==================== block 1
==> block_1/detail.png <==
Window x 73 to 98, y 16 to 41 um. Cells in gray, sequential cells in the stronger gray; small squares are vias.
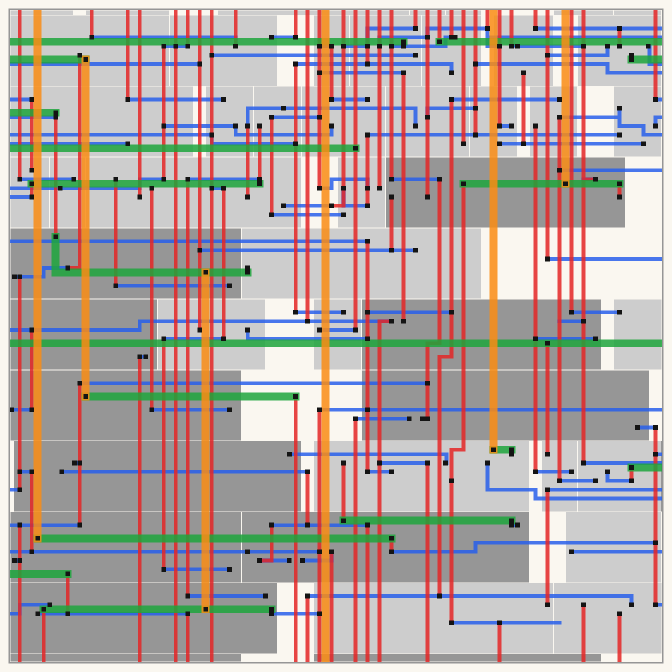

===== config.mk =====
export PLATFORM = sky130hd
export DESIGN_NAME = pc_ras_unit
export DESIGN_NICKNAME = d
export VERILOG_FILES = /design/src/rtl/pc_ras_unit.sv
export SDC_FILE = /design/constraint.sdc
export NUM_CORES = 1
export LEC_CHECK = 0
export CORE_UTILIZATION = 58
export DETAILED_ROUTE_END_ITERATION = 6
export GPL_TIMING_DRIVEN = 0
export PLACE_DENSITY = 0.87
export SLEW_MARGIN = 10
export SYNTH_ARGS = -nofsm -noshare
export SYNTH_HDL_FRONTEND = slang
export SYNTH_SLANG_ARGS = --single-unit

===== constraint.sdc =====
create_clock -name clk -period 10 [get_ports clk]
set_clock_uncertainty 0.05 [all_clocks]
set_input_delay 2 -clock clk [delete_from_list [all_inputs] [get_ports clk]]
set_output_delay 2 -clock clk [all_outputs]
set_load 0.02 [all_outputs]

===== src/rtl/pc_ras_unit.sv =====
// Fetch program counter with redirect, stall and a circular return-address stack.
// Latency: the selected next PC appears on PC one cycle after the qualifying edge; RetPredicted is combinational.
// Backpressure: Stall holds PC and RAS; RedirectValid overrides Stall; RasFlush empties the RAS on any edge.
module pc_ras_unit #(
    parameter int unsigned       WIDTH        = 32,
    parameter logic [WIDTH-1:0]  RESET_VECTOR = '0,
    parameter int unsigned       INC          = 4,
    parameter int unsigned       RAS_DEPTH    = 4
) (
    input  logic                           clk,
    input  logic                           rst,
    input  logic                           Stall,
    input  logic                           RedirectValid,
    input  logic [WIDTH-1:0]               RedirectTarget,
    input  logic                           CallValid,
    input  logic [WIDTH-1:0]               CallRetAddr,
    input  logic                           RetValid,
    input  logic                           RasFlush,
    output logic [WIDTH-1:0]               PC,
    output logic                           RetPredicted,
    output logic [$clog2(RAS_DEPTH+1)-1:0] RasCount
);
    localparam int unsigned PW = $clog2(RAS_DEPTH);
    localparam int unsigned CW = $clog2(RAS_DEPTH + 1);

    logic [WIDTH-1:0] ras [RAS_DEPTH];
    logic [PW-1:0]    tp;
    logic [CW-1:0]    count;
    logic             upd;
    logic             do_push;
    logic             do_pop;
    logic [WIDTH-1:0] pc_next;

    assign upd          = !Stall && !RedirectValid;
    assign do_push      = upd && CallValid;
    assign do_pop       = upd && RetValid && (count != '0);
    assign RetPredicted = do_pop;
    assign RasCount     = count;

    always_comb begin
        pc_next = PC + WIDTH'(INC);
        if (RedirectValid) begin
            pc_next = {RedirectTarget[WIDTH-1:2], 2'b00};
        end else if (Stall) begin
            pc_next = PC;
        end else if (do_pop) begin
            pc_next = ras[tp];
        end
    end

    always_ff @(posedge clk or posedge rst) begin
        if (rst) begin
            PC <= RESET_VECTOR;
        end else begin
            PC <= pc_next;
        end
    end

    // A simultaneous call and return swaps the top entry in place: tp and count stay put.
    always_ff @(posedge clk or posedge rst) begin
        if (rst) begin
            tp    <= '0;
            count <= '0;
        end else if (RasFlush) begin
            tp    <= '0;
            count <= '0;
        end else if (do_push && !do_pop) begin
            tp <= tp + PW'(1);
            if (count != CW'(RAS_DEPTH)) begin
                count <= count + CW'(1);
            end
        end else if (do_pop && !do_push) begin
            tp    <= tp - PW'(1);
            count <= count - CW'(1);
        end
    end

    // Entry contents need no reset; validity is tracked by count alone.
    always_ff @(posedge clk) begin
        if (do_push && !RasFlush) begin
            if (do_pop) begin
                ras[tp] <= CallRetAddr;
            end else begin
                ras[tp + PW'(1)] <= CallRetAddr;
            end
        end
    end
endmodule


==================== block 2
## config.mk

```make
export PLATFORM = sky130hd
export DESIGN_NAME = bicubic_tile_scheduler_flat
export DESIGN_NICKNAME = d
export VERILOG_FILES = /design/src/rtl/bicubic_tile_scheduler_if.sv /design/src/rtl/bicubic_tile_scheduler.sv /design/src/flat_wrapper.sv
export SDC_FILE = /design/constraint.sdc
export NUM_CORES = 1
export LEC_CHECK = 0
export CAP_MARGIN = 20
export CORE_UTILIZATION = 49
export CTS_CLUSTER_SIZE = 16
export DETAILED_ROUTE_END_ITERATION = 7
export GPL_TIMING_DRIVEN = 0
export PLACE_DENSITY = 0.92
export SYNTH_ARGS = -nofsm -noshare
export SYNTH_HDL_FRONTEND = slang
export SYNTH_SLANG_ARGS = --single-unit
export TNS_END_PERCENT = 1
```

## constraint.sdc

```tcl
create_clock -name clk -period 6.1 [get_ports clk]
set_input_delay 1.22 -clock clk [delete_from_list [all_inputs] [get_ports clk]]
set_output_delay 1.22 -clock clk [all_outputs]
set_load 0.01 [all_outputs]
```

## src/rtl/bicubic_tile_scheduler_if.sv

```systemverilog
// Handshake bundle between the bicubic tile scheduler, the window fetch stage,
// the upsample engine and the output writer. master = scheduler side.
interface bicubic_tile_scheduler_if #(
  parameter int XW = 12,
  parameter int YW = 12
);
  logic          frame_start;
  logic          busy;
  logic          frame_done;
  logic [XW-1:0] win_x;
  logic [YW-1:0] win_y;
  logic          fetch_valid;
  logic          fetch_ready;
  logic          bf_req_valid;
  logic          bcci_req_ready;
  logic          bcci_rsp_valid;
  logic          bf_rsp_ready;
  logic          out_valid;
  logic          out_ready;
  logic [XW+1:0] out_x;
  logic [YW+1:0] out_y;
  logic          out_last;

  modport master (
    input  frame_start, fetch_valid, bcci_req_ready, bcci_rsp_valid, out_ready,
    output busy, frame_done, win_x, win_y, fetch_ready, bf_req_valid,
           bf_rsp_ready, out_valid, out_x, out_y, out_last
  );

  modport slave (
    output frame_start, fetch_valid, bcci_req_ready, bcci_rsp_valid, out_ready,
    input  busy, frame_done, win_x, win_y, fetch_ready, bf_req_valid,
           bf_rsp_ready, out_valid, out_x, out_y, out_last
  );
endinterface

```

## src/rtl/bicubic_tile_scheduler.sv

```systemverilog
// Raster-order tile sequencer for the 4x bicubic upsample engine: one window
// request per tile, four tagged response beats. BICUBIC_SCHED_PERF_EN adds stall/tile counters.
module bicubic_tile_scheduler #(
  parameter int SRC_W = 960,
  parameter int SRC_H = 540,
  parameter int XW    = 12,
  parameter int YW    = 12
) (
  input  logic                    clk,
  input  logic                    rst_n,
  bicubic_tile_scheduler_if.master bus
`ifdef BICUBIC_SCHED_PERF_EN
  ,
  output logic [15:0]             stall_cnt,
  output logic [XW+YW-1:0]        tile_cnt
`endif
);

  localparam logic [1:0] S_IDLE    = 2'd0;
  localparam logic [1:0] S_ISSUE   = 2'd1;
  localparam logic [1:0] S_COLLECT = 2'd2;
  localparam logic [1:0] S_DONE    = 2'd3;

  localparam logic [XW-1:0] COL_MAX = XW'(SRC_W - 1);
  localparam logic [YW-1:0] ROW_MAX = YW'(SRC_H - 1);

  logic [1:0]    state_q, state_d;
  logic [XW-1:0] col_q, col_d;
  logic [YW-1:0] row_q, row_d;
  logic [1:0]    beat_q, beat_d;

  logic in_idle, in_issue, in_collect;
  logic req_hsk, rsp_hsk, last_tile, frame_accept;

  assign in_idle    = (state_q == S_IDLE);
  assign in_issue   = (state_q == S_ISSUE);
  assign in_collect = (state_q == S_COLLECT);

  // The engine only raises req_ready once it may respond, so rsp_ready is
  // held high throughout ISSUE to keep the two handshakes from deadlocking.
  assign bus.fetch_ready  = in_issue & bus.bcci_req_ready;
  assign bus.bf_req_valid = in_issue & bus.fetch_valid;
  assign bus.bf_rsp_ready = in_issue | (in_collect & bus.out_ready);
  assign bus.out_valid    = in_collect & bus.bcci_rsp_valid;

  assign req_hsk      = bus.bf_req_valid & bus.bcci_req_ready;
  assign rsp_hsk      = bus.out_valid & bus.out_ready;
  assign last_tile    = (col_q == COL_MAX) && (row_q == ROW_MAX);
  assign frame_accept = in_idle & bus.frame_start;

  assign bus.busy       = !in_idle;
  assign bus.frame_done = (state_q == S_DONE);
  assign bus.win_x      = col_q;
  assign bus.win_y      = row_q;
  assign bus.out_x      = {col_q, 2'b00};
  assign bus.out_y      = {row_q, beat_q};
  assign bus.out_last   = in_collect && (beat_q == 2'd3) && last_tile;

  // NOTE: every variable gets its hold value first so no path leaves it unassigned (no latch).
  always_comb begin
    state_d = state_q;
    col_d   = col_q;
    row_d   = row_q;
    beat_d  = beat_q;
    case (state_q)
      S_IDLE: begin
        if (bus.frame_start) begin
          state_d = S_ISSUE;
          col_d   = '0;
          row_d   = '0;
          beat_d  = '0;
        end
      end
      S_ISSUE: begin
        if (req_hsk) begin
          state_d = S_COLLECT;
          beat_d  = '0;
        end
      end
      S_COLLECT: begin
        if (rsp_hsk) begin
          if (beat_q != 2'd3) begin
            beat_d = beat_q + 2'd1;
          end else begin
            beat_d = '0;
            if (last_tile) begin
              state_d = S_DONE;
            end else begin
              state_d = S_ISSUE;
              if (col_q == COL_MAX) begin
                col_d = '0;
                row_d = row_q + YW'(1);
              end else begin
                col_d = col_q + XW'(1);
              end
            end
          end
        end
      end
      default: state_d = S_IDLE;
    endcase
  end

  // NOTE: registered state uses non-blocking assignments so all flops update together at the edge.
  always_ff @(posedge clk or negedge rst_n) begin
    if (!rst_n) begin
      state_q <= S_IDLE;
      col_q   <= '0;
      row_q   <= '0;
      beat_q  <= '0;
    end else begin
      state_q <= state_d;
      col_q   <= col_d;
      row_q   <= row_d;
      beat_q  <= beat_d;
    end
  end

`ifdef BICUBIC_SCHED_PERF_EN
  logic [15:0]      stall_cnt_q, stall_cnt_d;
  logic [XW+YW-1:0] tile_cnt_q, tile_cnt_d;

  always_comb begin
    stall_cnt_d = stall_cnt_q;
    tile_cnt_d  = tile_cnt_q;
    if (frame_accept) begin
      stall_cnt_d = '0;
      tile_cnt_d  = '0;
    end else begin
      if (in_collect && bus.bcci_rsp_valid && !bus.out_ready && (stall_cnt_q != 16'hFFFF))
        stall_cnt_d = stall_cnt_q + 16'd1;
      if (rsp_hsk && (beat_q == 2'd3))
        tile_cnt_d = tile_cnt_q + (XW+YW)'(1);
    end
  end

  always_ff @(posedge clk or negedge rst_n) begin
    if (!rst_n) begin
      stall_cnt_q <= '0;
      tile_cnt_q  <= '0;
    end else begin
      stall_cnt_q <= stall_cnt_d;
      tile_cnt_q  <= tile_cnt_d;
    end
  end

  assign stall_cnt = stall_cnt_q;
  assign tile_cnt  = tile_cnt_q;
`endif

endmodule

```

## src/flat_wrapper.sv

```systemverilog
// flat-port wrapper written by rule: the top's interface ports become plain ports
module bicubic_tile_scheduler_flat 
#(
  parameter int SRC_W = 960,
  parameter int SRC_H = 540,
  parameter int XW    = 12,
  parameter int YW    = 12
)
  (clk, rst_n, bus_frame_start, bus_fetch_valid, bus_bcci_req_ready, bus_bcci_rsp_valid, bus_out_ready, bus_busy, bus_frame_done, bus_win_x, bus_win_y, bus_fetch_ready, bus_bf_req_valid, bus_bf_rsp_ready, bus_out_valid, bus_out_x, bus_out_y, bus_out_last);
  bicubic_tile_scheduler_if #(.XW(XW), .YW(YW)) bus_i ();
  input  logic clk;
  input  logic rst_n;
  input wire logic [$bits(bus_i.frame_start)-1:0] bus_frame_start;
  input wire logic [$bits(bus_i.fetch_valid)-1:0] bus_fetch_valid;
  input wire logic [$bits(bus_i.bcci_req_ready)-1:0] bus_bcci_req_ready;
  input wire logic [$bits(bus_i.bcci_rsp_valid)-1:0] bus_bcci_rsp_valid;
  input wire logic [$bits(bus_i.out_ready)-1:0] bus_out_ready;
  output wire logic [$bits(bus_i.busy)-1:0] bus_busy;
  output wire logic [$bits(bus_i.frame_done)-1:0] bus_frame_done;
  output wire logic [$bits(bus_i.win_x)-1:0] bus_win_x;
  output wire logic [$bits(bus_i.win_y)-1:0] bus_win_y;
  output wire logic [$bits(bus_i.fetch_ready)-1:0] bus_fetch_ready;
  output wire logic [$bits(bus_i.bf_req_valid)-1:0] bus_bf_req_valid;
  output wire logic [$bits(bus_i.bf_rsp_ready)-1:0] bus_bf_rsp_ready;
  output wire logic [$bits(bus_i.out_valid)-1:0] bus_out_valid;
  output wire logic [$bits(bus_i.out_x)-1:0] bus_out_x;
  output wire logic [$bits(bus_i.out_y)-1:0] bus_out_y;
  output wire logic [$bits(bus_i.out_last)-1:0] bus_out_last;
  assign bus_i.frame_start = bus_frame_start;
  assign bus_i.fetch_valid = bus_fetch_valid;
  assign bus_i.bcci_req_ready = bus_bcci_req_ready;
  assign bus_i.bcci_rsp_valid = bus_bcci_rsp_valid;
  assign bus_i.out_ready = bus_out_ready;
  assign bus_busy = bus_i.busy;
  assign bus_frame_done = bus_i.frame_done;
  assign bus_win_x = bus_i.win_x;
  assign bus_win_y = bus_i.win_y;
  assign bus_fetch_ready = bus_i.fetch_ready;
  assign bus_bf_req_valid = bus_i.bf_req_valid;
  assign bus_bf_rsp_ready = bus_i.bf_rsp_ready;
  assign bus_out_valid = bus_i.out_valid;
  assign bus_out_x = bus_i.out_x;
  assign bus_out_y = bus_i.out_y;
  assign bus_out_last = bus_i.out_last;
  bicubic_tile_scheduler #(.SRC_W(SRC_W), .SRC_H(SRC_H), .XW(XW), .YW(YW)) u_core (.clk(clk), .rst_n(rst_n), .bus(bus_i));
endmodule
```

==================== block 3
===== config.mk =====
export PLATFORM = sky130hd
export DESIGN_NAME = fifo_flex_flat
export DESIGN_NICKNAME = d
export VERILOG_FILES = /design/src/rtl/fifo_flex_if.sv /design/src/rtl/fifo_flex.sv /design/src/flat_wrapper.sv
export SDC_FILE = /design/constraint.sdc
export NUM_CORES = 1
export LEC_CHECK = 0
export ABC_AREA = 1
export CAP_MARGIN = 20
export CORE_MARGIN = 3
export CORE_UTILIZATION = 42
export CTS_CLUSTER_DIAMETER = 200
export DETAILED_ROUTE_END_ITERATION = 8
export GPL_TIMING_DRIVEN = 1
export PLACE_DENSITY = 0.67
export SYNTH_ARGS = -nofsm -noshare
export SYNTH_HDL_FRONTEND = slang
export SYNTH_SLANG_ARGS = --single-unit

===== constraint.sdc =====
create_clock -name clk -period 2.05 [get_ports clk]
set_input_delay 0.41 -clock clk [delete_from_list [all_inputs] [get_ports clk]]
set_output_delay 0.41 -clock clk [all_outputs]
set_load 0.05 [all_outputs]

===== src/rtl/fifo_flex_if.sv =====
// Handshake and status bundle between a producer/consumer and fifo_flex.
// The master drives requests and data; the slave (the FIFO) returns data and status.
interface fifo_flex_if #(
  parameter int DATA_W = 16,
  parameter int DEPTH  = 8
);
  localparam int CNT_W = $clog2(DEPTH + 1);

  logic              push_i;
  logic [DATA_W-1:0] push_data_i;
  logic              pop_i;
  logic [DATA_W-1:0] pop_data_o;
  logic              flush_i;
  logic              err_clr_i;
  logic [CNT_W-1:0]  count_o;
  logic              full_o;
  logic              empty_o;
  logic              almost_full_o;
  logic              almost_empty_o;
  logic              overflow_o;
  logic              underflow_o;

  modport master (
    output push_i, push_data_i, pop_i, flush_i, err_clr_i,
    input  pop_data_o, count_o, full_o, empty_o, almost_full_o,
           almost_empty_o, overflow_o, underflow_o
  );

  modport slave (
    input  push_i, push_data_i, pop_i, flush_i, err_clr_i,
    output pop_data_o, count_o, full_o, empty_o, almost_full_o,
           almost_empty_o, overflow_o, underflow_o
  );
endinterface


===== src/rtl/fifo_flex.sv =====
// Synchronous first-word-fall-through FIFO with occupancy count, programmable
// almost-full/almost-empty thresholds, sticky overflow/underflow and flush.
module fifo_flex #(
  parameter int DATA_W    = 16,
  parameter int DEPTH     = 8,
  parameter int AF_THRESH = DEPTH - 2,
  parameter int AE_THRESH = 2
) (
  input  logic        clk,
  input  logic        reset,
  fifo_flex_if.slave  bus
);
  localparam int PTR_W = (DEPTH > 1) ? $clog2(DEPTH) : 1;
  localparam int CNT_W = $clog2(DEPTH + 1);

  typedef logic [PTR_W-1:0] ptr_t;
  typedef logic [CNT_W-1:0] cnt_t;

  // Pointers wrap explicitly so DEPTH need not be a power of two.
  function automatic ptr_t ptr_inc(input ptr_t p);
    return (p == ptr_t'(DEPTH - 1)) ? '0 : p + ptr_t'(1);
  endfunction

  logic [DATA_W-1:0] mem_q [DEPTH];

  ptr_t rd_ptr_q, rd_ptr_d;
  ptr_t wr_ptr_q, wr_ptr_d;
  cnt_t count_q, count_d;
  logic overflow_q, overflow_d;
  logic underflow_q, underflow_d;

  logic full, empty;
  logic push_ok, pop_ok, mem_we;

  // Status flags derive only from the registered count, so they never glitch.
  assign full  = (count_q == cnt_t'(DEPTH));
  assign empty = (count_q == '0);

  always_comb begin
    // NOTE: every always_comb output gets a default first so no latch is inferred.
    rd_ptr_d    = rd_ptr_q;
    wr_ptr_d    = wr_ptr_q;
    count_d     = count_q;
    mem_we      = 1'b0;
    push_ok     = bus.push_i && (!full || bus.pop_i);
    pop_ok      = bus.pop_i && !empty;
    overflow_d  = overflow_q && !bus.err_clr_i;
    underflow_d = underflow_q && !bus.err_clr_i;

    if (bus.flush_i) begin
      rd_ptr_d = '0;
      wr_ptr_d = '0;
      count_d  = '0;
    end else begin
      if (push_ok) begin
        mem_we   = 1'b1;
        wr_ptr_d = ptr_inc(wr_ptr_q);
      end
      if (pop_ok) begin
        rd_ptr_d = ptr_inc(rd_ptr_q);
      end
      count_d = count_q + cnt_t'(push_ok) - cnt_t'(pop_ok);
      // A new error in the same cycle as err_clr_i wins over the clear.
      if (bus.push_i && full && !bus.pop_i) overflow_d = 1'b1;
      if (bus.pop_i && empty) underflow_d = 1'b1;
    end
  end

  always_ff @(posedge clk) begin
    // NOTE: sequential state uses non-blocking assignments only.
    if (reset) begin
      rd_ptr_q    <= '0;
      wr_ptr_q    <= '0;
      count_q     <= '0;
      overflow_q  <= 1'b0;
      underflow_q <= 1'b0;
    end else begin
      rd_ptr_q    <= rd_ptr_d;
      wr_ptr_q    <= wr_ptr_d;
      count_q     <= count_d;
      overflow_q  <= overflow_d;
      underflow_q <= underflow_d;
    end
  end

  // NOTE: storage is deliberately not reset; the count alone defines validity.
  always_ff @(posedge clk) begin
    if (mem_we && !reset) mem_q[wr_ptr_q] <= bus.push_data_i;
  end

  assign bus.pop_data_o     = mem_q[rd_ptr_q];
  assign bus.count_o        = count_q;
  assign bus.full_o         = full;
  assign bus.empty_o        = empty;
  assign bus.almost_full_o  = (int'(count_q) >= AF_THRESH);
  assign bus.almost_empty_o = (int'(count_q) <= AE_THRESH);
  assign bus.overflow_o     = overflow_q;
  assign bus.underflow_o    = underflow_q;
endmodule


===== src/flat_wrapper.sv =====
// flat-port wrapper written by rule: the top's interface ports become plain ports
module fifo_flex_flat 
#(
  parameter int DATA_W    = 16,
  parameter int DEPTH     = 8,
  parameter int AF_THRESH = DEPTH - 2,
  parameter int AE_THRESH = 2
)
  (clk, reset, bus_push_i, bus_push_data_i, bus_pop_i, bus_flush_i, bus_err_clr_i, bus_pop_data_o, bus_count_o, bus_full_o, bus_empty_o, bus_almost_full_o, bus_almost_empty_o, bus_overflow_o, bus_underflow_o);
  fifo_flex_if #(.DATA_W(DATA_W), .DEPTH(DEPTH)) bus_i ();
  input  logic clk;
  input  logic reset;
  input wire logic [$bits(bus_i.push_i)-1:0] bus_push_i;
  input wire logic [$bits(bus_i.push_data_i)-1:0] bus_push_data_i;
  input wire logic [$bits(bus_i.pop_i)-1:0] bus_pop_i;
  input wire logic [$bits(bus_i.flush_i)-1:0] bus_flush_i;
  input wire logic [$bits(bus_i.err_clr_i)-1:0] bus_err_clr_i;
  output wire logic [$bits(bus_i.pop_data_o)-1:0] bus_pop_data_o;
  output wire logic [$bits(bus_i.count_o)-1:0] bus_count_o;
  output wire logic [$bits(bus_i.full_o)-1:0] bus_full_o;
  output wire logic [$bits(bus_i.empty_o)-1:0] bus_empty_o;
  output wire logic [$bits(bus_i.almost_full_o)-1:0] bus_almost_full_o;
  output wire logic [$bits(bus_i.almost_empty_o)-1:0] bus_almost_empty_o;
  output wire logic [$bits(bus_i.overflow_o)-1:0] bus_overflow_o;
  output wire logic [$bits(bus_i.underflow_o)-1:0] bus_underflow_o;
  assign bus_i.push_i = bus_push_i;
  assign bus_i.push_data_i = bus_push_data_i;
  assign bus_i.pop_i = bus_pop_i;
  assign bus_i.flush_i = bus_flush_i;
  assign bus_i.err_clr_i = bus_err_clr_i;
  assign bus_pop_data_o = bus_i.pop_data_o;
  assign bus_count_o = bus_i.count_o;
  assign bus_full_o = bus_i.full_o;
  assign bus_empty_o = bus_i.empty_o;
  assign bus_almost_full_o = bus_i.almost_full_o;
  assign bus_almost_empty_o = bus_i.almost_empty_o;
  assign bus_overflow_o = bus_i.overflow_o;
  assign bus_underflow_o = bus_i.underflow_o;
  fifo_flex #(.DATA_W(DATA_W), .DEPTH(DEPTH), .AF_THRESH(AF_THRESH), .AE_THRESH(AE_THRESH)) u_core (.clk(clk), .reset(reset), .bus(bus_i));
endmodule

==================== block 4
===== config.mk =====
export PLATFORM = sky130hd
export DESIGN_NAME = param_code_lock_fsm_flat
export DESIGN_NICKNAME = d
export VERILOG_FILES = /design/src/rtl/param_code_lock_fsm_if.sv /design/src/rtl/param_code_lock_fsm.sv /design/src/flat_wrapper.sv
export SDC_FILE = /design/constraint.sdc
export NUM_CORES = 1
export LEC_CHECK = 0
export CORE_MARGIN = 5
export CORE_UTILIZATION = 25
export DETAILED_ROUTE_END_ITERATION = 7
export HOLD_SLACK_MARGIN = 0.08
export PLACE_DENSITY = 0.56
export SLEW_MARGIN = 20
export SYNTH_ARGS = -nofsm -noshare
export SYNTH_HDL_FRONTEND = slang
export SYNTH_SLANG_ARGS = --single-unit

===== constraint.sdc =====
create_clock -name clk -period 3.1 [get_ports clk]
set_clock_uncertainty 0.05 [all_clocks]
set_input_delay 0.31 -clock clk [delete_from_list [all_inputs] [get_ports clk]]
set_output_delay 0.31 -clock clk [all_outputs]
set_load 0.01 [all_outputs]

===== src/rtl/param_code_lock_fsm_if.sv =====
// param_code_lock_fsm_if: keypad-side request lines and display/actuator-side status of the code lock
interface param_code_lock_fsm_if #(
  parameter int DIGITS   = 6,
  parameter int DW       = 4,
  parameter int MAX_FAIL = 3
);
  logic j, m, r;
  logic [DIGITS*DW-1:0] code_in, disp_out;
  logic res, unlocked, alarm;
  logic [$clog2(MAX_FAIL+1)-1:0] fail_cnt;
  modport master (output j, m, r, code_in, input disp_out, res, unlocked, alarm, fail_cnt);
  modport slave (input j, m, r, code_in, output disp_out, res, unlocked, alarm, fail_cnt);
endinterface


===== src/rtl/param_code_lock_fsm.sv =====
// param_code_lock_fsm: N-digit code lock with timed open window and failure-count alarm lockout
module param_code_lock_fsm #(
  parameter int DIGITS = 6,
  parameter int DW = 4,
  parameter logic [DIGITS*DW-1:0] DEFAULT_CODE = '0,
  parameter int MAX_FAIL = 3,
  parameter int OPEN_CYCLES = 500,
  parameter int LOCK_CYCLES = 1000
) (
  input logic clk,
  input logic clr,
  param_code_lock_fsm_if.slave bus
);
  localparam int TMAX = OPEN_CYCLES > LOCK_CYCLES ? OPEN_CYCLES : LOCK_CYCLES;
  localparam int TW = TMAX > 1 ? $clog2(TMAX) : 1;
  localparam int FW = $clog2(MAX_FAIL+1);
  localparam logic [TW-1:0] T_OPEN = TW'(OPEN_CYCLES-1);
  localparam logic [TW-1:0] T_LOCK = TW'(LOCK_CYCLES-1);
  localparam logic [FW-1:0] F_MAX = FW'(MAX_FAIL);
  typedef enum logic [1:0] {IDLE, OPEN, LOCKOUT} state_t;
  state_t state;
  logic [DIGITS*DW-1:0] pw;
  logic [TW-1:0] timer;
  logic j_q;
  logic jr;
  logic [FW-1:0] fail_nx;
  assign jr = bus.j & ~j_q;
  assign fail_nx = bus.fail_cnt + 1'b1;
  always_ff @(posedge clk) begin
    if (clr) begin
      state <= IDLE;
      pw <= DEFAULT_CODE;
      timer <= '0;
      j_q <= 1'b0;
      bus.disp_out <= '0;
      bus.res <= 1'b0;
      bus.unlocked <= 1'b0;
      bus.alarm <= 1'b0;
      bus.fail_cnt <= '0;
    end else begin
      j_q <= bus.j;
      // stored code is only ever shown while the lock is open
      bus.disp_out <= !bus.m ? bus.code_in : state == OPEN ? pw : '1;
      case (state)
        IDLE:
          if (bus.r) begin
            pw <= DEFAULT_CODE;
            bus.fail_cnt <= '0;
            timer <= '0;
          end else if (jr && !bus.m) begin
            if (bus.code_in == pw) begin
              bus.res <= 1'b1;
              bus.fail_cnt <= '0;
              bus.unlocked <= 1'b1;
              state <= OPEN;
              timer <= T_OPEN;
            end else begin
              bus.res <= 1'b0;
              bus.fail_cnt <= fail_nx;
              if (fail_nx == F_MAX) begin
                state <= LOCKOUT;
                bus.alarm <= 1'b1;
                timer <= T_LOCK;
              end
            end
          end
        OPEN:
          if (bus.r) begin
            pw <= DEFAULT_CODE;
            bus.fail_cnt <= '0;
            timer <= '0;
            state <= IDLE;
            bus.unlocked <= 1'b0;
          end else if (jr && bus.m) begin
            pw <= bus.code_in;
            timer <= T_OPEN;
          end else if (jr || timer == '0) begin
            state <= IDLE;
            bus.unlocked <= 1'b0;
            timer <= '0;
          end else begin
            timer <= timer - 1'b1;
          end
        default:
          if (timer == '0) begin
            state <= IDLE;
            bus.alarm <= 1'b0;
            bus.fail_cnt <= '0;
          end else begin
            timer <= timer - 1'b1;
          end
      endcase
    end
  end
endmodule

===== src/flat_wrapper.sv =====
// flat-port wrapper written by rule: the top's interface ports become plain ports
module param_code_lock_fsm_flat 
#(
  parameter int DIGITS = 6,
  parameter int DW = 4,
  parameter logic [DIGITS*DW-1:0] DEFAULT_CODE = '0,
  parameter int MAX_FAIL = 3,
  parameter int OPEN_CYCLES = 500,
  parameter int LOCK_CYCLES = 1000
)
  (clk, clr, bus_j, bus_m, bus_r, bus_code_in, bus_disp_out, bus_res, bus_unlocked, bus_alarm, bus_fail_cnt);
  param_code_lock_fsm_if #(.DIGITS(DIGITS), .DW(DW), .MAX_FAIL(MAX_FAIL)) bus_i ();
  input logic clk;
  input logic clr;
  input wire logic [$bits(bus_i.j)-1:0] bus_j;
  input wire logic [$bits(bus_i.m)-1:0] bus_m;
  input wire logic [$bits(bus_i.r)-1:0] bus_r;
  input wire logic [$bits(bus_i.code_in)-1:0] bus_code_in;
  output wire logic [$bits(bus_i.disp_out)-1:0] bus_disp_out;
  output wire logic [$bits(bus_i.res)-1:0] bus_res;
  output wire logic [$bits(bus_i.unlocked)-1:0] bus_unlocked;
  output wire logic [$bits(bus_i.alarm)-1:0] bus_alarm;
  output wire logic [$bits(bus_i.fail_cnt)-1:0] bus_fail_cnt;
  assign bus_i.j = bus_j;
  assign bus_i.m = bus_m;
  assign bus_i.r = bus_r;
  assign bus_i.code_in = bus_code_in;
  assign bus_disp_out = bus_i.disp_out;
  assign bus_res = bus_i.res;
  assign bus_unlocked = bus_i.unlocked;
  assign bus_alarm = bus_i.alarm;
  assign bus_fail_cnt = bus_i.fail_cnt;
  param_code_lock_fsm #(.DIGITS(DIGITS), .DW(DW), .DEFAULT_CODE(DEFAULT_CODE), .MAX_FAIL(MAX_FAIL), .OPEN_CYCLES(OPEN_CYCLES), .LOCK_CYCLES(LOCK_CYCLES)) u_core (.clk(clk), .clr(clr), .bus(bus_i));
endmodule


==> layout pictures side by side <==
Routed metal, one color a layer.
Only two layers are drawn.
(a)
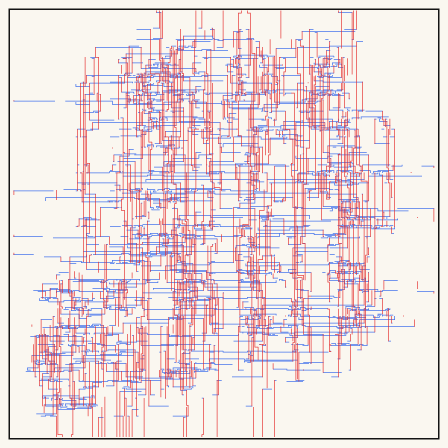
(b)
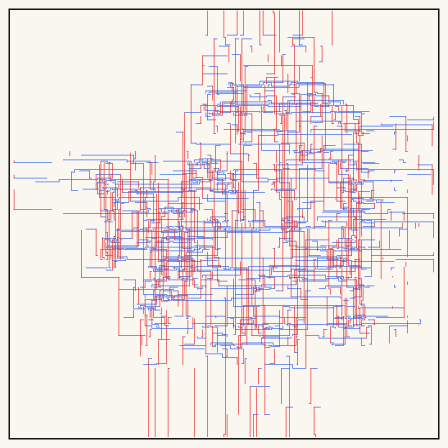
(c)
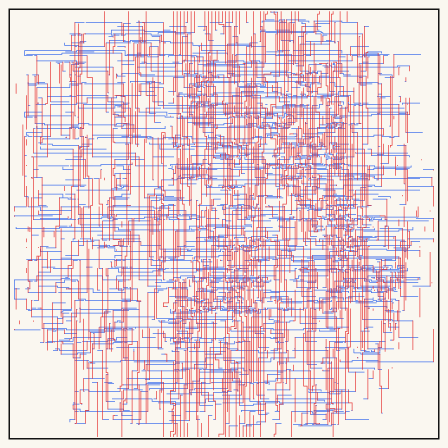
(d)
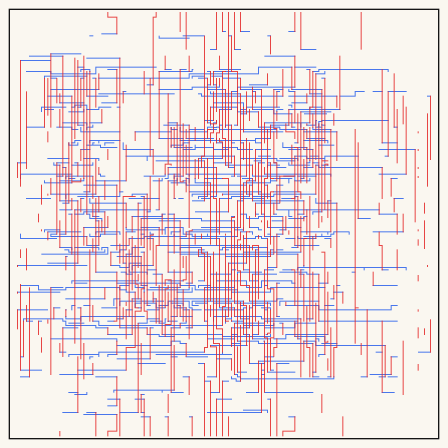
- least wire: (d)
block 1: (c)
block 2: (d)
block 3: (a)
block 4: (b)

==> block_3/layer_met4.png <==
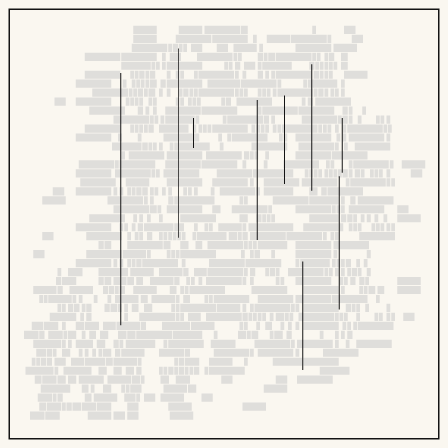
- share of all routed wire: 2.5%
- wire length on this layer: 338 um
- longest straight run: 76.2 um

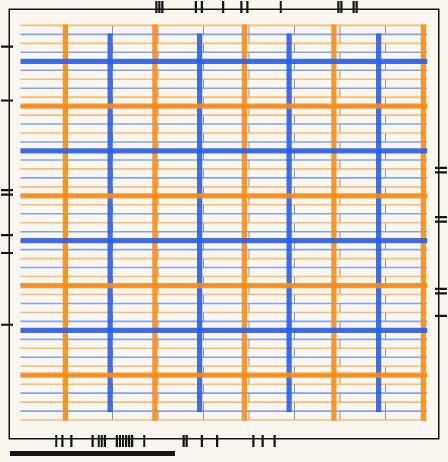
(block_3/power_grid.png)
Bar = 50 um. Pins as bars on the die edge. Tap cells in gray.
- orange: VSS
- blue: VDD
- met4 straps: 9
- met5 straps: 8
- rows: 44
- tap cells: 184
- signal pins: 48
height of the die: 130 um
core region area: 14800 sq um

==> flow_summary.yaml, block 3 <==
# flow metrics
final_layout:
  layout-area-overhead-vs-synth_pct: 28.2
  clock_cell_area_share: 0.0599
  most-common-layout-cells: "242 x sky130_fd_sc_hd__nand2_1, 128 x sky130_fd_sc_hd__edfxtp_1, 110 x sky130_fd_sc_hd__inv_1"
  sequential_cell_area_sq_um: 4160
yosys:
  enable_flop_cells: 128
  ys_seq_frac: 0.644
  post_synth_mux_area_share: 0
  fa_ha_area_frac: 0.0284
  yosys-stat-area_sq_um: 6440
  synth.cellmix.compoundShare: 0.00991
pwr:
  seq-power_mw: 3.39
  ir_drop_mv: 0.866
  cellLeakagePower_nw: 3.66
  p_clk_frac: 0.270
sta:
  period_needed_ns: 2.04
  tightestPinTransition_ns: 0.539
status:
  status: "completed"
critical_path:
  rr_endpoint: "u_core.bus.count_o[2]"
  timing_worst_setup_path_type: "register to primary output"
  worstSetupPathDepth: 9
placed_design:
  numPlacedInstances: 899
  gp_congestion: 0.776
  pre_cts_ws_ns: -0.258
grt:
  gr-usage-all-layers: 0.168
  global_route.usage.met2: 0.294
hold_path:
  hold_end: "u_core.bus.overflow_o"
die:
  rows: 44
  well_tap_cells: 184
detailed_routing:
  drt-met1-wl_um: 5580
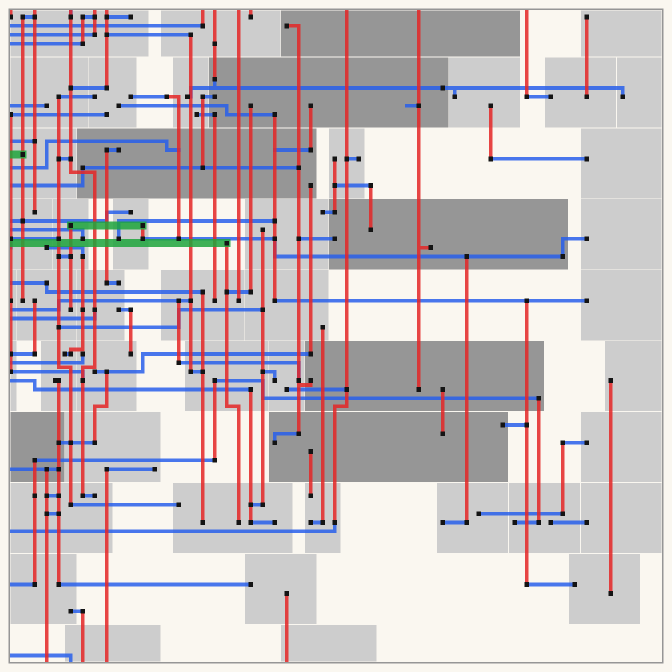
(block_2/detail.png)
Window x 37 to 62, y 4 to 29 um. Cells in gray, sequential cells in the stronger gray; small squares are vias.
- green: metal 3
- blue: metal 1
- red: metal 2
- netlist names of flops here include: `u_core.bus.win_x` (4), `u_core.bus.win_y` (2)
- cells with their middle in the window: 44
- sequential cells in the window: 6
- most frequent: clkdlybuf4s50_1 (11), buf_4 (6), dfrtp_1 (6)

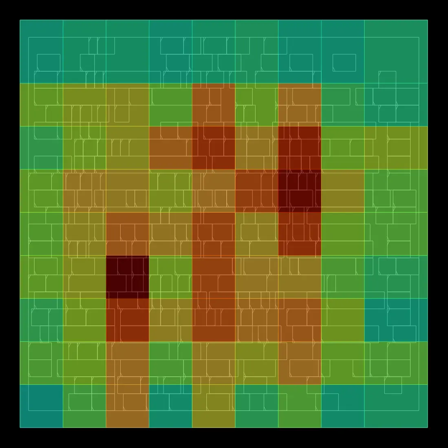
(block_2/congestion.png)
routing usage on met3: 0.0174
share of the core filled with cells in the final layout: 0.729
gr usage total: 0.237
most utilized layer in the global route result: met2

==> flow_summary.yaml, block 2 <==
# flow metrics
critical_path:
  worstPathMaxFanout: 10
  crit_path_max_incr_delay_ns: 0.65
  crit_slowest_cell: "sky130_fd_sc_hd__or4_1"
final_layout:
  fillers: 294
  clock_cell_area_share: 0.0151
  biggestCellCategory: "combinational gates"
  seq-cell-share: 0.257
placed_design:
  gp_congestion: 0.856
  numPlacedInstances: 330
die:
  io_pins: 66
  fp_util: 0.525
  die_w_um: 65.3
clocking:
  cts_inserted_buffers: 3
status:
  status: "completed"
pwr:
  powerClk_uw: 97.6
  internal_power_uw: 325
yosys:
  ys_top_cells_by_count: "28 x sky130_fd_sc_hd__dfrtp_1, 26 x sky130_fd_sc_hd__buf_4, 20 x sky130_fd_sc_hd__o21ai_0"
  netlist_area_sq_um: 1970
sta:
  timing.hold.ws_ns: 0.540
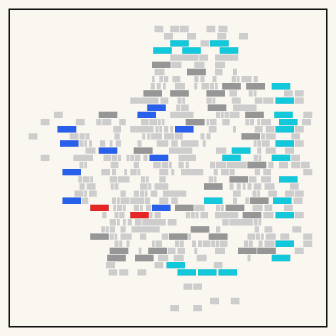
(block_4/flops_by_reg.png)
- red: `u_core.state` (flops 2)
- cyan: `u_core.bus.disp_out` (flops 24)
- blue: `u_core.timer` (flops 10)
Sequential Area: 1320 sq um
share of the core filled with cells in the final layout: 0.342
register fraction of the total cell area: 0.323
Flop+latch power: 894 uW

==> flow_summary.yaml, block 4 <==
# flow metrics
status:
  status: "completed"
placed_design:
  placed_area_sq_um: 3750
clocking:
  cts_buffer_depth: 2
  htreeDepth: 3
  cts.repair.resized: 0
final_layout:
  biggestCellCategory: "combinational gates"
  most-common-layout-cells: "66 x sky130_fd_sc_hd__dfxtp_1, 57 x sky130_fd_sc_hd__clkdlybuf4s50_1, 37 x sky130_fd_sc_hd__nand2_1"
yosys:
  synthesis.nets: 356
  netlist_area_sq_um: 3030
  postSynth.asyncResetShare: 0
sta:
  finalCritPeriodShare: 0.796
critical_path:
  worstPathBufferInverterCount: 1
  timing.critical_path.arrival_ns: 2.63
  crit_slowest_cell: "sky130_fd_sc_hd__nor3b_2"
  crit_path_end: "u_core.timer[4]"
  crit_path_start: "u_core.timer[0]"
  worstSetupPathDepth: 8
  timing_worst_setup_path_type: "register to register"
pwr:
  cellLeakagePower_nw: 1.47
  power_frac_seq: 0.387
  total_power_draw_mw: 2.31
die:
  die_w_um: 120
  core_region_area_sq_um: 12000
grt:
  number_of_antenna_violations_at_the_first_check_in_global_routing: 0
detailed_routing:
  detail_routed_via_count_per_cell: 4.95
hold_path:
  hp-start: "u_core.bus.res"
  min-delay-path-class: "register to register"
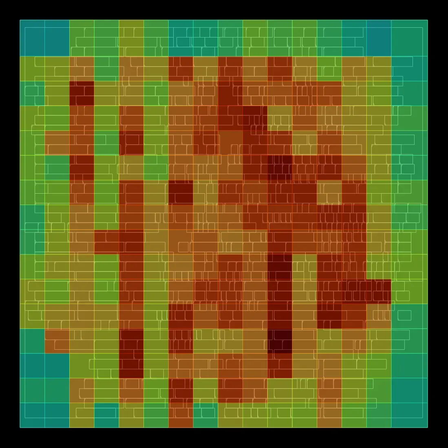
(block_1/congestion.png)
average wire length per cell after detail routing: 23.3 um
share of the core filled with cells in the final layout: 0.766
routing usage on met3: 0.0770
gr usage total: 0.305

About block_1/detail.png:
- orange: metal 4
- red: metal 2
- blue: metal 1
- green: metal 3
- sequential cells in the window: 10
- most frequent: edfxtp_1 (8)
- cells with their middle in the window: 37
- netlist names of flops here include: `ras` (8), `tp` (2)

==> flow_summary.yaml, block 1 <==
# flow metrics
yosys:
  synth.cellmix.compoundShare: 0.0885
  synth.yosys.warnings: 0
  yosys_cells: 482
  syn-instance-count: 482
  ys_top_cells_by_count: "128 x sky130_fd_sc_hd__edfxtp_1, 47 x sky130_fd_sc_hd__nand2_1, 37 x sky130_fd_sc_hd__dfrtp_1"
  post_synth_mux_area_share: 0.102
detailed_routing:
  detail_route.iter0.violations: 528
  detailed_router_iteration_count_before_antenna_repair: 5
clocking:
  sinks_on_clock_net: 165
  post-cts-setup-buffer-count: 0
status:
  status: "completed"
final_layout:
  fin_cells: 790
  most-common-layout-cells: "128 x sky130_fd_sc_hd__edfxtp_1, 104 x sky130_fd_sc_hd__clkdlybuf4s50_1, 47 x sky130_fd_sc_hd__nand2_1"
  antenna-diode-count: 0
hold_path:
  min-delay-path-class: "register to register"
critical_path:
  timing_worst_setup_path_type: "input port to primary output"
  crit_path_max_incr_delay_ns: 0.60
sta:
  period_needed_ns: 6.03
  finalCritPeriodShare: 0.603
grt:
  grt_max_degree: 38
pwr:
  power_frac_seq: 0.467

==================== block 5
==> block_5/wires.png <==
Only two layers are drawn.
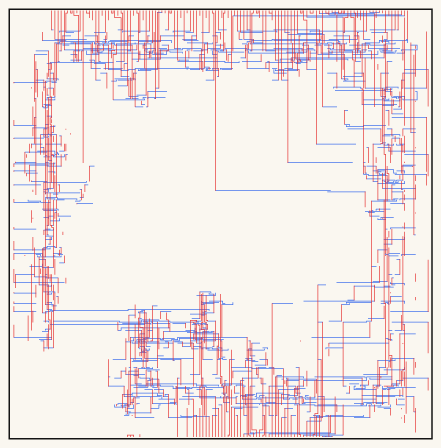

`config.mk`:
```
export PLATFORM = sky130hd
export DESIGN_NAME = cache_sram_arbiter_flat
export DESIGN_NICKNAME = d
export VERILOG_FILES = /design/src/rtl/cache_sram_arbiter_pkg.sv /design/src/rtl/cache_sram_arbiter_if.sv /design/src/rtl/cache_sram_arbiter_order_fifo.sv /design/src/rtl/cache_sram_arbiter.sv /design/src/flat_wrapper.sv
export SDC_FILE = /design/constraint.sdc
export NUM_CORES = 1
export LEC_CHECK = 0
export CORE_AREA = 4 4 119 121
export DETAILED_ROUTE_END_ITERATION = 10
export DIE_AREA = 0 0 123 125
export PLACE_DENSITY = 0.61
export SLEW_MARGIN = 40
export SYNTH_ARGS = -nofsm -noshare
export SYNTH_HDL_FRONTEND = slang
export SYNTH_SLANG_ARGS = --single-unit
export TNS_END_PERCENT = 50
```
`constraint.sdc`:
```
create_clock -name clk -period 6.9 [get_ports clk]
set_clock_uncertainty 0.1 [all_clocks]
set_input_delay 2.07 -clock clk [delete_from_list [all_inputs] [get_ports clk]]
set_output_delay 2.07 -clock clk [all_outputs]
set_load 0.02 [all_outputs]
```
`src/rtl/cache_sram_arbiter_pkg.sv`:
```
// Shared constants for the cache-to-bridge SRAM arbiter.
// Latency: none (definitions only).
// Backpressure: none (definitions only).
package cache_arb_pkg;

  // Requester identity carried through the order FIFO
  typedef logic arb_id_t;

  localparam arb_id_t ID_INST = 1'b0;
  localparam arb_id_t ID_DATA = 1'b1;

  // SRAM-like transfer sizes
  localparam logic [1:0] SIZE_BYTE = 2'd0;
  localparam logic [1:0] SIZE_HALF = 2'd1;
  localparam logic [1:0] SIZE_WORD = 2'd2;

endpackage

```
`src/rtl/cache_sram_arbiter_if.sv`:
```
// SRAM-like request/response port shared by caches and the AXI bridge.
// Latency: none (wires only).
// Backpressure: master holds req and its fields until addr_ok; data_ok is never stalled.
interface cache_sram_arbiter_if;

  logic        req;
  logic        wr;
  logic [1:0]  size;
  logic [31:0] addr;
  logic [31:0] wdata;
  logic [31:0] rdata;
  logic        addr_ok;
  logic        data_ok;

  // Side that issues requests
  modport master (
    output req, wr, size, addr, wdata,
    input  rdata, addr_ok, data_ok
  );

  // Side that accepts requests
  modport slave (
    input  req, wr, size, addr, wdata,
    output rdata, addr_ok, data_ok
  );

endinterface

```
`src/rtl/cache_sram_arbiter_order_fifo.sv`:
```
// Order FIFO remembering which requester owns each outstanding bus request.
// Latency: push visible at head the cycle after; pop/push same cycle allowed when full.
// Backpressure: push ignored when full unless a pop happens in the same cycle.
module arb_order_fifo
  import cache_arb_pkg::*;
#(
  parameter int DEPTH = 2,
  localparam int CNT_W = $clog2(DEPTH + 1),
  localparam int PTR_W = (DEPTH > 1) ? $clog2(DEPTH) : 1
) (
  input  logic             clk,
  input  logic             rst,
  input  logic             push,
  input  arb_id_t          push_dat,
  input  logic             pop,
  output arb_id_t          head,
  output logic             full,
  output logic             empty,
  output logic [CNT_W-1:0] count
);

  logic [DEPTH-1:0] mem_q, mem_d;
  logic [PTR_W-1:0] wr_ptr_q, wr_ptr_d;
  logic [PTR_W-1:0] rd_ptr_q, rd_ptr_d;
  logic [CNT_W-1:0] count_q, count_d;
  logic             do_push;
  logic             do_pop;

  // Pointers wrap at DEPTH so non-power-of-two depths work
  function automatic logic [PTR_W-1:0] ptr_inc(input logic [PTR_W-1:0] p);
    return (p == PTR_W'(DEPTH - 1)) ? '0 : p + PTR_W'(1);
  endfunction

  assign full  = (count_q == CNT_W'(DEPTH));
  assign empty = (count_q == '0);
  assign count = count_q;
  assign head  = mem_q[rd_ptr_q];

  // Next-state: pop frees the head slot first, so a full FIFO can take a push alongside it
  always_comb begin
    mem_d    = mem_q;
    wr_ptr_d = wr_ptr_q;
    rd_ptr_d = rd_ptr_q;
    count_d  = count_q;
    do_pop   = pop && !empty;
    do_push  = push && (!full || do_pop);
    if (do_push) begin
      mem_d[wr_ptr_q] = push_dat;
      wr_ptr_d        = ptr_inc(wr_ptr_q);
    end
    if (do_pop) begin
      rd_ptr_d = ptr_inc(rd_ptr_q);
    end
    case ({do_push, do_pop})
      2'b10:   count_d = count_q + CNT_W'(1);
      2'b01:   count_d = count_q - CNT_W'(1);
      default: count_d = count_q;
    endcase
  end

  // State registers; reset drops every outstanding entry
  always_ff @(posedge clk) begin
    if (rst) begin
      mem_q    <= '0;
      wr_ptr_q <= '0;
      rd_ptr_q <= '0;
      count_q  <= '0;
    end else begin
      mem_q    <= mem_d;
      wr_ptr_q <= wr_ptr_d;
      rd_ptr_q <= rd_ptr_d;
      count_q  <= count_d;
    end
  end

endmodule

```
`src/rtl/cache_sram_arbiter.sv`:
```
// Merges i_cache and d_cache SRAM-like ports onto the single bridge port, routing responses in order.
// Latency: zero added cycles on address phase and on data_ok/rdata return.
// Backpressure: bus_req held low while MAX_OUTSTANDING requests are unanswered (unless one retires now).
module cache_sram_arbiter
  import cache_arb_pkg::*;
#(
  parameter int MAX_OUTSTANDING = 2
) (
  input  logic                  clk,
  input  logic                  rst,
  cache_sram_arbiter_if.slave   inst,
  cache_sram_arbiter_if.slave   data,
  cache_sram_arbiter_if.master  bus
);

  localparam int CNT_W = $clog2(MAX_OUTSTANDING + 1);

  logic             grant_valid_q, grant_valid_d;
  arb_id_t          grant_id_q, grant_id_d;
  arb_id_t          last_id_q, last_id_d;

  logic             sel_vld;
  arb_id_t          sel_id;
  logic             sel_req;
  logic             fifo_block;
  logic             bus_hs;
  logic             resp_vld;

  logic             fifo_push;
  logic             fifo_pop;
  logic             fifo_full;
  logic             fifo_empty;
  arb_id_t          fifo_head;
  logic [CNT_W-1:0] fifo_count;

  // Requester selection: a held grant wins, otherwise round-robin against the last winner
  always_comb begin
    sel_vld = 1'b0;
    sel_id  = ID_INST;
    if (grant_valid_q) begin
      sel_vld = 1'b1;
      sel_id  = grant_id_q;
    end else if (inst.req && data.req) begin
      sel_vld = 1'b1;
      sel_id  = (last_id_q == ID_INST) ? ID_DATA : ID_INST;
    end else if (data.req) begin
      sel_vld = 1'b1;
      sel_id  = ID_DATA;
    end else if (inst.req) begin
      sel_vld = 1'b1;
      sel_id  = ID_INST;
    end
  end

  assign sel_req    = sel_vld && ((sel_id == ID_DATA) ? data.req : inst.req);
  // A response retiring this cycle frees a slot, so a full FIFO does not block then
  assign fifo_block = (fifo_count == CNT_W'(MAX_OUTSTANDING)) && !bus.data_ok;

  // Bus request mux; fields read as zero when nobody is selected
  always_comb begin
    bus.req   = sel_req && !fifo_block && !rst;
    bus.wr    = 1'b0;
    bus.size  = 2'd0;
    bus.addr  = 32'd0;
    bus.wdata = 32'd0;
    if (sel_vld) begin
      if (sel_id == ID_DATA) begin
        bus.wr    = data.wr;
        bus.size  = data.size;
        bus.addr  = data.addr;
        bus.wdata = data.wdata;
      end else begin
        bus.wr    = inst.wr;
        bus.size  = inst.size;
        bus.addr  = inst.addr;
        bus.wdata = inst.wdata;
      end
    end
  end

  assign bus_hs       = bus.req && bus.addr_ok;
  assign inst.addr_ok = bus_hs && (sel_id == ID_INST);
  assign data.addr_ok = bus_hs && (sel_id == ID_DATA);

  // A data_ok with nothing outstanding is dropped rather than misrouted
  assign resp_vld     = bus.data_ok && !fifo_empty && !rst;
  assign fifo_pop     = resp_vld;
  assign fifo_push    = bus_hs && (!fifo_full || fifo_pop);
  assign inst.data_ok = resp_vld && (fifo_head == ID_INST);
  assign data.data_ok = resp_vld && (fifo_head == ID_DATA);
  assign inst.rdata   = bus.rdata;
  assign data.rdata   = bus.rdata;

  // Grant tracking: release on handshake, otherwise lock onto the pending requester
  always_comb begin
    grant_valid_d = grant_valid_q;
    grant_id_d    = grant_id_q;
    last_id_d     = last_id_q;
    if (bus_hs) begin
      grant_valid_d = 1'b0;
      last_id_d     = sel_id;
    end else if (sel_req) begin
      grant_valid_d = 1'b1;
      grant_id_d    = sel_id;
    end
  end

  // Grant state registers; last_id resets to INST so DATA wins the first tie
  always_ff @(posedge clk) begin
    if (rst) begin
      grant_valid_q <= 1'b0;
      grant_id_q    <= ID_INST;
      last_id_q     <= ID_INST;
    end else begin
      grant_valid_q <= grant_valid_d;
      grant_id_q    <= grant_id_d;
      last_id_q     <= last_id_d;
    end
  end

  arb_order_fifo #(
    .DEPTH (MAX_OUTSTANDING)
  ) u_order_fifo (
    .clk      (clk),
    .rst      (rst),
    .push     (fifo_push),
    .push_dat (sel_id),
    .pop      (fifo_pop),
    .head     (fifo_head),
    .full     (fifo_full),
    .empty    (fifo_empty),
    .count    (fifo_count)
  );

endmodule

```
`src/flat_wrapper.sv`:
```
// flat-port wrapper written by rule: the top's interface ports become plain ports
module cache_sram_arbiter_flat import cache_arb_pkg::*;
#(
  parameter int MAX_OUTSTANDING = 2
)
  (clk, rst, inst_req, inst_wr, inst_size, inst_addr, inst_wdata, inst_rdata, inst_addr_ok, inst_data_ok, data_req, data_wr, data_size, data_addr, data_wdata, data_rdata, data_addr_ok, data_data_ok, bus_req, bus_wr, bus_size, bus_addr, bus_wdata, bus_rdata, bus_addr_ok, bus_data_ok);
  cache_sram_arbiter_if inst_i ();
  cache_sram_arbiter_if data_i ();
  cache_sram_arbiter_if bus_i ();
  input  logic clk;
  input  logic rst;
  input wire logic [$bits(inst_i.req)-1:0] inst_req;
  input wire logic [$bits(inst_i.wr)-1:0] inst_wr;
  input wire logic [$bits(inst_i.size)-1:0] inst_size;
  input wire logic [$bits(inst_i.addr)-1:0] inst_addr;
  input wire logic [$bits(inst_i.wdata)-1:0] inst_wdata;
  output wire logic [$bits(inst_i.rdata)-1:0] inst_rdata;
  output wire logic [$bits(inst_i.addr_ok)-1:0] inst_addr_ok;
  output wire logic [$bits(inst_i.data_ok)-1:0] inst_data_ok;
  input wire logic [$bits(data_i.req)-1:0] data_req;
  input wire logic [$bits(data_i.wr)-1:0] data_wr;
  input wire logic [$bits(data_i.size)-1:0] data_size;
  input wire logic [$bits(data_i.addr)-1:0] data_addr;
  input wire logic [$bits(data_i.wdata)-1:0] data_wdata;
  output wire logic [$bits(data_i.rdata)-1:0] data_rdata;
  output wire logic [$bits(data_i.addr_ok)-1:0] data_addr_ok;
  output wire logic [$bits(data_i.data_ok)-1:0] data_data_ok;
  output wire logic [$bits(bus_i.req)-1:0] bus_req;
  output wire logic [$bits(bus_i.wr)-1:0] bus_wr;
  output wire logic [$bits(bus_i.size)-1:0] bus_size;
  output wire logic [$bits(bus_i.addr)-1:0] bus_addr;
  output wire logic [$bits(bus_i.wdata)-1:0] bus_wdata;
  input wire logic [$bits(bus_i.rdata)-1:0] bus_rdata;
  input wire logic [$bits(bus_i.addr_ok)-1:0] bus_addr_ok;
  input wire logic [$bits(bus_i.data_ok)-1:0] bus_data_ok;
  assign inst_i.req = inst_req;
  assign inst_i.wr = inst_wr;
  assign inst_i.size = inst_size;
  assign inst_i.addr = inst_addr;
  assign inst_i.wdata = inst_wdata;
  assign inst_rdata = inst_i.rdata;
  assign inst_addr_ok = inst_i.addr_ok;
  assign inst_data_ok = inst_i.data_ok;
  assign data_i.req = data_req;
  assign data_i.wr = data_wr;
  assign data_i.size = data_size;
  assign data_i.addr = data_addr;
  assign data_i.wdata = data_wdata;
  assign data_rdata = data_i.rdata;
  assign data_addr_ok = data_i.addr_ok;
  assign data_data_ok = data_i.data_ok;
  assign bus_req = bus_i.req;
  assign bus_wr = bus_i.wr;
  assign bus_size = bus_i.size;
  assign bus_addr = bus_i.addr;
  assign bus_wdata = bus_i.wdata;
  assign bus_i.rdata = bus_rdata;
  assign bus_i.addr_ok = bus_addr_ok;
  assign bus_i.data_ok = bus_data_ok;
  cache_sram_arbiter #(.MAX_OUTSTANDING(MAX_OUTSTANDING)) u_core (.clk(clk), .rst(rst), .inst(inst_i), .data(data_i), .bus(bus_i));
endmodule
```
==================== block 6
==> config.mk <==
export PLATFORM = sky130hd
export DESIGN_NAME = layer_sequencer
export DESIGN_NICKNAME = d
export VERILOG_FILES = /design/src/rtl/layer_sequencer.sv
export SDC_FILE = /design/constraint.sdc
export NUM_CORES = 1
export LEC_CHECK = 0
export ABC_AREA = 1
export CAP_MARGIN = 25
export CORE_UTILIZATION = 25
export CTS_BUF_LIST = sky130_fd_sc_hd__clkbuf_2 sky130_fd_sc_hd__clkbuf_4 sky130_fd_sc_hd__clkbuf_8
export DETAILED_ROUTE_END_ITERATION = 8
export GPL_TIMING_DRIVEN = 0
export SLEW_MARGIN = 20
export SYNTH_ARGS = -nofsm -noshare
export SYNTH_HDL_FRONTEND = slang
export SYNTH_SLANG_ARGS = --single-unit
==> constraint.sdc <==
create_clock -name clk -period 3.2 [get_ports clk]
set_input_delay 0.64 -clock clk [delete_from_list [all_inputs] [get_ports clk]]
set_output_delay 0.64 -clock clk [all_outputs]
set_load 0.02 [all_outputs]
==> src/rtl/layer_sequencer.sv <==
// layer_sequencer: walks one dense layer of the MAC datapath.
// For each output neuron j it clears the accumulator, issues N_IN
// input/weight index pairs, waits MEM_LAT cycles for the last operand
// to reach the MAC, then strobes the accumulator into the output buffer.
// A high 'hold' freezes every piece of state and masks all strobes, so the
// datapath registers must freeze on the same 'hold' for results to stay aligned.
module layer_sequencer #(
  parameter int N_IN    = 16,
  parameter int N_OUT   = 8,
  parameter int MEM_LAT = 1,
  parameter int IDX_W   = 8,
  parameter int WA_W    = 16
) (
  input  logic             clk,
  input  logic             rst,
  input  logic             start,
  input  logic             hold,
  output logic             busy,
  output logic             done,
  output logic [IDX_W-1:0] in_idx,
  output logic [WA_W-1:0]  w_idx,
  output logic [IDX_W-1:0] out_idx,
  output logic             acc_clr,
  output logic             acc_en,
  output logic             out_we
);

  typedef enum logic [2:0] {
    IDLE,
    CLEAR,
    ISSUE,
    DRAIN,
    WRITE,
    DONE
  } state_t;

  localparam logic [IDX_W-1:0] IN_LAST  = IDX_W'(N_IN - 1);
  localparam logic [IDX_W-1:0] OUT_LAST = IDX_W'(N_OUT - 1);
  localparam logic [2:0]       LAT_LAST = 3'(MEM_LAT - 1);

  state_t state;
  state_t next_state;

  // Bit k high means an operand issued k+1 cycles ago is in flight;
  // the top bit marks the operand arriving at the MAC this cycle.
  logic [MEM_LAT-1:0] issue_line;
  logic               issue_valid;
  logic [2:0]         drain_cnt;

  assign issue_valid = (state == ISSUE);

  // State register; reset returns straight to IDLE from anywhere.
  always_ff @(posedge clk) begin
    if (rst) begin
      state <= IDLE;
    end else begin
      state <= next_state;
    end
  end

  // Next-state and strobe decode; while held, state stays put and strobes are masked.
  always_comb begin
    next_state = state;
    busy       = (state != IDLE);
    done       = 1'b0;
    acc_clr    = 1'b0;
    out_we     = 1'b0;
    acc_en     = issue_line[MEM_LAT-1] & ~hold;
    if (!hold) begin
      case (state)
        IDLE: begin
          if (start) begin
            next_state = CLEAR;
          end
        end
        CLEAR: begin
          acc_clr    = 1'b1;
          next_state = ISSUE;
        end
        ISSUE: begin
          if (in_idx == IN_LAST) begin
            next_state = DRAIN;
          end
        end
        DRAIN: begin
          if (drain_cnt == LAT_LAST) begin
            next_state = WRITE;
          end
        end
        WRITE: begin
          out_we     = 1'b1;
          next_state = (out_idx == OUT_LAST) ? DONE : CLEAR;
        end
        DONE: begin
          done       = 1'b1;
          next_state = IDLE;
        end
        default: begin
          next_state = IDLE;
        end
      endcase
    end
  end

  // Index counters, drain timer and operand delay line.
  // Indices are loaded on the edge that enters each ISSUE cycle, so they hold
  // their last issued values everywhere else; w_idx is a running +1 adder that
  // restarts at zero only for the first neuron of a layer.
  always_ff @(posedge clk) begin
    if (rst) begin
      in_idx     <= '0;
      w_idx      <= '0;
      out_idx    <= '0;
      drain_cnt  <= '0;
      issue_line <= '0;
    end else if (!hold) begin
      issue_line <= (issue_line << 1) | MEM_LAT'(issue_valid);
      case (state)
        IDLE: begin
          if (start) begin
            out_idx <= '0;
          end
        end
        CLEAR: begin
          in_idx <= '0;
          w_idx  <= (out_idx == '0) ? '0 : w_idx + WA_W'(1);
        end
        ISSUE: begin
          if (in_idx != IN_LAST) begin
            in_idx <= in_idx + IDX_W'(1);
            w_idx  <= w_idx + WA_W'(1);
          end else begin
            drain_cnt <= '0;
          end
        end
        DRAIN: begin
          drain_cnt <= drain_cnt + 3'd1;
        end
        WRITE: begin
          if (out_idx != OUT_LAST) begin
            out_idx <= out_idx + IDX_W'(1);
          end
        end
        default: begin
        end
      endcase
    end
  end

endmodule
==================== block 7
File: src/rtl/esp32_prog_pkg.sv
// Shared definitions for the ESP32 programming bridge: FSM state encodings,
// DTR/RTS pattern constants, the strap decode and the parameter sanity check.
`timescale 1ns/1ps

package esp32_prog_pkg;

    typedef enum logic [1:0] {
        ST_RUN  = 2'd0,
        ST_RST  = 2'd1,
        ST_BOOT = 2'd2,
        ST_HOLD = 2'd3
    } prog_state_t;

    // Synced {dtr, rts} patterns as seen on the FTDI lines.
    localparam logic [1:0] PAT_IDLE  = 2'b11;
    localparam logic [1:0] PAT_RESET = 2'b10;
    localparam logic [1:0] PAT_BOOT  = 2'b01;

    // {dtr, rts} -> {en, io0}
    function automatic logic [1:0] decode_pat(input logic [1:0] pat);
        logic [1:0] res;
        res = 2'b11;
        if (pat == PAT_RESET)
            res = 2'b01;
        else if (pat == PAT_BOOT)
            res = 2'b10;
        return res;
    endfunction

    function automatic bit btn_fits(input int btn_bits, input int spi_bits);
        return btn_bits <= spi_bits;
    endfunction

endpackage

File: src/rtl/esp32_prog_bridge_sync_edge.sv
// Multi-stage synchroniser with single-cycle rise/fall pulses on the
// synchronised value. All stages reset to C_RESET_VAL (idle-high lines).
`timescale 1ns/1ps

module sync_edge #(
    parameter int   C_STAGES    = 2,
    parameter logic C_RESET_VAL = 1'b1
) (
    input  logic clk_25mhz,
    input  logic reset,
    input  logic d,
    output logic sync,
    output logic rise,
    output logic fall
);

    logic [C_STAGES-1:0] chain;
    logic                last;

    // Shift the asynchronous input through the chain; keep last output for edges.
    always_ff @(posedge clk_25mhz or posedge reset) begin
        if (reset) begin
            chain <= {C_STAGES{C_RESET_VAL}};
            last  <= C_RESET_VAL;
        end else begin
            chain <= {chain[C_STAGES-2:0], d};
            last  <= chain[C_STAGES-1];
        end
    end

    assign sync = chain[C_STAGES-1];
    assign rise = sync & ~last;
    assign fall = ~sync & last;

endmodule

File: src/rtl/esp32_prog_bridge.sv
// ESP32 programming / passthru bridge for ULX3S.
// UART passthru, DTR/RTS -> EN/GPIO0 programming FSM with timed strap hold,
// and an SPI slave returning button state over the shared MISO/strap pin.
// Optional build macro ACTIVITY_LED_EN adds stretched UART activity LEDs.
//
// state | meaning
// RUN   | normal operation, ESP32 running
// RST   | EN held low by FTDI
// BOOT  | EN released with GPIO0 low; one-cycle step into HOLD
// HOLD  | strap driven on shared pin for 2^C_RELEASE_BITS cycles
`timescale 1ns/1ps

module esp32_prog_bridge
    import esp32_prog_pkg::*;
#(
    parameter int C_SYNC_STAGES  = 2,
    parameter int C_RELEASE_BITS = 17,
    parameter int C_SPI_BITS     = 8,
    parameter int C_BTN_BITS     = 7,
    parameter int C_ACT_BITS     = 20
) (
    input  logic                  clk_25mhz,
    input  logic                  reset,
    input  logic                  ftdi_txd,
    output logic                  ftdi_rxd,
    input  logic                  wifi_txd,
    output logic                  wifi_rxd,
    input  logic                  ftdi_ndtr,
    input  logic                  ftdi_nrts,
    input  logic [C_BTN_BITS-1:0] btn,
    output logic                  wifi_en,
    output logic                  wifi_gpio0,
    input  logic                  spi_sck,
    input  logic                  spi_csn,
    output logic                  shared_out,
    output logic                  shared_oe,
    output logic                  prog_active,
    output logic [1:0]            state,
    output logic [1:0]            led_act
);

    if (!btn_fits(C_BTN_BITS, C_SPI_BITS)) begin : g_bad_btn_bits
        $error("C_BTN_BITS must not exceed C_SPI_BITS");
    end
    if (C_SYNC_STAGES < 2) begin : g_bad_sync_stages
        $error("C_SYNC_STAGES must be at least 2");
    end

    logic dtr_s, rts_s, sck_s, csn_s;
    logic dtr_rise, dtr_fall, rts_rise, rts_fall;
    logic sck_rise, sck_fall, csn_rise, csn_fall;
    logic unused_edges;

    assign ftdi_rxd = wifi_txd;
    assign wifi_rxd = ftdi_txd;

    sync_edge #(.C_STAGES(C_SYNC_STAGES), .C_RESET_VAL(1'b1)) u_sync_dtr (
        .clk_25mhz(clk_25mhz), .reset(reset), .d(ftdi_ndtr),
        .sync(dtr_s), .rise(dtr_rise), .fall(dtr_fall));
    sync_edge #(.C_STAGES(C_SYNC_STAGES), .C_RESET_VAL(1'b1)) u_sync_rts (
        .clk_25mhz(clk_25mhz), .reset(reset), .d(ftdi_nrts),
        .sync(rts_s), .rise(rts_rise), .fall(rts_fall));
    sync_edge #(.C_STAGES(C_SYNC_STAGES), .C_RESET_VAL(1'b1)) u_sync_sck (
        .clk_25mhz(clk_25mhz), .reset(reset), .d(spi_sck),
        .sync(sck_s), .rise(sck_rise), .fall(sck_fall));
    sync_edge #(.C_STAGES(C_SYNC_STAGES), .C_RESET_VAL(1'b1)) u_sync_csn (
        .clk_25mhz(clk_25mhz), .reset(reset), .d(spi_csn),
        .sync(csn_s), .rise(csn_rise), .fall(csn_fall));

    assign unused_edges = ^{dtr_rise, dtr_fall, rts_rise, rts_fall,
                            sck_s, sck_fall, csn_rise, csn_fall};

    logic [1:0] pat, pat_prev;
    logic [1:0] dec;
    logic       dec_en, dec_io0;
    logic       new_boot;

    assign pat      = {dtr_s, rts_s};
    assign dec      = decode_pat(pat);
    assign dec_en   = dec[1];
    assign dec_io0  = dec[0];
    // A boot pattern that was not already present last cycle (re)starts the hold.
    assign new_boot = (pat == PAT_BOOT) && (pat_prev != PAT_BOOT);

    prog_state_t               state_q, state_d;
    logic [C_RELEASE_BITS-1:0] cnt_q, cnt_d;

    // State, hold counter, previous pattern and the EN/GPIO0 output registers.
    always_ff @(posedge clk_25mhz or posedge reset) begin
        if (reset) begin
            state_q    <= ST_RUN;
            cnt_q      <= '0;
            pat_prev   <= PAT_IDLE;
            wifi_en    <= 1'b1;
            wifi_gpio0 <= 1'b1;
        end else begin
            state_q    <= state_d;
            cnt_q      <= cnt_d;
            pat_prev   <= pat;
            wifi_en    <= dec_en;
            wifi_gpio0 <= dec_io0 & btn[0];
        end
    end

    // Programming FSM next-state and hold counter.
    always_comb begin
        state_d = state_q;
        cnt_d   = cnt_q;
        case (state_q)
            ST_RUN: begin
                if (!dec_en)
                    state_d = ST_RST;
                else if (pat == PAT_BOOT && pat_prev == PAT_IDLE) begin
                    state_d = ST_HOLD;
                    cnt_d   = '0;
                end
            end
            ST_RST: begin
                if (dec_en && !dec_io0)
                    state_d = ST_BOOT;
                else if (dec_en && dec_io0)
                    state_d = ST_RUN;
            end
            ST_BOOT: begin
                state_d = ST_HOLD;
                cnt_d   = '0;
            end
            ST_HOLD: begin
                if (!dec_en)
                    state_d = ST_RST;
                else if (new_boot)
                    cnt_d = '0;
                else if (&cnt_q)
                    state_d = ST_RUN;
                else
                    cnt_d = cnt_q + 1'b1;
            end
            default: state_d = ST_RUN;
        endcase
    end

    assign state       = state_q;
    assign prog_active = (state_q == ST_HOLD);

    logic [C_SPI_BITS-1:0] sr;
    logic                  miso;

    // SPI slave: reload buttons while deselected, rotate on each synced SCK rise.
    always_ff @(posedge clk_25mhz or posedge reset) begin
        if (reset)
            sr <= '0;
        else if (csn_s)
            sr <= C_SPI_BITS'(btn);
        else if (sck_rise)
            sr <= {sr[C_SPI_BITS-2:0], sr[C_SPI_BITS-1]};
    end

    assign miso = sr[C_SPI_BITS-1];

    // Shared pin: the strap beats SPI so a boot never sees stray MISO data.
    always_comb begin
        shared_oe  = 1'b0;
        shared_out = 1'b0;
        if (state_q == ST_HOLD) begin
            shared_oe  = 1'b1;
            shared_out = dec_io0;
        end else if (!csn_s) begin
            shared_oe  = 1'b1;
            shared_out = miso;
        end
    end

`ifdef ACTIVITY_LED_EN
    logic ftx_s, ftx_rise, ftx_fall;
    logic wtx_s, wtx_rise, wtx_fall;
    logic [C_ACT_BITS:0] act_ftdi, act_wifi;
    logic unused_txd_sync;

    sync_edge #(.C_STAGES(C_SYNC_STAGES), .C_RESET_VAL(1'b1)) u_sync_ftx (
        .clk_25mhz(clk_25mhz), .reset(reset), .d(ftdi_txd),
        .sync(ftx_s), .rise(ftx_rise), .fall(ftx_fall));
    sync_edge #(.C_STAGES(C_SYNC_STAGES), .C_RESET_VAL(1'b1)) u_sync_wtx (
        .clk_25mhz(clk_25mhz), .reset(reset), .d(wifi_txd),
        .sync(wtx_s), .rise(wtx_rise), .fall(wtx_fall));

    assign unused_txd_sync = ftx_s ^ wtx_s;

    // Stretch counters: any edge reloads 2^C_ACT_BITS, then count down to zero.
    always_ff @(posedge clk_25mhz or posedge reset) begin
        if (reset) begin
            act_ftdi <= '0;
            act_wifi <= '0;
        end else begin
            if (ftx_rise || ftx_fall)
                act_ftdi <= (C_ACT_BITS+1)'(1) << C_ACT_BITS;
            else if (act_ftdi != '0)
                act_ftdi <= act_ftdi - 1'b1;
            if (wtx_rise || wtx_fall)
                act_wifi <= (C_ACT_BITS+1)'(1) << C_ACT_BITS;
            else if (act_wifi != '0)
                act_wifi <= act_wifi - 1'b1;
        end
    end

    assign led_act = {act_ftdi != '0, act_wifi != '0};
`else
    localparam int unused_act_bits = C_ACT_BITS;
    assign led_act = 2'b00;
`endif

endmodule

File: config.mk
export PLATFORM = sky130hd
export DESIGN_NAME = esp32_prog_bridge
export DESIGN_NICKNAME = d
export VERILOG_FILES = /design/src/rtl/esp32_prog_pkg.sv /design/src/rtl/esp32_prog_bridge_sync_edge.sv /design/src/rtl/esp32_prog_bridge.sv
export SDC_FILE = /design/constraint.sdc
export NUM_CORES = 1
export LEC_CHECK = 0
export ABC_CLOCK_PERIOD_IN_PS = 4500
export CAP_MARGIN = 30
export CORE_ASPECT_RATIO = 1.25
export CORE_MARGIN = 4
export CORE_UTILIZATION = 35
export CTS_CLUSTER_SIZE = 12
export DETAILED_ROUTE_END_ITERATION = 8
export PLACE_DENSITY = 0.61
export SYNTH_ARGS = -nofsm -noshare
export SYNTH_HDL_FRONTEND = slang
export SYNTH_HIERARCHICAL = 1
export SYNTH_SLANG_ARGS = --single-unit
File: constraint.sdc
create_clock -name clk_25mhz -period 4.5 [get_ports clk_25mhz]
set_input_delay 1.35 -clock clk_25mhz [delete_from_list [all_inputs] [get_ports clk_25mhz]]
set_output_delay 1.35 -clock clk_25mhz [all_outputs]
set_load 0.02 [all_outputs]
==================== block 8
$ cat src/rtl/top_accumulator.sv
// Sums memory words 0..30 of an attached 32x16 synchronous RAM and
// writes the 16-bit sum (carry discarded) to word 31, then halts.
//
// Ports:
//   clk      in   clock, rising-edge active
//   reset    in   asynchronous active-high reset
//   address  out  [4:0]  memory word address
//   rden     out  memory read enable
//   wren     out  memory write enable
//   ready    out  one-cycle completion strobe
//   datain   in   [15:0] memory read data (q)
//   dataout  out  [15:0] memory write data (accumulated sum)

module top_accumulator (
    input  logic        clk,
    input  logic        reset,
    output logic [4:0]  address,
    output logic        rden,
    output logic        wren,
    output logic        ready,
    input  logic [15:0] datain,
    output logic [15:0] dataout
);

    typedef enum logic [2:0] {
        IDLE,
        READ,
        GAP,
        WR_SETUP,
        WR,
        WR_HOLD,
        DONE,
        HALT
    } state_t;

    state_t      state;
    state_t      state_n;
    logic [15:0] acc;
    logic [15:0] acc_n;
    logic [1:0]  cnt;
    logic [1:0]  cnt_n;
    logic [4:0]  address_n;
    logic        rden_n;
    logic        wren_n;
    logic        ready_n;
    logic [15:0] dataout_n;

    // Every output is a register; the comb block only computes next values.
    always_ff @(posedge clk or posedge reset) begin
        if (reset) begin
            state   <= IDLE;
            acc     <= 16'h0000;
            cnt     <= 2'd0;
            address <= 5'd0;
            rden    <= 1'b0;
            wren    <= 1'b0;
            ready   <= 1'b0;
            dataout <= 16'h0000;
        end else begin
            state   <= state_n;
            acc     <= acc_n;
            cnt     <= cnt_n;
            address <= address_n;
            rden    <= rden_n;
            wren    <= wren_n;
            ready   <= ready_n;
            dataout <= dataout_n;
        end
    end

    always_comb begin
        state_n   = state;
        acc_n     = acc;
        cnt_n     = cnt;
        address_n = address;
        rden_n    = rden;
        wren_n    = 1'b0;
        ready_n   = 1'b0;
        dataout_n = dataout;

        unique case (state)
            IDLE: begin
                state_n = READ;
                rden_n  = 1'b1;
                cnt_n   = 2'd0;
            end
            READ: begin
                // The read word is sampled on the fourth edge, which gives
                // the RAM's two-edge read latency a cycle of margin.
                if (cnt == 2'd3) begin
                    acc_n   = acc + datain;
                    state_n = GAP;
                    rden_n  = 1'b0;
                    cnt_n   = 2'd0;
                end else begin
                    cnt_n = cnt + 2'd1;
                end
            end
            GAP: begin
                if (address == 5'd30) begin
                    state_n   = WR_SETUP;
                    address_n = 5'd31;
                    dataout_n = acc;
                    rden_n    = 1'b0;
                end else begin
                    state_n   = READ;
                    address_n = address + 5'd1;
                    rden_n    = 1'b1;
                    cnt_n     = 2'd0;
                end
            end
            WR_SETUP: begin
                state_n = WR;
                wren_n  = 1'b1;
            end
            WR: begin
                state_n = WR_HOLD;
            end
            WR_HOLD: begin
                state_n = DONE;
                ready_n = 1'b1;
            end
            DONE: begin
                state_n = HALT;
            end
            HALT: begin
                state_n = HALT;
                rden_n  = 1'b0;
            end
            default: begin
                state_n = IDLE;
                rden_n  = 1'b0;
            end
        endcase
    end

endmodule

$ cat config.mk
export PLATFORM = sky130hd
export DESIGN_NAME = top_accumulator
export DESIGN_NICKNAME = d
export VERILOG_FILES = /design/src/rtl/top_accumulator.sv
export SDC_FILE = /design/constraint.sdc
export NUM_CORES = 1
export LEC_CHECK = 0
export ABC_AREA = 1
export CORE_ASPECT_RATIO = 1.4
export CORE_MARGIN = 3
export CORE_UTILIZATION = 46
export CTS_CLUSTER_DIAMETER = 200
export CTS_CLUSTER_SIZE = 8
export DETAILED_ROUTE_END_ITERATION = 10
export PLACE_DENSITY_LB_ADDON = 0.12
export SLEW_MARGIN = 10
export SYNTH_ARGS = -nofsm -noshare
export SYNTH_HDL_FRONTEND = slang
export SYNTH_SLANG_ARGS = --single-unit
$ cat constraint.sdc
create_clock -name clk -period 4.6 [get_ports clk]
set_clock_uncertainty 0.1 [all_clocks]
set_input_delay 1.15 -clock clk [delete_from_list [all_inputs] [get_ports clk]]
set_output_delay 1.15 -clock clk [all_outputs]
set_load 0.02 [all_outputs]
==> block_8/wires.png <==
Only two layers are drawn.
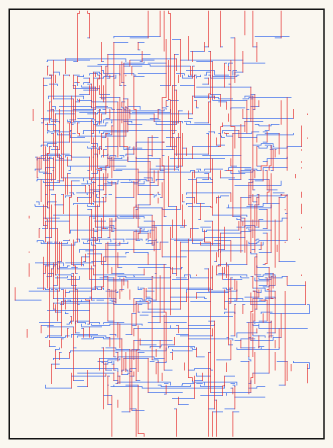
- blue: metal 1 (wire length 2630 um)
- red: metal 2 (wire length 2740 um)
average wire length per cell after detail routing: 11.8 um
gr usage total: 0.176
total number of vias: 2333
routed wire length: 5660 um

==> flow_summary.yaml, block 8 <==
# flow metrics
sta:
  final_max_slew_viol_count: 0
  setup-tns-final_ns: 0
critical_path:
  crit_path_start: "datain[0]"
  critical-path-top-cell-by-count: "sky130_fd_sc_hd__nand2_1"
  crit_path_max_incr_delay_ns: 0.40
  crit_end_element: "register"
final_layout:
  stdcell_area_sq_um: 3290
  layout.cells.most_common: "sky130_fd_sc_hd__nand2_1"
  clock_cell_area_share: 0.0274
  most-common-layout-cells: "145 x sky130_fd_sc_hd__nand2_1, 52 x sky130_fd_sc_hd__inv_1, 45 x sky130_fd_sc_hd__dfrtp_1"
  area_share_nonclk_buffers: 0.127
yosys:
  synth_xor_xnor_area_share: 0.0127
  synthesis.nets: 405
  ys.flops: 45
pwr:
  powerClk_uw: 245
  p_clk_frac: 0.160
  power-per-cell-area_nw_per_um2: 464
  switching_pwr_uw: 651
  maxPowerGroup: "combinational cells"
grt:
  vias_in_the_first_global_route: 2236
die:
  rows: 32
  well_tap_cells: 68
hold_path:
  hp-start: "dataout[15]"
clocking:
  cts.repair.resized: 0
status:
  status: "completed"
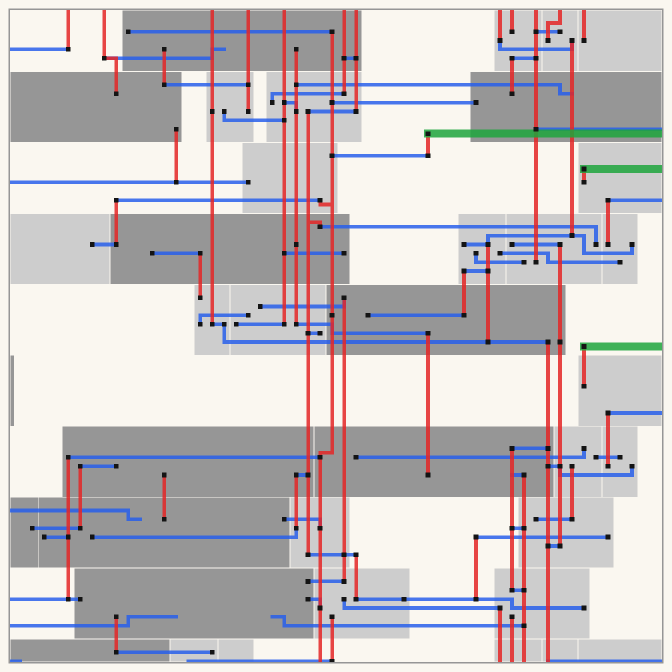
(block_7/detail.png)
Window x 44 to 69, y 10 to 35 um. Cells in gray, sequential cells in the stronger gray; small squares are vias.
- green: metal 3
- red: metal 2
- blue: metal 1
- most frequent: dfrtp_1 (7), mux2i_1 (6)
- netlist names of flops here include: `sr` (6)
- cells with their middle in the window: 29
- sequential cells in the window: 9

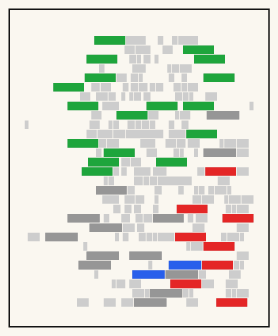
(block_7/flops_by_reg.png)
- blue: `u_sync_sck/chain` (flops 2)
- green: `cnt_q` (flops 17)
- red: `sr` (flops 8)
- not colored: 13

==> flow_summary.yaml, block 7 <==
# flow metrics
die:
  core_region_area_sq_um: 5440
grt:
  grt_max_degree: 32
  global_route.usage.met2: 0.192
yosys:
  netlist_area_sq_um: 1970
sta:
  final_max_slew_viol_count: 0
critical_path:
  cp_data_required_time_ns: 3.15
  crit_path_end: "shared_out"
  timing_worst_setup_path_type: "register to primary output"
clocking:
  cts_inserted_buffers: 5
  cts.repair.resized: 0
job:
  tool_warnings: 26
  timing.max_cap.violations: 0
status:
  status: "completed"
final_layout:
  most-common-layout-cells: "27 x sky130_fd_sc_hd__dfrtp_1, 19 x sky130_fd_sc_hd__clkdlybuf4s50_1, 16 x sky130_fd_sc_hd__nand2_1"
  seq_cell_count: 40
hold_path:
  hold_end: "u_sync_sck/chain[1]"
pwr:
  power.share.combinational: 0.177
  switching_pwr_uw: 235
  switching_share: 0.275
placed_design:
  placed_area_sq_um: 2200
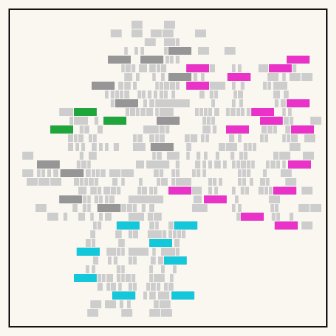
(block_6/flops_by_reg.png)
- cyan: `out_idx` (flops 8; where bottom middle)
- magenta: `w_idx` (flops 16)
- green: `drain_cnt` (flops 3)
Flop+latch power: 510 uW
share of the core filled with cells in the final layout: 0.339
register fraction of the total cell area: 0.261
Sequential Area: 781 sq um

==> flow_summary.yaml, block 6 <==
# flow metrics
status:
  status: "complete, but fails checks"
  failed_checks: "design-rule violations"
placed_design:
  placed_area_sq_um: 2860
yosys:
  synthesis.nets: 379
  yosys-stat-area_sq_um: 2320
  yosysTopAreaCell: "sky130_fd_sc_hd__dfxtp_1"
  syn_avg_cell_area_sq_um: 6.30
  synth_xor_xnor_area_share: 0.00754
  most_common_cell: "sky130_fd_sc_hd__nand2_1"
pwr:
  powerClk_uw: 501
  p_clk_frac: 0.424
sta:
  setup-violations-final: 0
  hold_viol: 0
  final_max_slew_viol_count: 0
  setup-tns-final_ns: 0
critical_path:
  rrSetupSlack_ns: 1.34
  crit_path_max_incr_delay_ns: 0.62
  cp_data_required_time_ns: 2.56
grt:
  gr-usage-all-layers: 0.128
  grt_overflow_total: 0
detailed_routing:
  drc: 4
  postRouteAntennaNets: 0
  routed-wl-met3_um: 260
final_layout:
  antenna-diode-count: 0
  seq_cell_count: 39
  signal_buffers: 43
hold_path:
  hp-start: "issue_line"
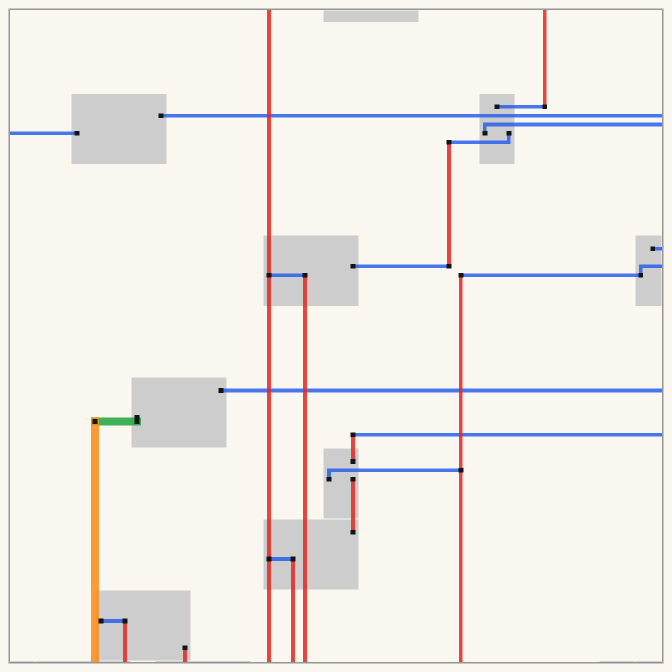
(block_5/detail.png)
Window x 80 to 105, y 19 to 44 um. Cells in gray, sequential cells in the stronger gray; small squares are vias.
- orange: metal 4
- green: metal 3
- blue: metal 1
- red: metal 2
- most frequent: clkdlybuf4s50_1 (5), nand2_1 (3)
- cells with their middle in the window: 8
- sequential cells in the window: 0

## Picture notes: block_5/wires.png
- red: metal 2 (wire length 4300 um)
- blue: metal 1 (wire length 3410 um)

==> flow_summary.yaml, block 5 <==
# flow metrics
status:
  status: "completed"
clocking:
  cts_hold_buffers: 0
  cts_inserted_buffers: 3
  cts_tree: "yes"
  htreeDepth: 1
final_layout:
  sequential_cell_area_sq_um: 180
  stdcell_area_sq_um: 3830
  finish.net_count: 653
  seq_cell_count: 9
  logic_area_sq_um: 1170
  signal_buffers: 217
  layout-area-overhead-vs-synth_pct: 91.6
  fin_cells: 655
yosys:
  yosysTopAreaCellShare: 0.257
  ys.flops: 9
die:
  die-area_sq_um: 15400
  die_w_um: 123
critical_path:
  crit_chain: "clkdlybuf4s50_1, nor2b_4, a22o_4, buf_4, nand2_1, a21oi_1, clkdlybuf4s50_1"
  worstPathBufferInverterCount: 3
  crit_path_max_incr_delay_ns: 0.63
  rrSetupSlack_ns: 4.72
grt:
  vias_in_the_first_global_route: 2703
  busiest_layer: "met2"
pwr:
  pg_comb_uw: 370
  powerClk_uw: 100
  ir_drop_mv: 0.0759
  internal_power_uw: 329
  power.share.combinational: 0.696
hold_path:
  hold_end: "u_core.u_order_fifo.mem_q[1]"
sta:
  finalCritPeriodShare: 0.949

==> gallery <==
Supply network.
Bar = 20 um. Pins as bars on the die edge. Tap cells in gray.
Plate I
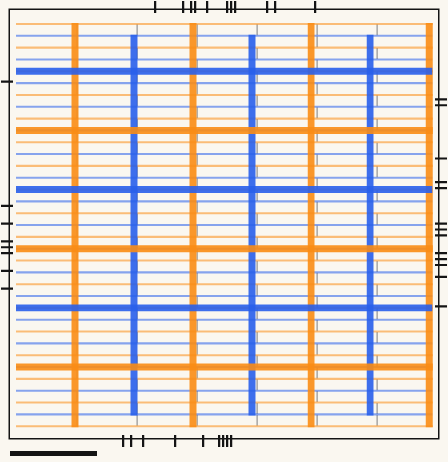
Plate II
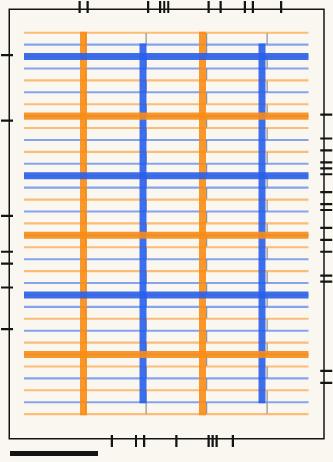
Plate III
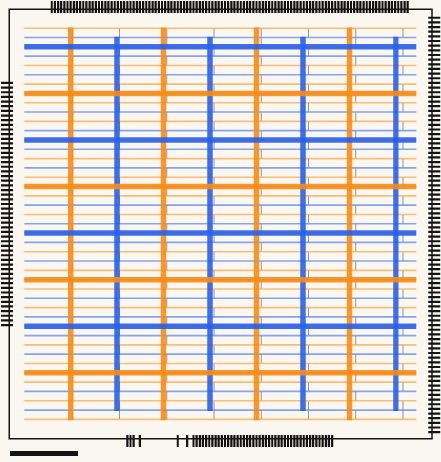
Plate IV
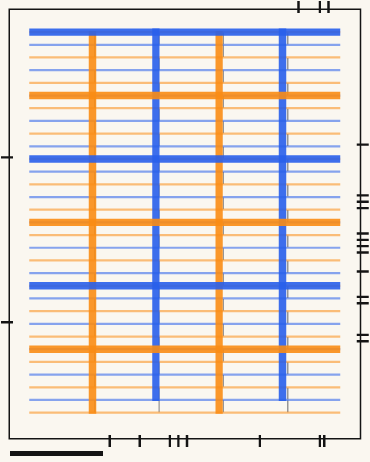
| from | picture |
|---|---|
| block 7 | Plate IV |
| block 8 | Plate II |
| block 6 | Plate I |
| block 5 | Plate III |

Key to Plate III:
- blue: VDD
- orange: VSS
- met5 straps: 8
- met1 rails: 43
- met4 straps: 8


==================== block 9
==> block_9/wires.png <==
Only two layers are drawn.
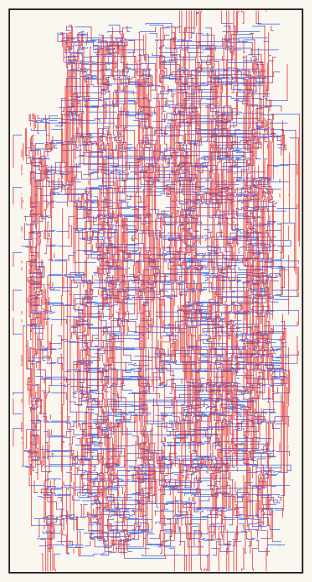

[src/rtl/soc_nios_ii_div_cell_pkg.sv]
// Shared definitions for the iterative radix-2 divider cell.
// Contents:
//   state_t       - controller states (IDLE -> CALC -> FIX -> IDLE)
//   DIV_WIDTH     - default operand width
//   DIV_CNT_W     - default iteration counter width
//   DIV_MSB       - sign-bit index for the default width
//   DIV_ALL_ONES  - divide-by-zero quotient for the default width
//   DIV_MOST_NEG  - most-negative two's-complement value for the default width
package soc_nios_ii_div_cell_pkg;

  typedef enum logic [1:0] {
    ST_IDLE = 2'd0,
    ST_CALC = 2'd1,
    ST_FIX  = 2'd2
  } state_t;

  localparam int DIV_WIDTH = 32;
  localparam int DIV_CNT_W = 6;
  localparam int DIV_MSB   = DIV_WIDTH - 1;

  localparam logic [DIV_WIDTH-1:0] DIV_ALL_ONES = {DIV_WIDTH{1'b1}};
  localparam logic [DIV_WIDTH-1:0] DIV_MOST_NEG = {1'b1, {DIV_MSB{1'b0}}};

endpackage

[src/rtl/soc_nios_ii_div_cell_step.sv]
// One restoring-division step: shifts the {rem, dvd} pair left by one bit,
// trial-subtracts the divisor from the partial remainder and shifts the
// resulting quotient bit into the LSB of dvd.
// Ports:
//   rem_in   [WIDTH:0]   partial remainder before the step
//   dvd_in   [WIDTH-1:0] dividend/quotient shift register before the step
//   divisor  [WIDTH-1:0] divisor magnitude
//   rem_out  [WIDTH:0]   partial remainder after the step
//   dvd_out  [WIDTH-1:0] dividend/quotient shift register after the step
module soc_nios_ii_div_step #(
  parameter int WIDTH = 32
) (
  input  logic [WIDTH:0]   rem_in,
  input  logic [WIDTH-1:0] dvd_in,
  input  logic [WIDTH-1:0] divisor,
  output logic [WIDTH:0]   rem_out,
  output logic [WIDTH-1:0] dvd_out
);

  logic [WIDTH:0] shifted_s;
  logic [WIDTH:0] diff_s;

  // Shift, trial-subtract, and either keep the difference or restore.
  always_comb begin
    shifted_s = {rem_in[WIDTH-1:0], dvd_in[WIDTH-1]};
    diff_s    = shifted_s - {1'b0, divisor};
    // The remainder stays below the divisor, so the difference is always
    // within +-(2**WIDTH - 1) and bit WIDTH is a reliable sign bit.
    if (diff_s[WIDTH] == 1'b0) begin
      rem_out = diff_s;
      dvd_out = {dvd_in[WIDTH-2:0], 1'b1};
    end else begin
      rem_out = shifted_s;
      dvd_out = {dvd_in[WIDTH-2:0], 1'b0};
    end
  end

endmodule

[src/rtl/soc_nios_ii_div_cell.sv]
// Iterative radix-2 restoring divider backing div/divu. One quotient bit per
// clock; returns either quotient or remainder with a one-cycle done pulse.
// Ports:
//   clk, reset_n     clock (rising edge), asynchronous active-low reset
//   start            request, taken only while busy=0
//   div_src1/2       dividend / divisor, sampled with start
//   is_signed        two's-complement division when 1
//   want_rem         return remainder when 1, quotient when 0
//   busy             high from the cycle after acceptance until done
//   done             one-cycle pulse, div_cell_result valid
//   div_cell_result  result, held until the next operation completes
module soc_nios_ii_div_cell
  import soc_nios_ii_div_cell_pkg::*;
#(
  parameter int WIDTH = DIV_WIDTH,
  parameter int CNT_W = DIV_CNT_W
) (
  input  logic             clk,
  input  logic             reset_n,
  input  logic             start,
  input  logic [WIDTH-1:0] div_src1,
  input  logic [WIDTH-1:0] div_src2,
  input  logic             is_signed,
  input  logic             want_rem,
  output logic             busy,
  output logic             done,
  output logic [WIDTH-1:0] div_cell_result
);

  localparam int MSB = WIDTH - 1;
  localparam logic [WIDTH-1:0] ALL_ONES = {WIDTH{1'b1}};

  // Two's-complement negation at the operand width.
  function automatic logic [WIDTH-1:0] neg(input logic [WIDTH-1:0] x);
    return -x;
  endfunction

  state_t            state_r, state_s;
  logic [WIDTH:0]    rem_r, rem_s;
  logic [WIDTH-1:0]  dvd_r, dvd_s;
  logic [WIDTH-1:0]  divisor_r, divisor_s;
  logic [WIDTH-1:0]  src1_r, src1_s;
  logic [CNT_W-1:0]  count_r, count_s;
  logic              sign_q_r, sign_q_s;
  logic              sign_r_r, sign_r_s;
  logic              want_rem_r, want_rem_s;
  logic              dbz_r, dbz_s;
  logic              busy_r, busy_s;
  logic              done_r, done_s;
  logic [WIDTH-1:0]  result_r, result_s;

  logic [WIDTH:0]    step_rem_s;
  logic [WIDTH-1:0]  step_dvd_s;
  logic [WIDTH-1:0]  quot_fix_s;
  logic [WIDTH-1:0]  rem_fix_s;

  soc_nios_ii_div_step #(.WIDTH(WIDTH)) u_step (
    .rem_in  (rem_r),
    .dvd_in  (dvd_r),
    .divisor (divisor_r),
    .rem_out (step_rem_s),
    .dvd_out (step_dvd_s)
  );

  // State and datapath registers.
  always_ff @(posedge clk or negedge reset_n) begin
    if (!reset_n) begin
      state_r    <= ST_IDLE;
      rem_r      <= '0;
      dvd_r      <= '0;
      divisor_r  <= '0;
      src1_r     <= '0;
      count_r    <= '0;
      sign_q_r   <= 1'b0;
      sign_r_r   <= 1'b0;
      want_rem_r <= 1'b0;
      dbz_r      <= 1'b0;
      busy_r     <= 1'b0;
      done_r     <= 1'b0;
      result_r   <= '0;
    end else begin
      state_r    <= state_s;
      rem_r      <= rem_s;
      dvd_r      <= dvd_s;
      divisor_r  <= divisor_s;
      src1_r     <= src1_s;
      count_r    <= count_s;
      sign_q_r   <= sign_q_s;
      sign_r_r   <= sign_r_s;
      want_rem_r <= want_rem_s;
      dbz_r      <= dbz_s;
      busy_r     <= busy_s;
      done_r     <= done_s;
      result_r   <= result_s;
    end
  end

  // Sign fix-up of the magnitudes; divide-by-zero overrides the datapath.
  always_comb begin
    quot_fix_s = dvd_r;
    rem_fix_s  = rem_r[MSB:0];
    if (dbz_r) begin
      quot_fix_s = ALL_ONES;
      rem_fix_s  = src1_r;
    end else begin
      if (sign_q_r) begin
        quot_fix_s = neg(dvd_r);
      end else begin
        quot_fix_s = dvd_r;
      end
      if (sign_r_r) begin
        rem_fix_s = neg(rem_r[MSB:0]);
      end else begin
        rem_fix_s = rem_r[MSB:0];
      end
    end
  end

  // Next-state and next-register logic for the controller.
  always_comb begin
    state_s    = state_r;
    rem_s      = rem_r;
    dvd_s      = dvd_r;
    divisor_s  = divisor_r;
    src1_s     = src1_r;
    count_s    = count_r;
    sign_q_s   = sign_q_r;
    sign_r_s   = sign_r_r;
    want_rem_s = want_rem_r;
    dbz_s      = dbz_r;
    busy_s     = busy_r;
    done_s     = 1'b0;
    result_s   = result_r;
    case (state_r)
      ST_IDLE: begin
        if (start) begin
          if (is_signed && div_src1[MSB]) begin
            dvd_s = neg(div_src1);
          end else begin
            dvd_s = div_src1;
          end
          if (is_signed && div_src2[MSB]) begin
            divisor_s = neg(div_src2);
          end else begin
            divisor_s = div_src2;
          end
          sign_q_s   = is_signed & (div_src1[MSB] ^ div_src2[MSB]);
          sign_r_s   = is_signed & div_src1[MSB];
          want_rem_s = want_rem;
          dbz_s      = (div_src2 == {WIDTH{1'b0}});
          src1_s     = div_src1;
          rem_s      = '0;
          count_s    = CNT_W'(WIDTH);
          busy_s     = 1'b1;
          state_s    = ST_CALC;
        end else begin
          state_s = ST_IDLE;
        end
      end
      ST_CALC: begin
        rem_s   = step_rem_s;
        dvd_s   = step_dvd_s;
        count_s = count_r - CNT_W'(1);
        if (count_r == CNT_W'(1)) begin
          state_s = ST_FIX;
        end else begin
          state_s = ST_CALC;
        end
      end
      ST_FIX: begin
        if (want_rem_r) begin
          result_s = rem_fix_s;
        end else begin
          result_s = quot_fix_s;
        end
        done_s  = 1'b1;
        busy_s  = 1'b0;
        state_s = ST_IDLE;
      end
      default: begin
        busy_s  = 1'b0;
        state_s = ST_IDLE;
      end
    endcase
  end

  assign busy            = busy_r;
  assign done            = done_r;
  assign div_cell_result = result_r;

endmodule

[config.mk]
export PLATFORM = sky130hd
export DESIGN_NAME = soc_nios_ii_div_cell
export DESIGN_NICKNAME = d
export VERILOG_FILES = /design/src/rtl/soc_nios_ii_div_cell_pkg.sv /design/src/rtl/soc_nios_ii_div_cell_step.sv /design/src/rtl/soc_nios_ii_div_cell.sv
export SDC_FILE = /design/constraint.sdc
export NUM_CORES = 1
export LEC_CHECK = 0
export ABC_CLOCK_PERIOD_IN_PS = 4700
export CAP_MARGIN = 20
export CORE_ASPECT_RATIO = 2
export CORE_MARGIN = 4
export CORE_UTILIZATION = 59
export CTS_CLUSTER_DIAMETER = 60
export DETAILED_ROUTE_END_ITERATION = 8
export MAX_ROUTING_LAYER = met4
export PLACE_DENSITY = 0.81
export SYNTH_ARGS = -nofsm -noshare
export SYNTH_HDL_FRONTEND = slang
export SYNTH_SLANG_ARGS = --single-unit
[constraint.sdc]
create_clock -name clk -period 4.7 [get_ports clk]
set_clock_uncertainty 0.2 [all_clocks]
set_input_delay 1.41 -clock clk [delete_from_list [all_inputs] [get_ports clk]]
set_output_delay 1.41 -clock clk [all_outputs]
set_load 0.05 [all_outputs]
==================== block 10
--- src/rtl/snow64_instr_fetch_stage_pkg.sv ---
// Shared types for the Snow64 instruction fetch stage: address/instruction
// words and the {instr, pc} entry held by the fetch FIFOs.
package PkgSnow64InstrFetch;

    localparam int unsigned WIDTH__ADDR       = 64;
    localparam int unsigned WIDTH__INSTR      = 32;
    localparam int unsigned WIDTH__FETCH_INCR = 4;

    typedef logic [WIDTH__ADDR-1:0]  FetchAddr;
    typedef logic [WIDTH__INSTR-1:0] FetchInstr;

    typedef struct packed {
        FetchInstr instr;
        FetchAddr  pc;
    } FetchBufEntry;

endpackage

--- src/rtl/snow64_instr_fetch_stage_fifo.sv ---
// Small synchronous FIFO of FetchBufEntry with flush; head is read combinationally.
// Callers must not push when full or pop when empty.
module snow64_fetch_fifo
    import PkgSnow64InstrFetch::*;
#(
    parameter int unsigned DEPTH = 2
) (
    input  logic                         clk,
    input  logic                         rst,
    input  logic                         push,
    input  FetchBufEntry                 push_data,
    input  logic                         pop,
    input  logic                         flush,
    output FetchBufEntry                 head,
    output logic [$clog2(DEPTH+1)-1:0]   count
);

    localparam int unsigned PTR_W = $clog2(DEPTH);
    localparam int unsigned CNT_W = $clog2(DEPTH + 1);

    FetchBufEntry     mem_q [DEPTH];
    FetchBufEntry     mem_d [DEPTH];
    logic [PTR_W-1:0] rd_ptr_q, rd_ptr_d;
    logic [PTR_W-1:0] wr_ptr_q, wr_ptr_d;
    logic [CNT_W-1:0] count_q, count_d;

    always_comb begin
        mem_d    = mem_q;
        rd_ptr_d = rd_ptr_q;
        wr_ptr_d = wr_ptr_q;
        count_d  = count_q;
        if (flush) begin
            rd_ptr_d = '0;
            wr_ptr_d = '0;
            count_d  = '0;
        end else begin
            if (push) begin
                mem_d[wr_ptr_q] = push_data;
                wr_ptr_d        = wr_ptr_q + 1'b1;
            end
            if (pop) begin
                rd_ptr_d = rd_ptr_q + 1'b1;
            end
            if (push && !pop) begin
                count_d = count_q + 1'b1;
            end else if (pop && !push) begin
                count_d = count_q - 1'b1;
            end
        end
    end

    always_ff @(posedge clk or posedge rst) begin
        if (rst) begin
            for (int unsigned i = 0; i < DEPTH; i++) begin
                mem_q[i] <= '0;
            end
            rd_ptr_q <= '0;
            wr_ptr_q <= '0;
            count_q  <= '0;
        end else begin
            mem_q    <= mem_d;
            rd_ptr_q <= rd_ptr_d;
            wr_ptr_q <= wr_ptr_d;
            count_q  <= count_d;
        end
    end

    assign head  = mem_q[rd_ptr_q];
    assign count = count_q;

endmodule

--- src/rtl/snow64_instr_fetch_stage.sv ---
// Snow64 fetch stage: owns the fetch PC, issues one read per request, buffers
// returned instructions in order with their PC, and handles execute redirects.
module snow64_instr_fetch_stage #(
    parameter int unsigned             WIDTH__ADDR  = PkgSnow64InstrFetch::WIDTH__ADDR,
    parameter int unsigned             WIDTH__INSTR = PkgSnow64InstrFetch::WIDTH__INSTR,
    parameter int unsigned             DEPTH__BUF   = 2,
    parameter logic [WIDTH__ADDR-1:0]  RESET_PC     = '0
) (
    input  logic                     clk,
    input  logic                     rst,
    output logic                     out_req_valid,
    output logic [WIDTH__ADDR-1:0]   out_req_addr,
    input  logic                     in_req_ready,
    input  logic                     in_resp_valid,
    input  logic [WIDTH__INSTR-1:0]  in_resp_instr,
    input  logic                     in_redirect_valid,
    input  logic [WIDTH__ADDR-1:0]   in_redirect_pc,
    input  logic                     in_decoder_stall,
    output logic                     out_instr_valid,
    output logic [WIDTH__INSTR-1:0]  out_instr,
    output logic [WIDTH__ADDR-1:0]   out_instr_pc
);

    localparam int unsigned CNT_W  = $clog2(DEPTH__BUF + 1);
    // Headroom so discards can pile up across several redirects against a slow memory.
    localparam int unsigned DROP_W = CNT_W + 4;

    PkgSnow64InstrFetch::FetchBufEntry buf_push_data, buf_head;
    PkgSnow64InstrFetch::FetchBufEntry pend_push_data, pend_head;

    logic [CNT_W-1:0]        buf_count, pend_count;
    logic [CNT_W:0]          in_use;
    logic [WIDTH__ADDR-1:0]  pc_q, pc_d;
    logic [DROP_W-1:0]       drop_q, drop_d, drop_plus;
    logic                    req_fire, resp_take, buf_pop;
    logic                    unused_pend_instr;

    always_comb begin
        in_use        = {1'b0, buf_count} + {1'b0, pend_count};
        out_req_valid = !rst && !in_redirect_valid && (in_use < (CNT_W+1)'(DEPTH__BUF));
        req_fire      = out_req_valid && in_req_ready;
        resp_take     = in_resp_valid && !in_redirect_valid && (drop_q == '0) && (pend_count != '0);
        buf_pop       = (buf_count != '0) && !in_decoder_stall && !in_redirect_valid;

        pend_push_data       = '0;
        pend_push_data.pc    = pc_q;
        buf_push_data.instr  = in_resp_instr;
        buf_push_data.pc     = pend_head.pc;

        pc_d      = pc_q;
        drop_d    = drop_q;
        drop_plus = drop_q + DROP_W'(pend_count);
        if (in_redirect_valid) begin
            pc_d = in_redirect_pc;
            // Everything in flight becomes a discard; a response landing now is one of them.
            drop_d = (in_resp_valid && (drop_plus != '0)) ? drop_plus - 1'b1 : drop_plus;
        end else begin
            if (req_fire) begin
                pc_d = pc_q + WIDTH__ADDR'(PkgSnow64InstrFetch::WIDTH__FETCH_INCR);
            end
            if (in_resp_valid && (drop_q != '0)) begin
                drop_d = drop_q - 1'b1;
            end
        end
    end

    always_ff @(posedge clk or posedge rst) begin
        if (rst) begin
            pc_q   <= RESET_PC;
            drop_q <= '0;
        end else begin
            pc_q   <= pc_d;
            drop_q <= drop_d;
        end
    end

    snow64_fetch_fifo #(
        .DEPTH (DEPTH__BUF)
    ) u_pend_fifo (
        .clk       (clk),
        .rst       (rst),
        .push      (req_fire),
        .push_data (pend_push_data),
        .pop       (resp_take),
        .flush     (in_redirect_valid),
        .head      (pend_head),
        .count     (pend_count)
    );

    snow64_fetch_fifo #(
        .DEPTH (DEPTH__BUF)
    ) u_instr_buf (
        .clk       (clk),
        .rst       (rst),
        .push      (resp_take),
        .push_data (buf_push_data),
        .pop       (buf_pop),
        .flush     (in_redirect_valid),
        .head      (buf_head),
        .count     (buf_count)
    );

    assign unused_pend_instr = ^pend_head.instr;

    assign out_req_addr    = pc_q;
    assign out_instr_valid = (buf_count != '0);
    assign out_instr       = buf_head.instr;
    assign out_instr_pc    = buf_head.pc;

endmodule

--- config.mk ---
export PLATFORM = sky130hd
export DESIGN_NAME = snow64_instr_fetch_stage
export DESIGN_NICKNAME = d
export VERILOG_FILES = /design/src/rtl/snow64_instr_fetch_stage_pkg.sv /design/src/rtl/snow64_instr_fetch_stage_fifo.sv /design/src/rtl/snow64_instr_fetch_stage.sv
export SDC_FILE = /design/constraint.sdc
export NUM_CORES = 1
export LEC_CHECK = 0
export CORE_ASPECT_RATIO = 0.7
export CORE_MARGIN = 2
export CORE_UTILIZATION = 34
export CTS_BUF_LIST = sky130_fd_sc_hd__clkbuf_4 sky130_fd_sc_hd__clkbuf_8
export CTS_CLUSTER_SIZE = 12
export DETAILED_ROUTE_END_ITERATION = 7
export SLEW_MARGIN = 25
export SYNTH_ARGS = -nofsm -noshare
export SYNTH_HDL_FRONTEND = slang
export SYNTH_SLANG_ARGS = --single-unit
--- constraint.sdc ---
create_clock -name clk -period 32.5 [get_ports clk]
set_input_delay 6.5 -clock clk [delete_from_list [all_inputs] [get_ports clk]]
set_output_delay 6.5 -clock clk [all_outputs]
set_load 0.01 [all_outputs]

==> layout pictures side by side <==
Zoomed window.
picture 1
Window x 199 to 224, y 37 to 62 um. Cells in gray, sequential cells in the stronger gray; small squares are vias.
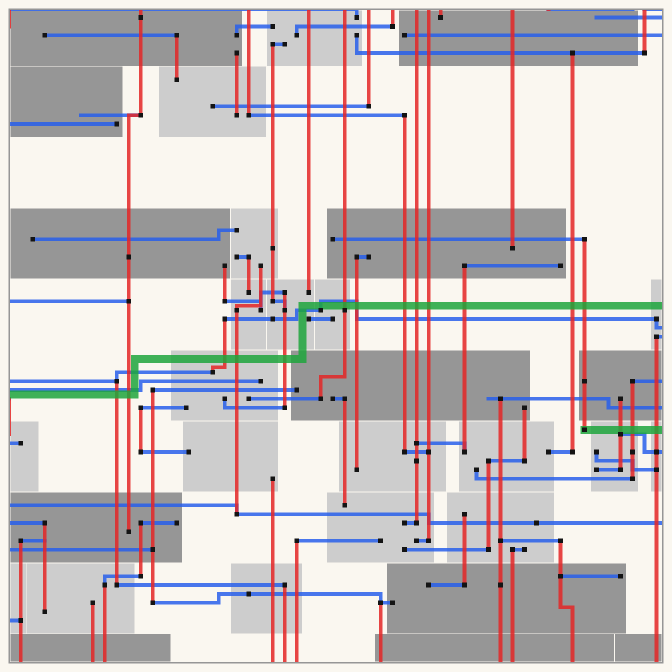
picture 2
Window x 69 to 94, y 40 to 65 um. Cells in gray, sequential cells in the stronger gray; small squares are vias.
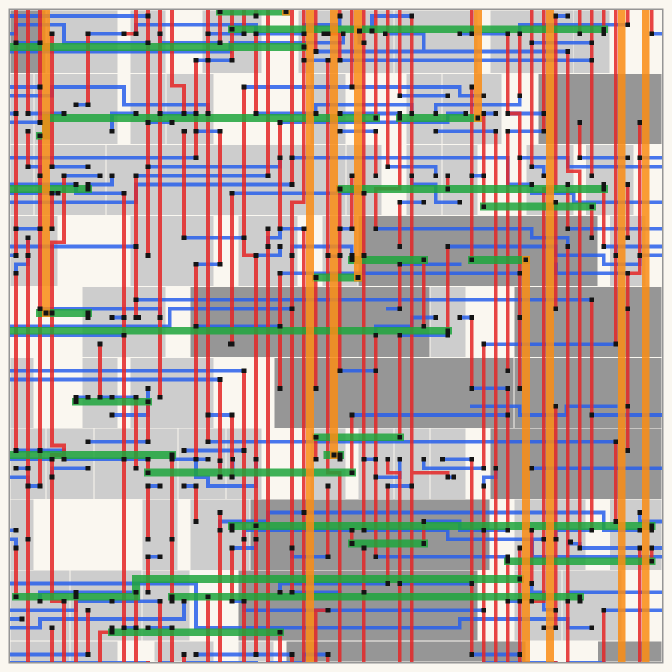
Picture 1 comes from block 10.
Picture 2 comes from block 9.

==> block_9/layer_met4.png <==
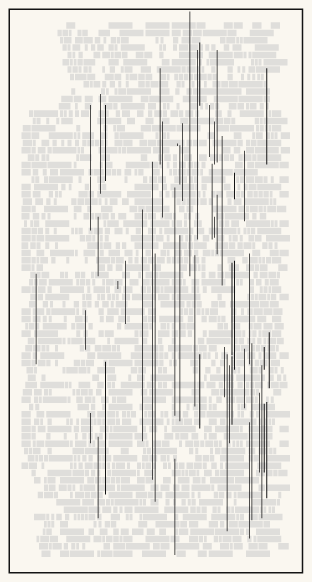
- longest straight run: 118 um
- share of all routed wire: 5.6%
- main direction: vertical
- wire length on this layer: 1980 um

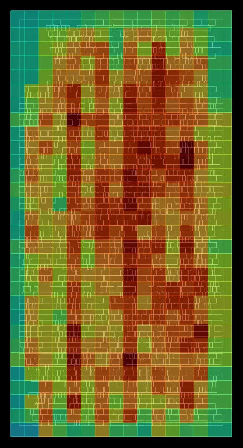
(block_9/congestion.png)
share of the core filled with cells in the final layout: 0.691
average wire length per cell after detail routing: 19.8 um
routing usage on met3: 0.0562

## Picture notes: block_9/wires.png
- blue: metal 1 (wire length 12400 um)
- red: metal 2 (wire length 19100 um)

==> flow_summary.yaml, block 9 <==
# flow metrics
yosys:
  yosysTopAreaCell: "sky130_fd_sc_hd__dfrtp_1"
  synthesis.nets: 1556
  synth_simple_gate_area_share: 0.199
clocking:
  sinks_on_clock_net: 174
  clk_pin_slew_ns: 0.07
  post-cts-setup-buffer-count: 0
  cts_inserted_buffers: 17
die:
  die_y_um: 208
  well_tap_cells: 262
  die_w_um: 108
grt:
  busiest_layer: "met2"
  grt_max_degree: 81
  grt_first_pass_wirelength_um: 56800
  gr-usage-all-layers: 0.332
critical_path:
  worstPathMaxFanout: 29
  worstPathBufferInverterCount: 2
status:
  status: "completed"
final_layout:
  area_share_nonclk_buffers: 0.0906
  logic_area_sq_um: 6990
sta:
  rsz0062_at_grt: "no"
  hold_viol: 0
  period_needed_ns: 4.27
detailed_routing:
  drc: 0
  routed-wl-met3_um: 1860
  postRouteAntennaNets: 0
placed_design:
  count_of_input_and_output_buffers: 102
  gp_congestion: 0.951
  numPlacedInstances: 1756
pwr:
  ir_drop_mv: 0.490
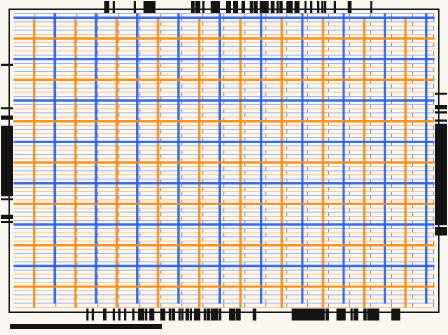
(block_10/power_grid.png)
Bar = 100 um. Pins as bars on the die edge. Tap cells in gray.
- blue: VDD
- orange: VSS
- rows: 71
- met1 rails: 72
- signal pins: 264

==> flow_summary.yaml, block 10 <==
# flow metrics
detailed_routing:
  wirelength_um: 50900
  drt-met1-wl_um: 24100
clocking:
  post-cts-setup-buffer-count: 0
  cts_inserted_buffers: 69
die:
  die_w_um: 281
yosys:
  netlist_area_sq_um: 18300
  synth.area.top_cells: "sky130_fd_sc_hd__dfrtp_1 54%, sky130_fd_sc_hd__mux2_2 17%, sky130_fd_sc_hd__mux2i_1 3.6%"
  synth_xor_xnor_area_share: 0.00956
  enable_flop_cells: 0
status:
  status: "completed"
final_layout:
  logic_gate_count: 1102
  logic_share_of_the_area: 0.344
pwr:
  pg_comb_uw: 161
  maxPowerGroup: "registers"
placed_design:
  place.detailed.hpwl_um: 33000
  numPlacedInstances: 2525
critical_path:
  crit_path_max_incr_delay_ns: 0.71

==================== block 11
<file path="src/rtl/calc_sequencer.sv">
// Calculator control FSM: sequences keypad entry into A, operator and B, launches the ALU
// and waits for completion (or times out), driving the display enables and error flag.
module calc_sequencer #(
  parameter int ALU_TIMEOUT = 16
) (
  input  logic       clk,
  input  logic       reset,
  input  logic       key_valid,
  input  logic [3:0] key_code,
  input  logic       alu_done,
  output logic [3:0] a,
  output logic [3:0] b,
  output logic [1:0] op,
  output logic       flag,
  output logic       en_a,
  output logic       en_b,
  output logic       alu_start,
  output logic       result_valid,
  output logic       error
);

  localparam int CW = (ALU_TIMEOUT > 2) ? $clog2(ALU_TIMEOUT) : 1;
  localparam logic [CW-1:0] CNT_LAST = CW'(ALU_TIMEOUT - 1);

  typedef enum logic [2:0] {
    S_A    = 3'd0,
    S_OP   = 3'd1,
    S_B    = 3'd2,
    S_EQ   = 3'd3,
    S_RUN  = 3'd4,
    S_SHOW = 3'd5,
    S_ERR  = 3'd6
  } state_t;

  state_t        state, state_nxt;
  logic [CW-1:0] cnt, cnt_nxt;
  logic [3:0]    a_nxt, b_nxt;
  logic [1:0]    op_nxt;
  logic          flag_nxt, en_a_nxt, en_b_nxt, start_nxt, rv_nxt, err_nxt;
  logic          is_digit, is_oper, is_eq, is_clr;
  logic [1:0]    key_op;

  assign is_digit = key_valid && (key_code <= 4'd9);
  assign is_oper  = key_valid && (key_code >= 4'd10) && (key_code <= 4'd13);
  assign is_eq    = key_valid && (key_code == 4'd14);
  assign is_clr   = key_valid && (key_code == 4'd15);
  // Codes 10..13 map to op 0..3; adding 2 modulo 4 to the low bits is the same as subtracting 10.
  assign key_op   = key_code[1:0] + 2'd2;

  always_ff @(posedge clk or negedge reset) begin
    if (!reset) begin
      state        <= S_A;
      cnt          <= '0;
      a            <= '0;
      b            <= '0;
      op           <= '0;
      flag         <= 1'b0;
      en_a         <= 1'b0;
      en_b         <= 1'b0;
      alu_start    <= 1'b0;
      result_valid <= 1'b0;
      error        <= 1'b0;
    end else begin
      state        <= state_nxt;
      cnt          <= cnt_nxt;
      a            <= a_nxt;
      b            <= b_nxt;
      op           <= op_nxt;
      flag         <= flag_nxt;
      en_a         <= en_a_nxt;
      en_b         <= en_b_nxt;
      alu_start    <= start_nxt;
      result_valid <= rv_nxt;
      error        <= err_nxt;
    end
  end

  always_comb begin
    state_nxt = state;
    cnt_nxt   = cnt;
    a_nxt     = a;
    b_nxt     = b;
    op_nxt    = op;
    flag_nxt  = flag;
    en_a_nxt  = en_a;
    en_b_nxt  = en_b;
    start_nxt = 1'b0;
    rv_nxt    = result_valid;
    err_nxt   = error;

    // Clear (and any illegal encoding) returns every register to its reset value.
    if (is_clr || state == 3'd7) begin
      state_nxt = S_A;
      cnt_nxt   = '0;
      a_nxt     = '0;
      b_nxt     = '0;
      op_nxt    = '0;
      flag_nxt  = 1'b0;
      en_a_nxt  = 1'b0;
      en_b_nxt  = 1'b0;
      rv_nxt    = 1'b0;
      err_nxt   = 1'b0;
    end else begin
      case (state)
        S_A: if (is_digit) begin
          a_nxt     = key_code;
          en_a_nxt  = 1'b1;
          state_nxt = S_OP;
        end
        S_OP: begin
          if (is_digit) a_nxt = key_code;
          else if (is_oper) begin
            op_nxt    = key_op;
            flag_nxt  = 1'b1;
            state_nxt = S_B;
          end
        end
        S_B: begin
          if (is_digit) begin
            b_nxt     = key_code;
            en_b_nxt  = 1'b1;
            state_nxt = S_EQ;
          end else if (is_oper) op_nxt = key_op;
        end
        S_EQ: begin
          if (is_digit) b_nxt = key_code;
          else if (is_oper) op_nxt = key_op;
          else if (is_eq) begin
            if (op == 2'b11 && b == 4'd0) begin
              err_nxt   = 1'b1;
              en_a_nxt  = 1'b0;
              en_b_nxt  = 1'b0;
              state_nxt = S_ERR;
            end else begin
              start_nxt = 1'b1;
              cnt_nxt   = '0;
              state_nxt = S_RUN;
            end
          end
        end
        // Completion is checked before expiry so a done on the last cycle still counts.
        S_RUN: begin
          if (alu_done) begin
            rv_nxt    = 1'b1;
            state_nxt = S_SHOW;
          end else if (cnt == CNT_LAST) begin
            err_nxt   = 1'b1;
            en_a_nxt  = 1'b0;
            en_b_nxt  = 1'b0;
            state_nxt = S_ERR;
          end else cnt_nxt = cnt + 1'b1;
        end
        S_SHOW: if (is_digit) begin
          rv_nxt    = 1'b0;
          a_nxt     = key_code;
          b_nxt     = '0;
          flag_nxt  = 1'b0;
          en_a_nxt  = 1'b1;
          en_b_nxt  = 1'b0;
          state_nxt = S_OP;
        end
        S_ERR: begin
          err_nxt  = 1'b1;
          en_a_nxt = 1'b0;
          en_b_nxt = 1'b0;
          rv_nxt   = 1'b0;
        end
        default: state_nxt = S_A;
      endcase
    end
  end

endmodule

</file>
<file path="config.mk">
export PLATFORM = sky130hd
export DESIGN_NAME = calc_sequencer
export DESIGN_NICKNAME = d
export VERILOG_FILES = /design/src/rtl/calc_sequencer.sv
export SDC_FILE = /design/constraint.sdc
export NUM_CORES = 1
export LEC_CHECK = 0
export CAP_MARGIN = 20
export CORE_MARGIN = 2
export CORE_UTILIZATION = 53
export DETAILED_ROUTE_END_ITERATION = 8
export PLACE_DENSITY = 0.79
export SLEW_MARGIN = 20
export SYNTH_ARGS = -nofsm -noshare
export SYNTH_HDL_FRONTEND = slang
export SYNTH_SLANG_ARGS = --single-unit
</file>
<file path="constraint.sdc">
create_clock -name clk -period 2 [get_ports clk]
set_input_delay 0.4 -clock clk [delete_from_list [all_inputs] [get_ports clk]]
set_output_delay 0.4 -clock clk [all_outputs]
set_load 0.05 [all_outputs]
</file>
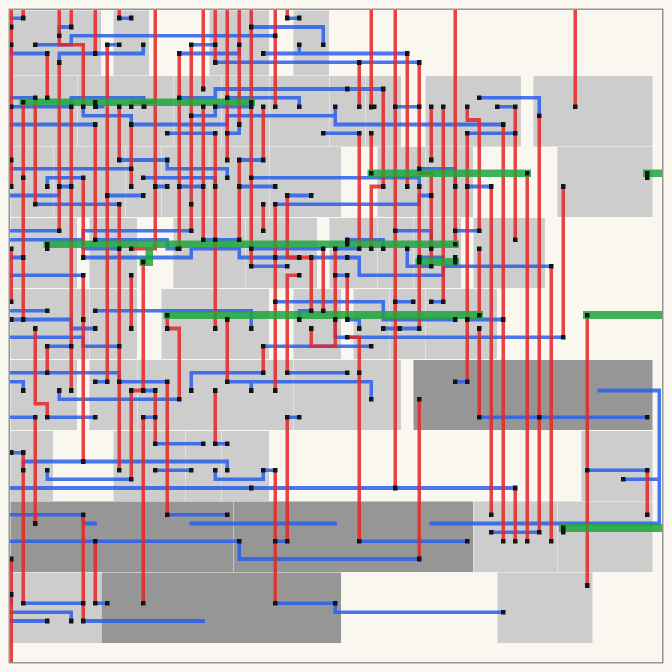
(block_11/detail.png)
Window x 31 to 56, y 2 to 27 um. Cells in gray, sequential cells in the stronger gray; small squares are vias.
- red: metal 2
- green: metal 3
- blue: metal 1
- sequential cells in the window: 4
- cells with their middle in the window: 53
- most frequent: buf_4 (8), a21oi_1 (6), nor2_1 (6)

==> flow_summary.yaml <==
# flow metrics
status:
  status: "completed"
critical_path:
  timing_worst_setup_path_type: "register to primary output"
  crit_path_max_incr_delay_ns: 0.83
pwr:
  total_power_draw_mw: 2.74
  powerClk_uw: 233
  cellLeakagePower_nw: 1.00
grt:
  global_route.usage.met2: 0.471
final_layout:
  antenna-diode-count: 0
  final.clkbuf_count: 3
  number_of_signal_net_inverters_in_the_final_layout: 9
  seq_cell_count: 23
placed_design:
  gp_congestion: 0.947
  numPlacedInstances: 245
detailed_routing:
  vias: 1549
  wirelength_um: 4270
  drt-met1-wl_um: 1890
yosys:
  post_synth_mux_area_share: 0.0755
  synth_simple_gate_area_share: 0.234
  synth.cellmix.compoundShare: 0.241
  yosys-stat-area_sq_um: 1540
  synth.yosys.warnings: 0
sta:
  tightestPinTransition_ns: 0.526
  period_needed_ns: 1.96
clocking:
  cts_inserted_buffers: 3
die:
  die_w_um: 57.9
  io_pins: 24


## Gallery

Zoomed window.
panel A
Window x 85 to 110, y 20 to 45 um. Cells in gray, sequential cells in the stronger gray; small squares are vias.
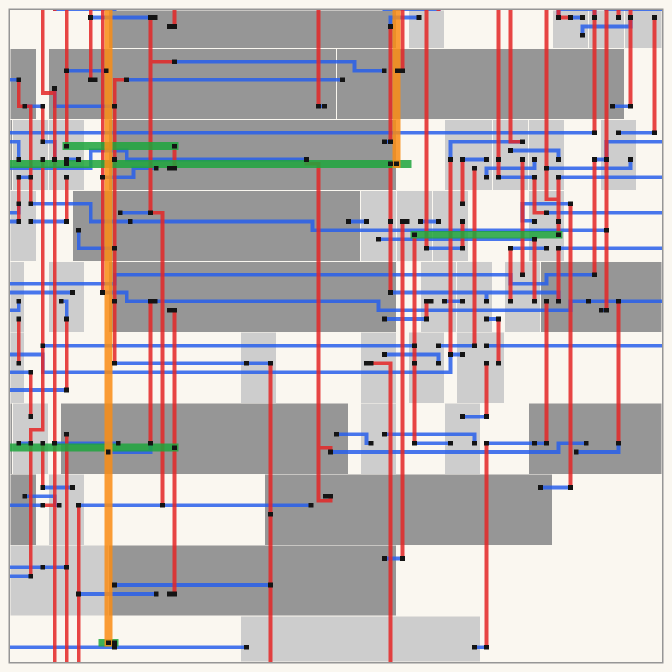
panel B
Window x 78 to 103, y 18 to 43 um. Cells in gray, sequential cells in the stronger gray; small squares are vias.
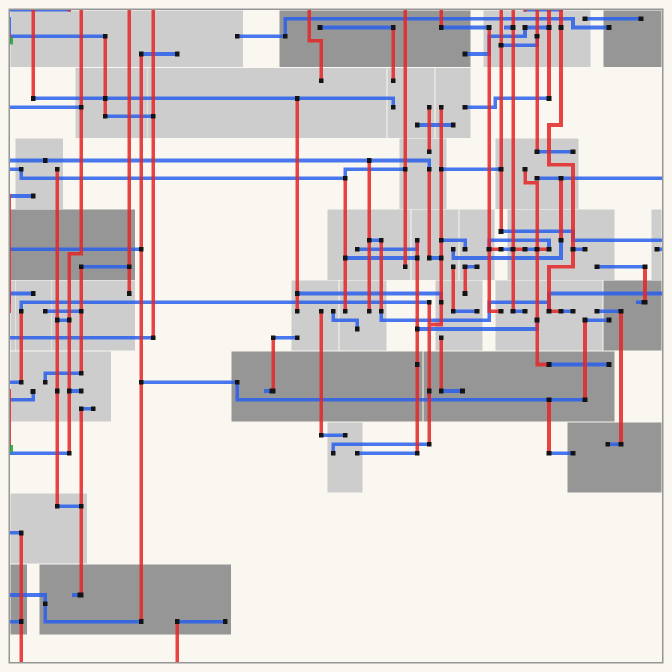
panel C
Window x 41 to 66, y 12 to 37 um. Cells in gray, sequential cells in the stronger gray; small squares are vias.
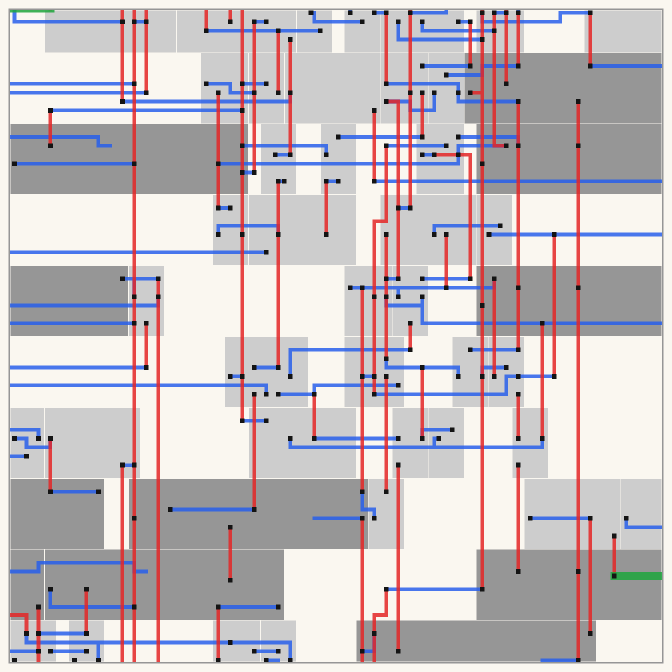
panel D
Window x 61 to 86, y 12 to 37 um. Cells in gray, sequential cells in the stronger gray; small squares are vias.
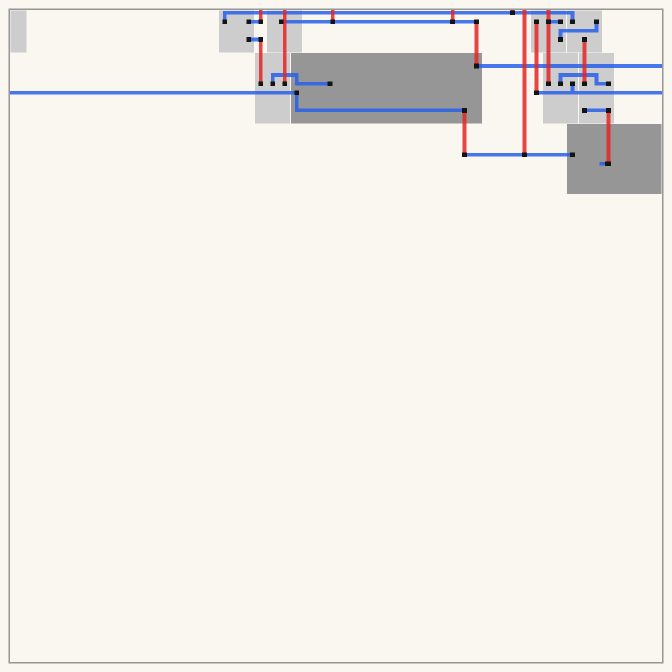
Panel D is block 6.
Panel A is block 3.
Panel B is block 4.
Panel C is block 8.

Key to panel A:
- red: metal 2
- blue: metal 1
- green: metal 3
- orange: metal 4
- netlist names of flops here include: `u_core.mem_q` (9)
- most frequent: nand2_1 (16), edfxtp_1 (9), inv_1 (7)
- sequential cells in the window: 9
- cells with their middle in the window: 37


==> layout pictures side by side <==
Supply network.
Bar = 20 um. Pins as bars on the die edge. Tap cells in gray.
shot_01.png
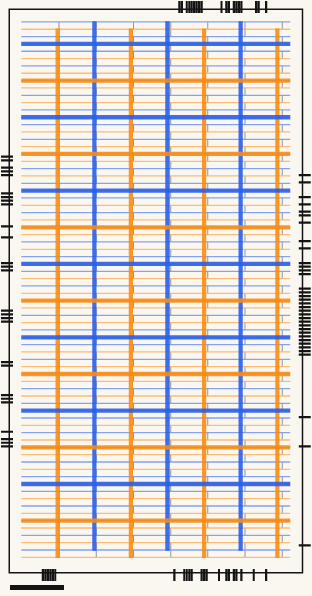
shot_02.png
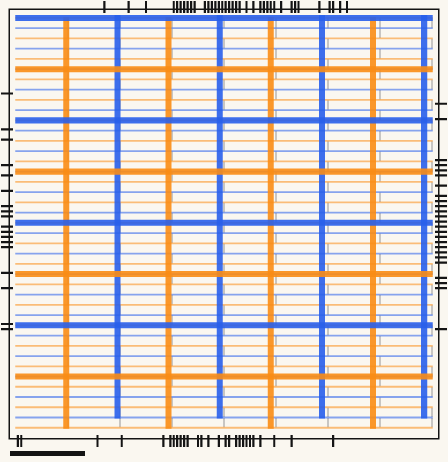
shot_03.png
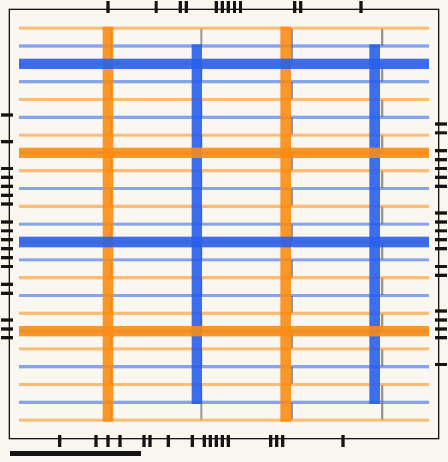
shot_04.png
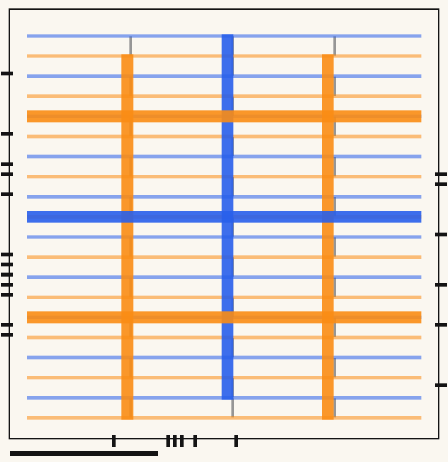
shot_05.png
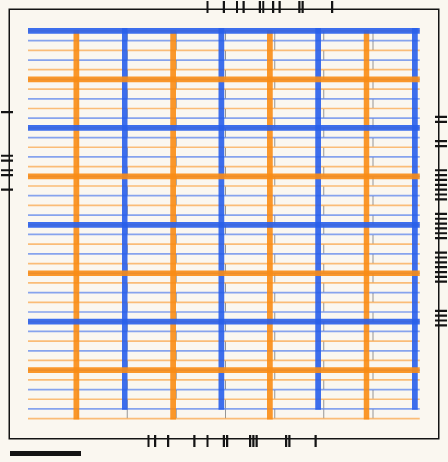
block 11 -> shot_04.png
block 2 -> shot_03.png
block 1 -> shot_02.png
block 9 -> shot_01.png
block 4 -> shot_05.png
- largest die: shot_01.png
- fewest pins: shot_04.png

Key to shot_04.png:
- orange: VSS
- blue: VDD
- met4 straps: 3
- met5 straps: 3
- met1 rails: 20
- rows: 19
- signal pins: 24

Power and IR drop assume default switching activity.
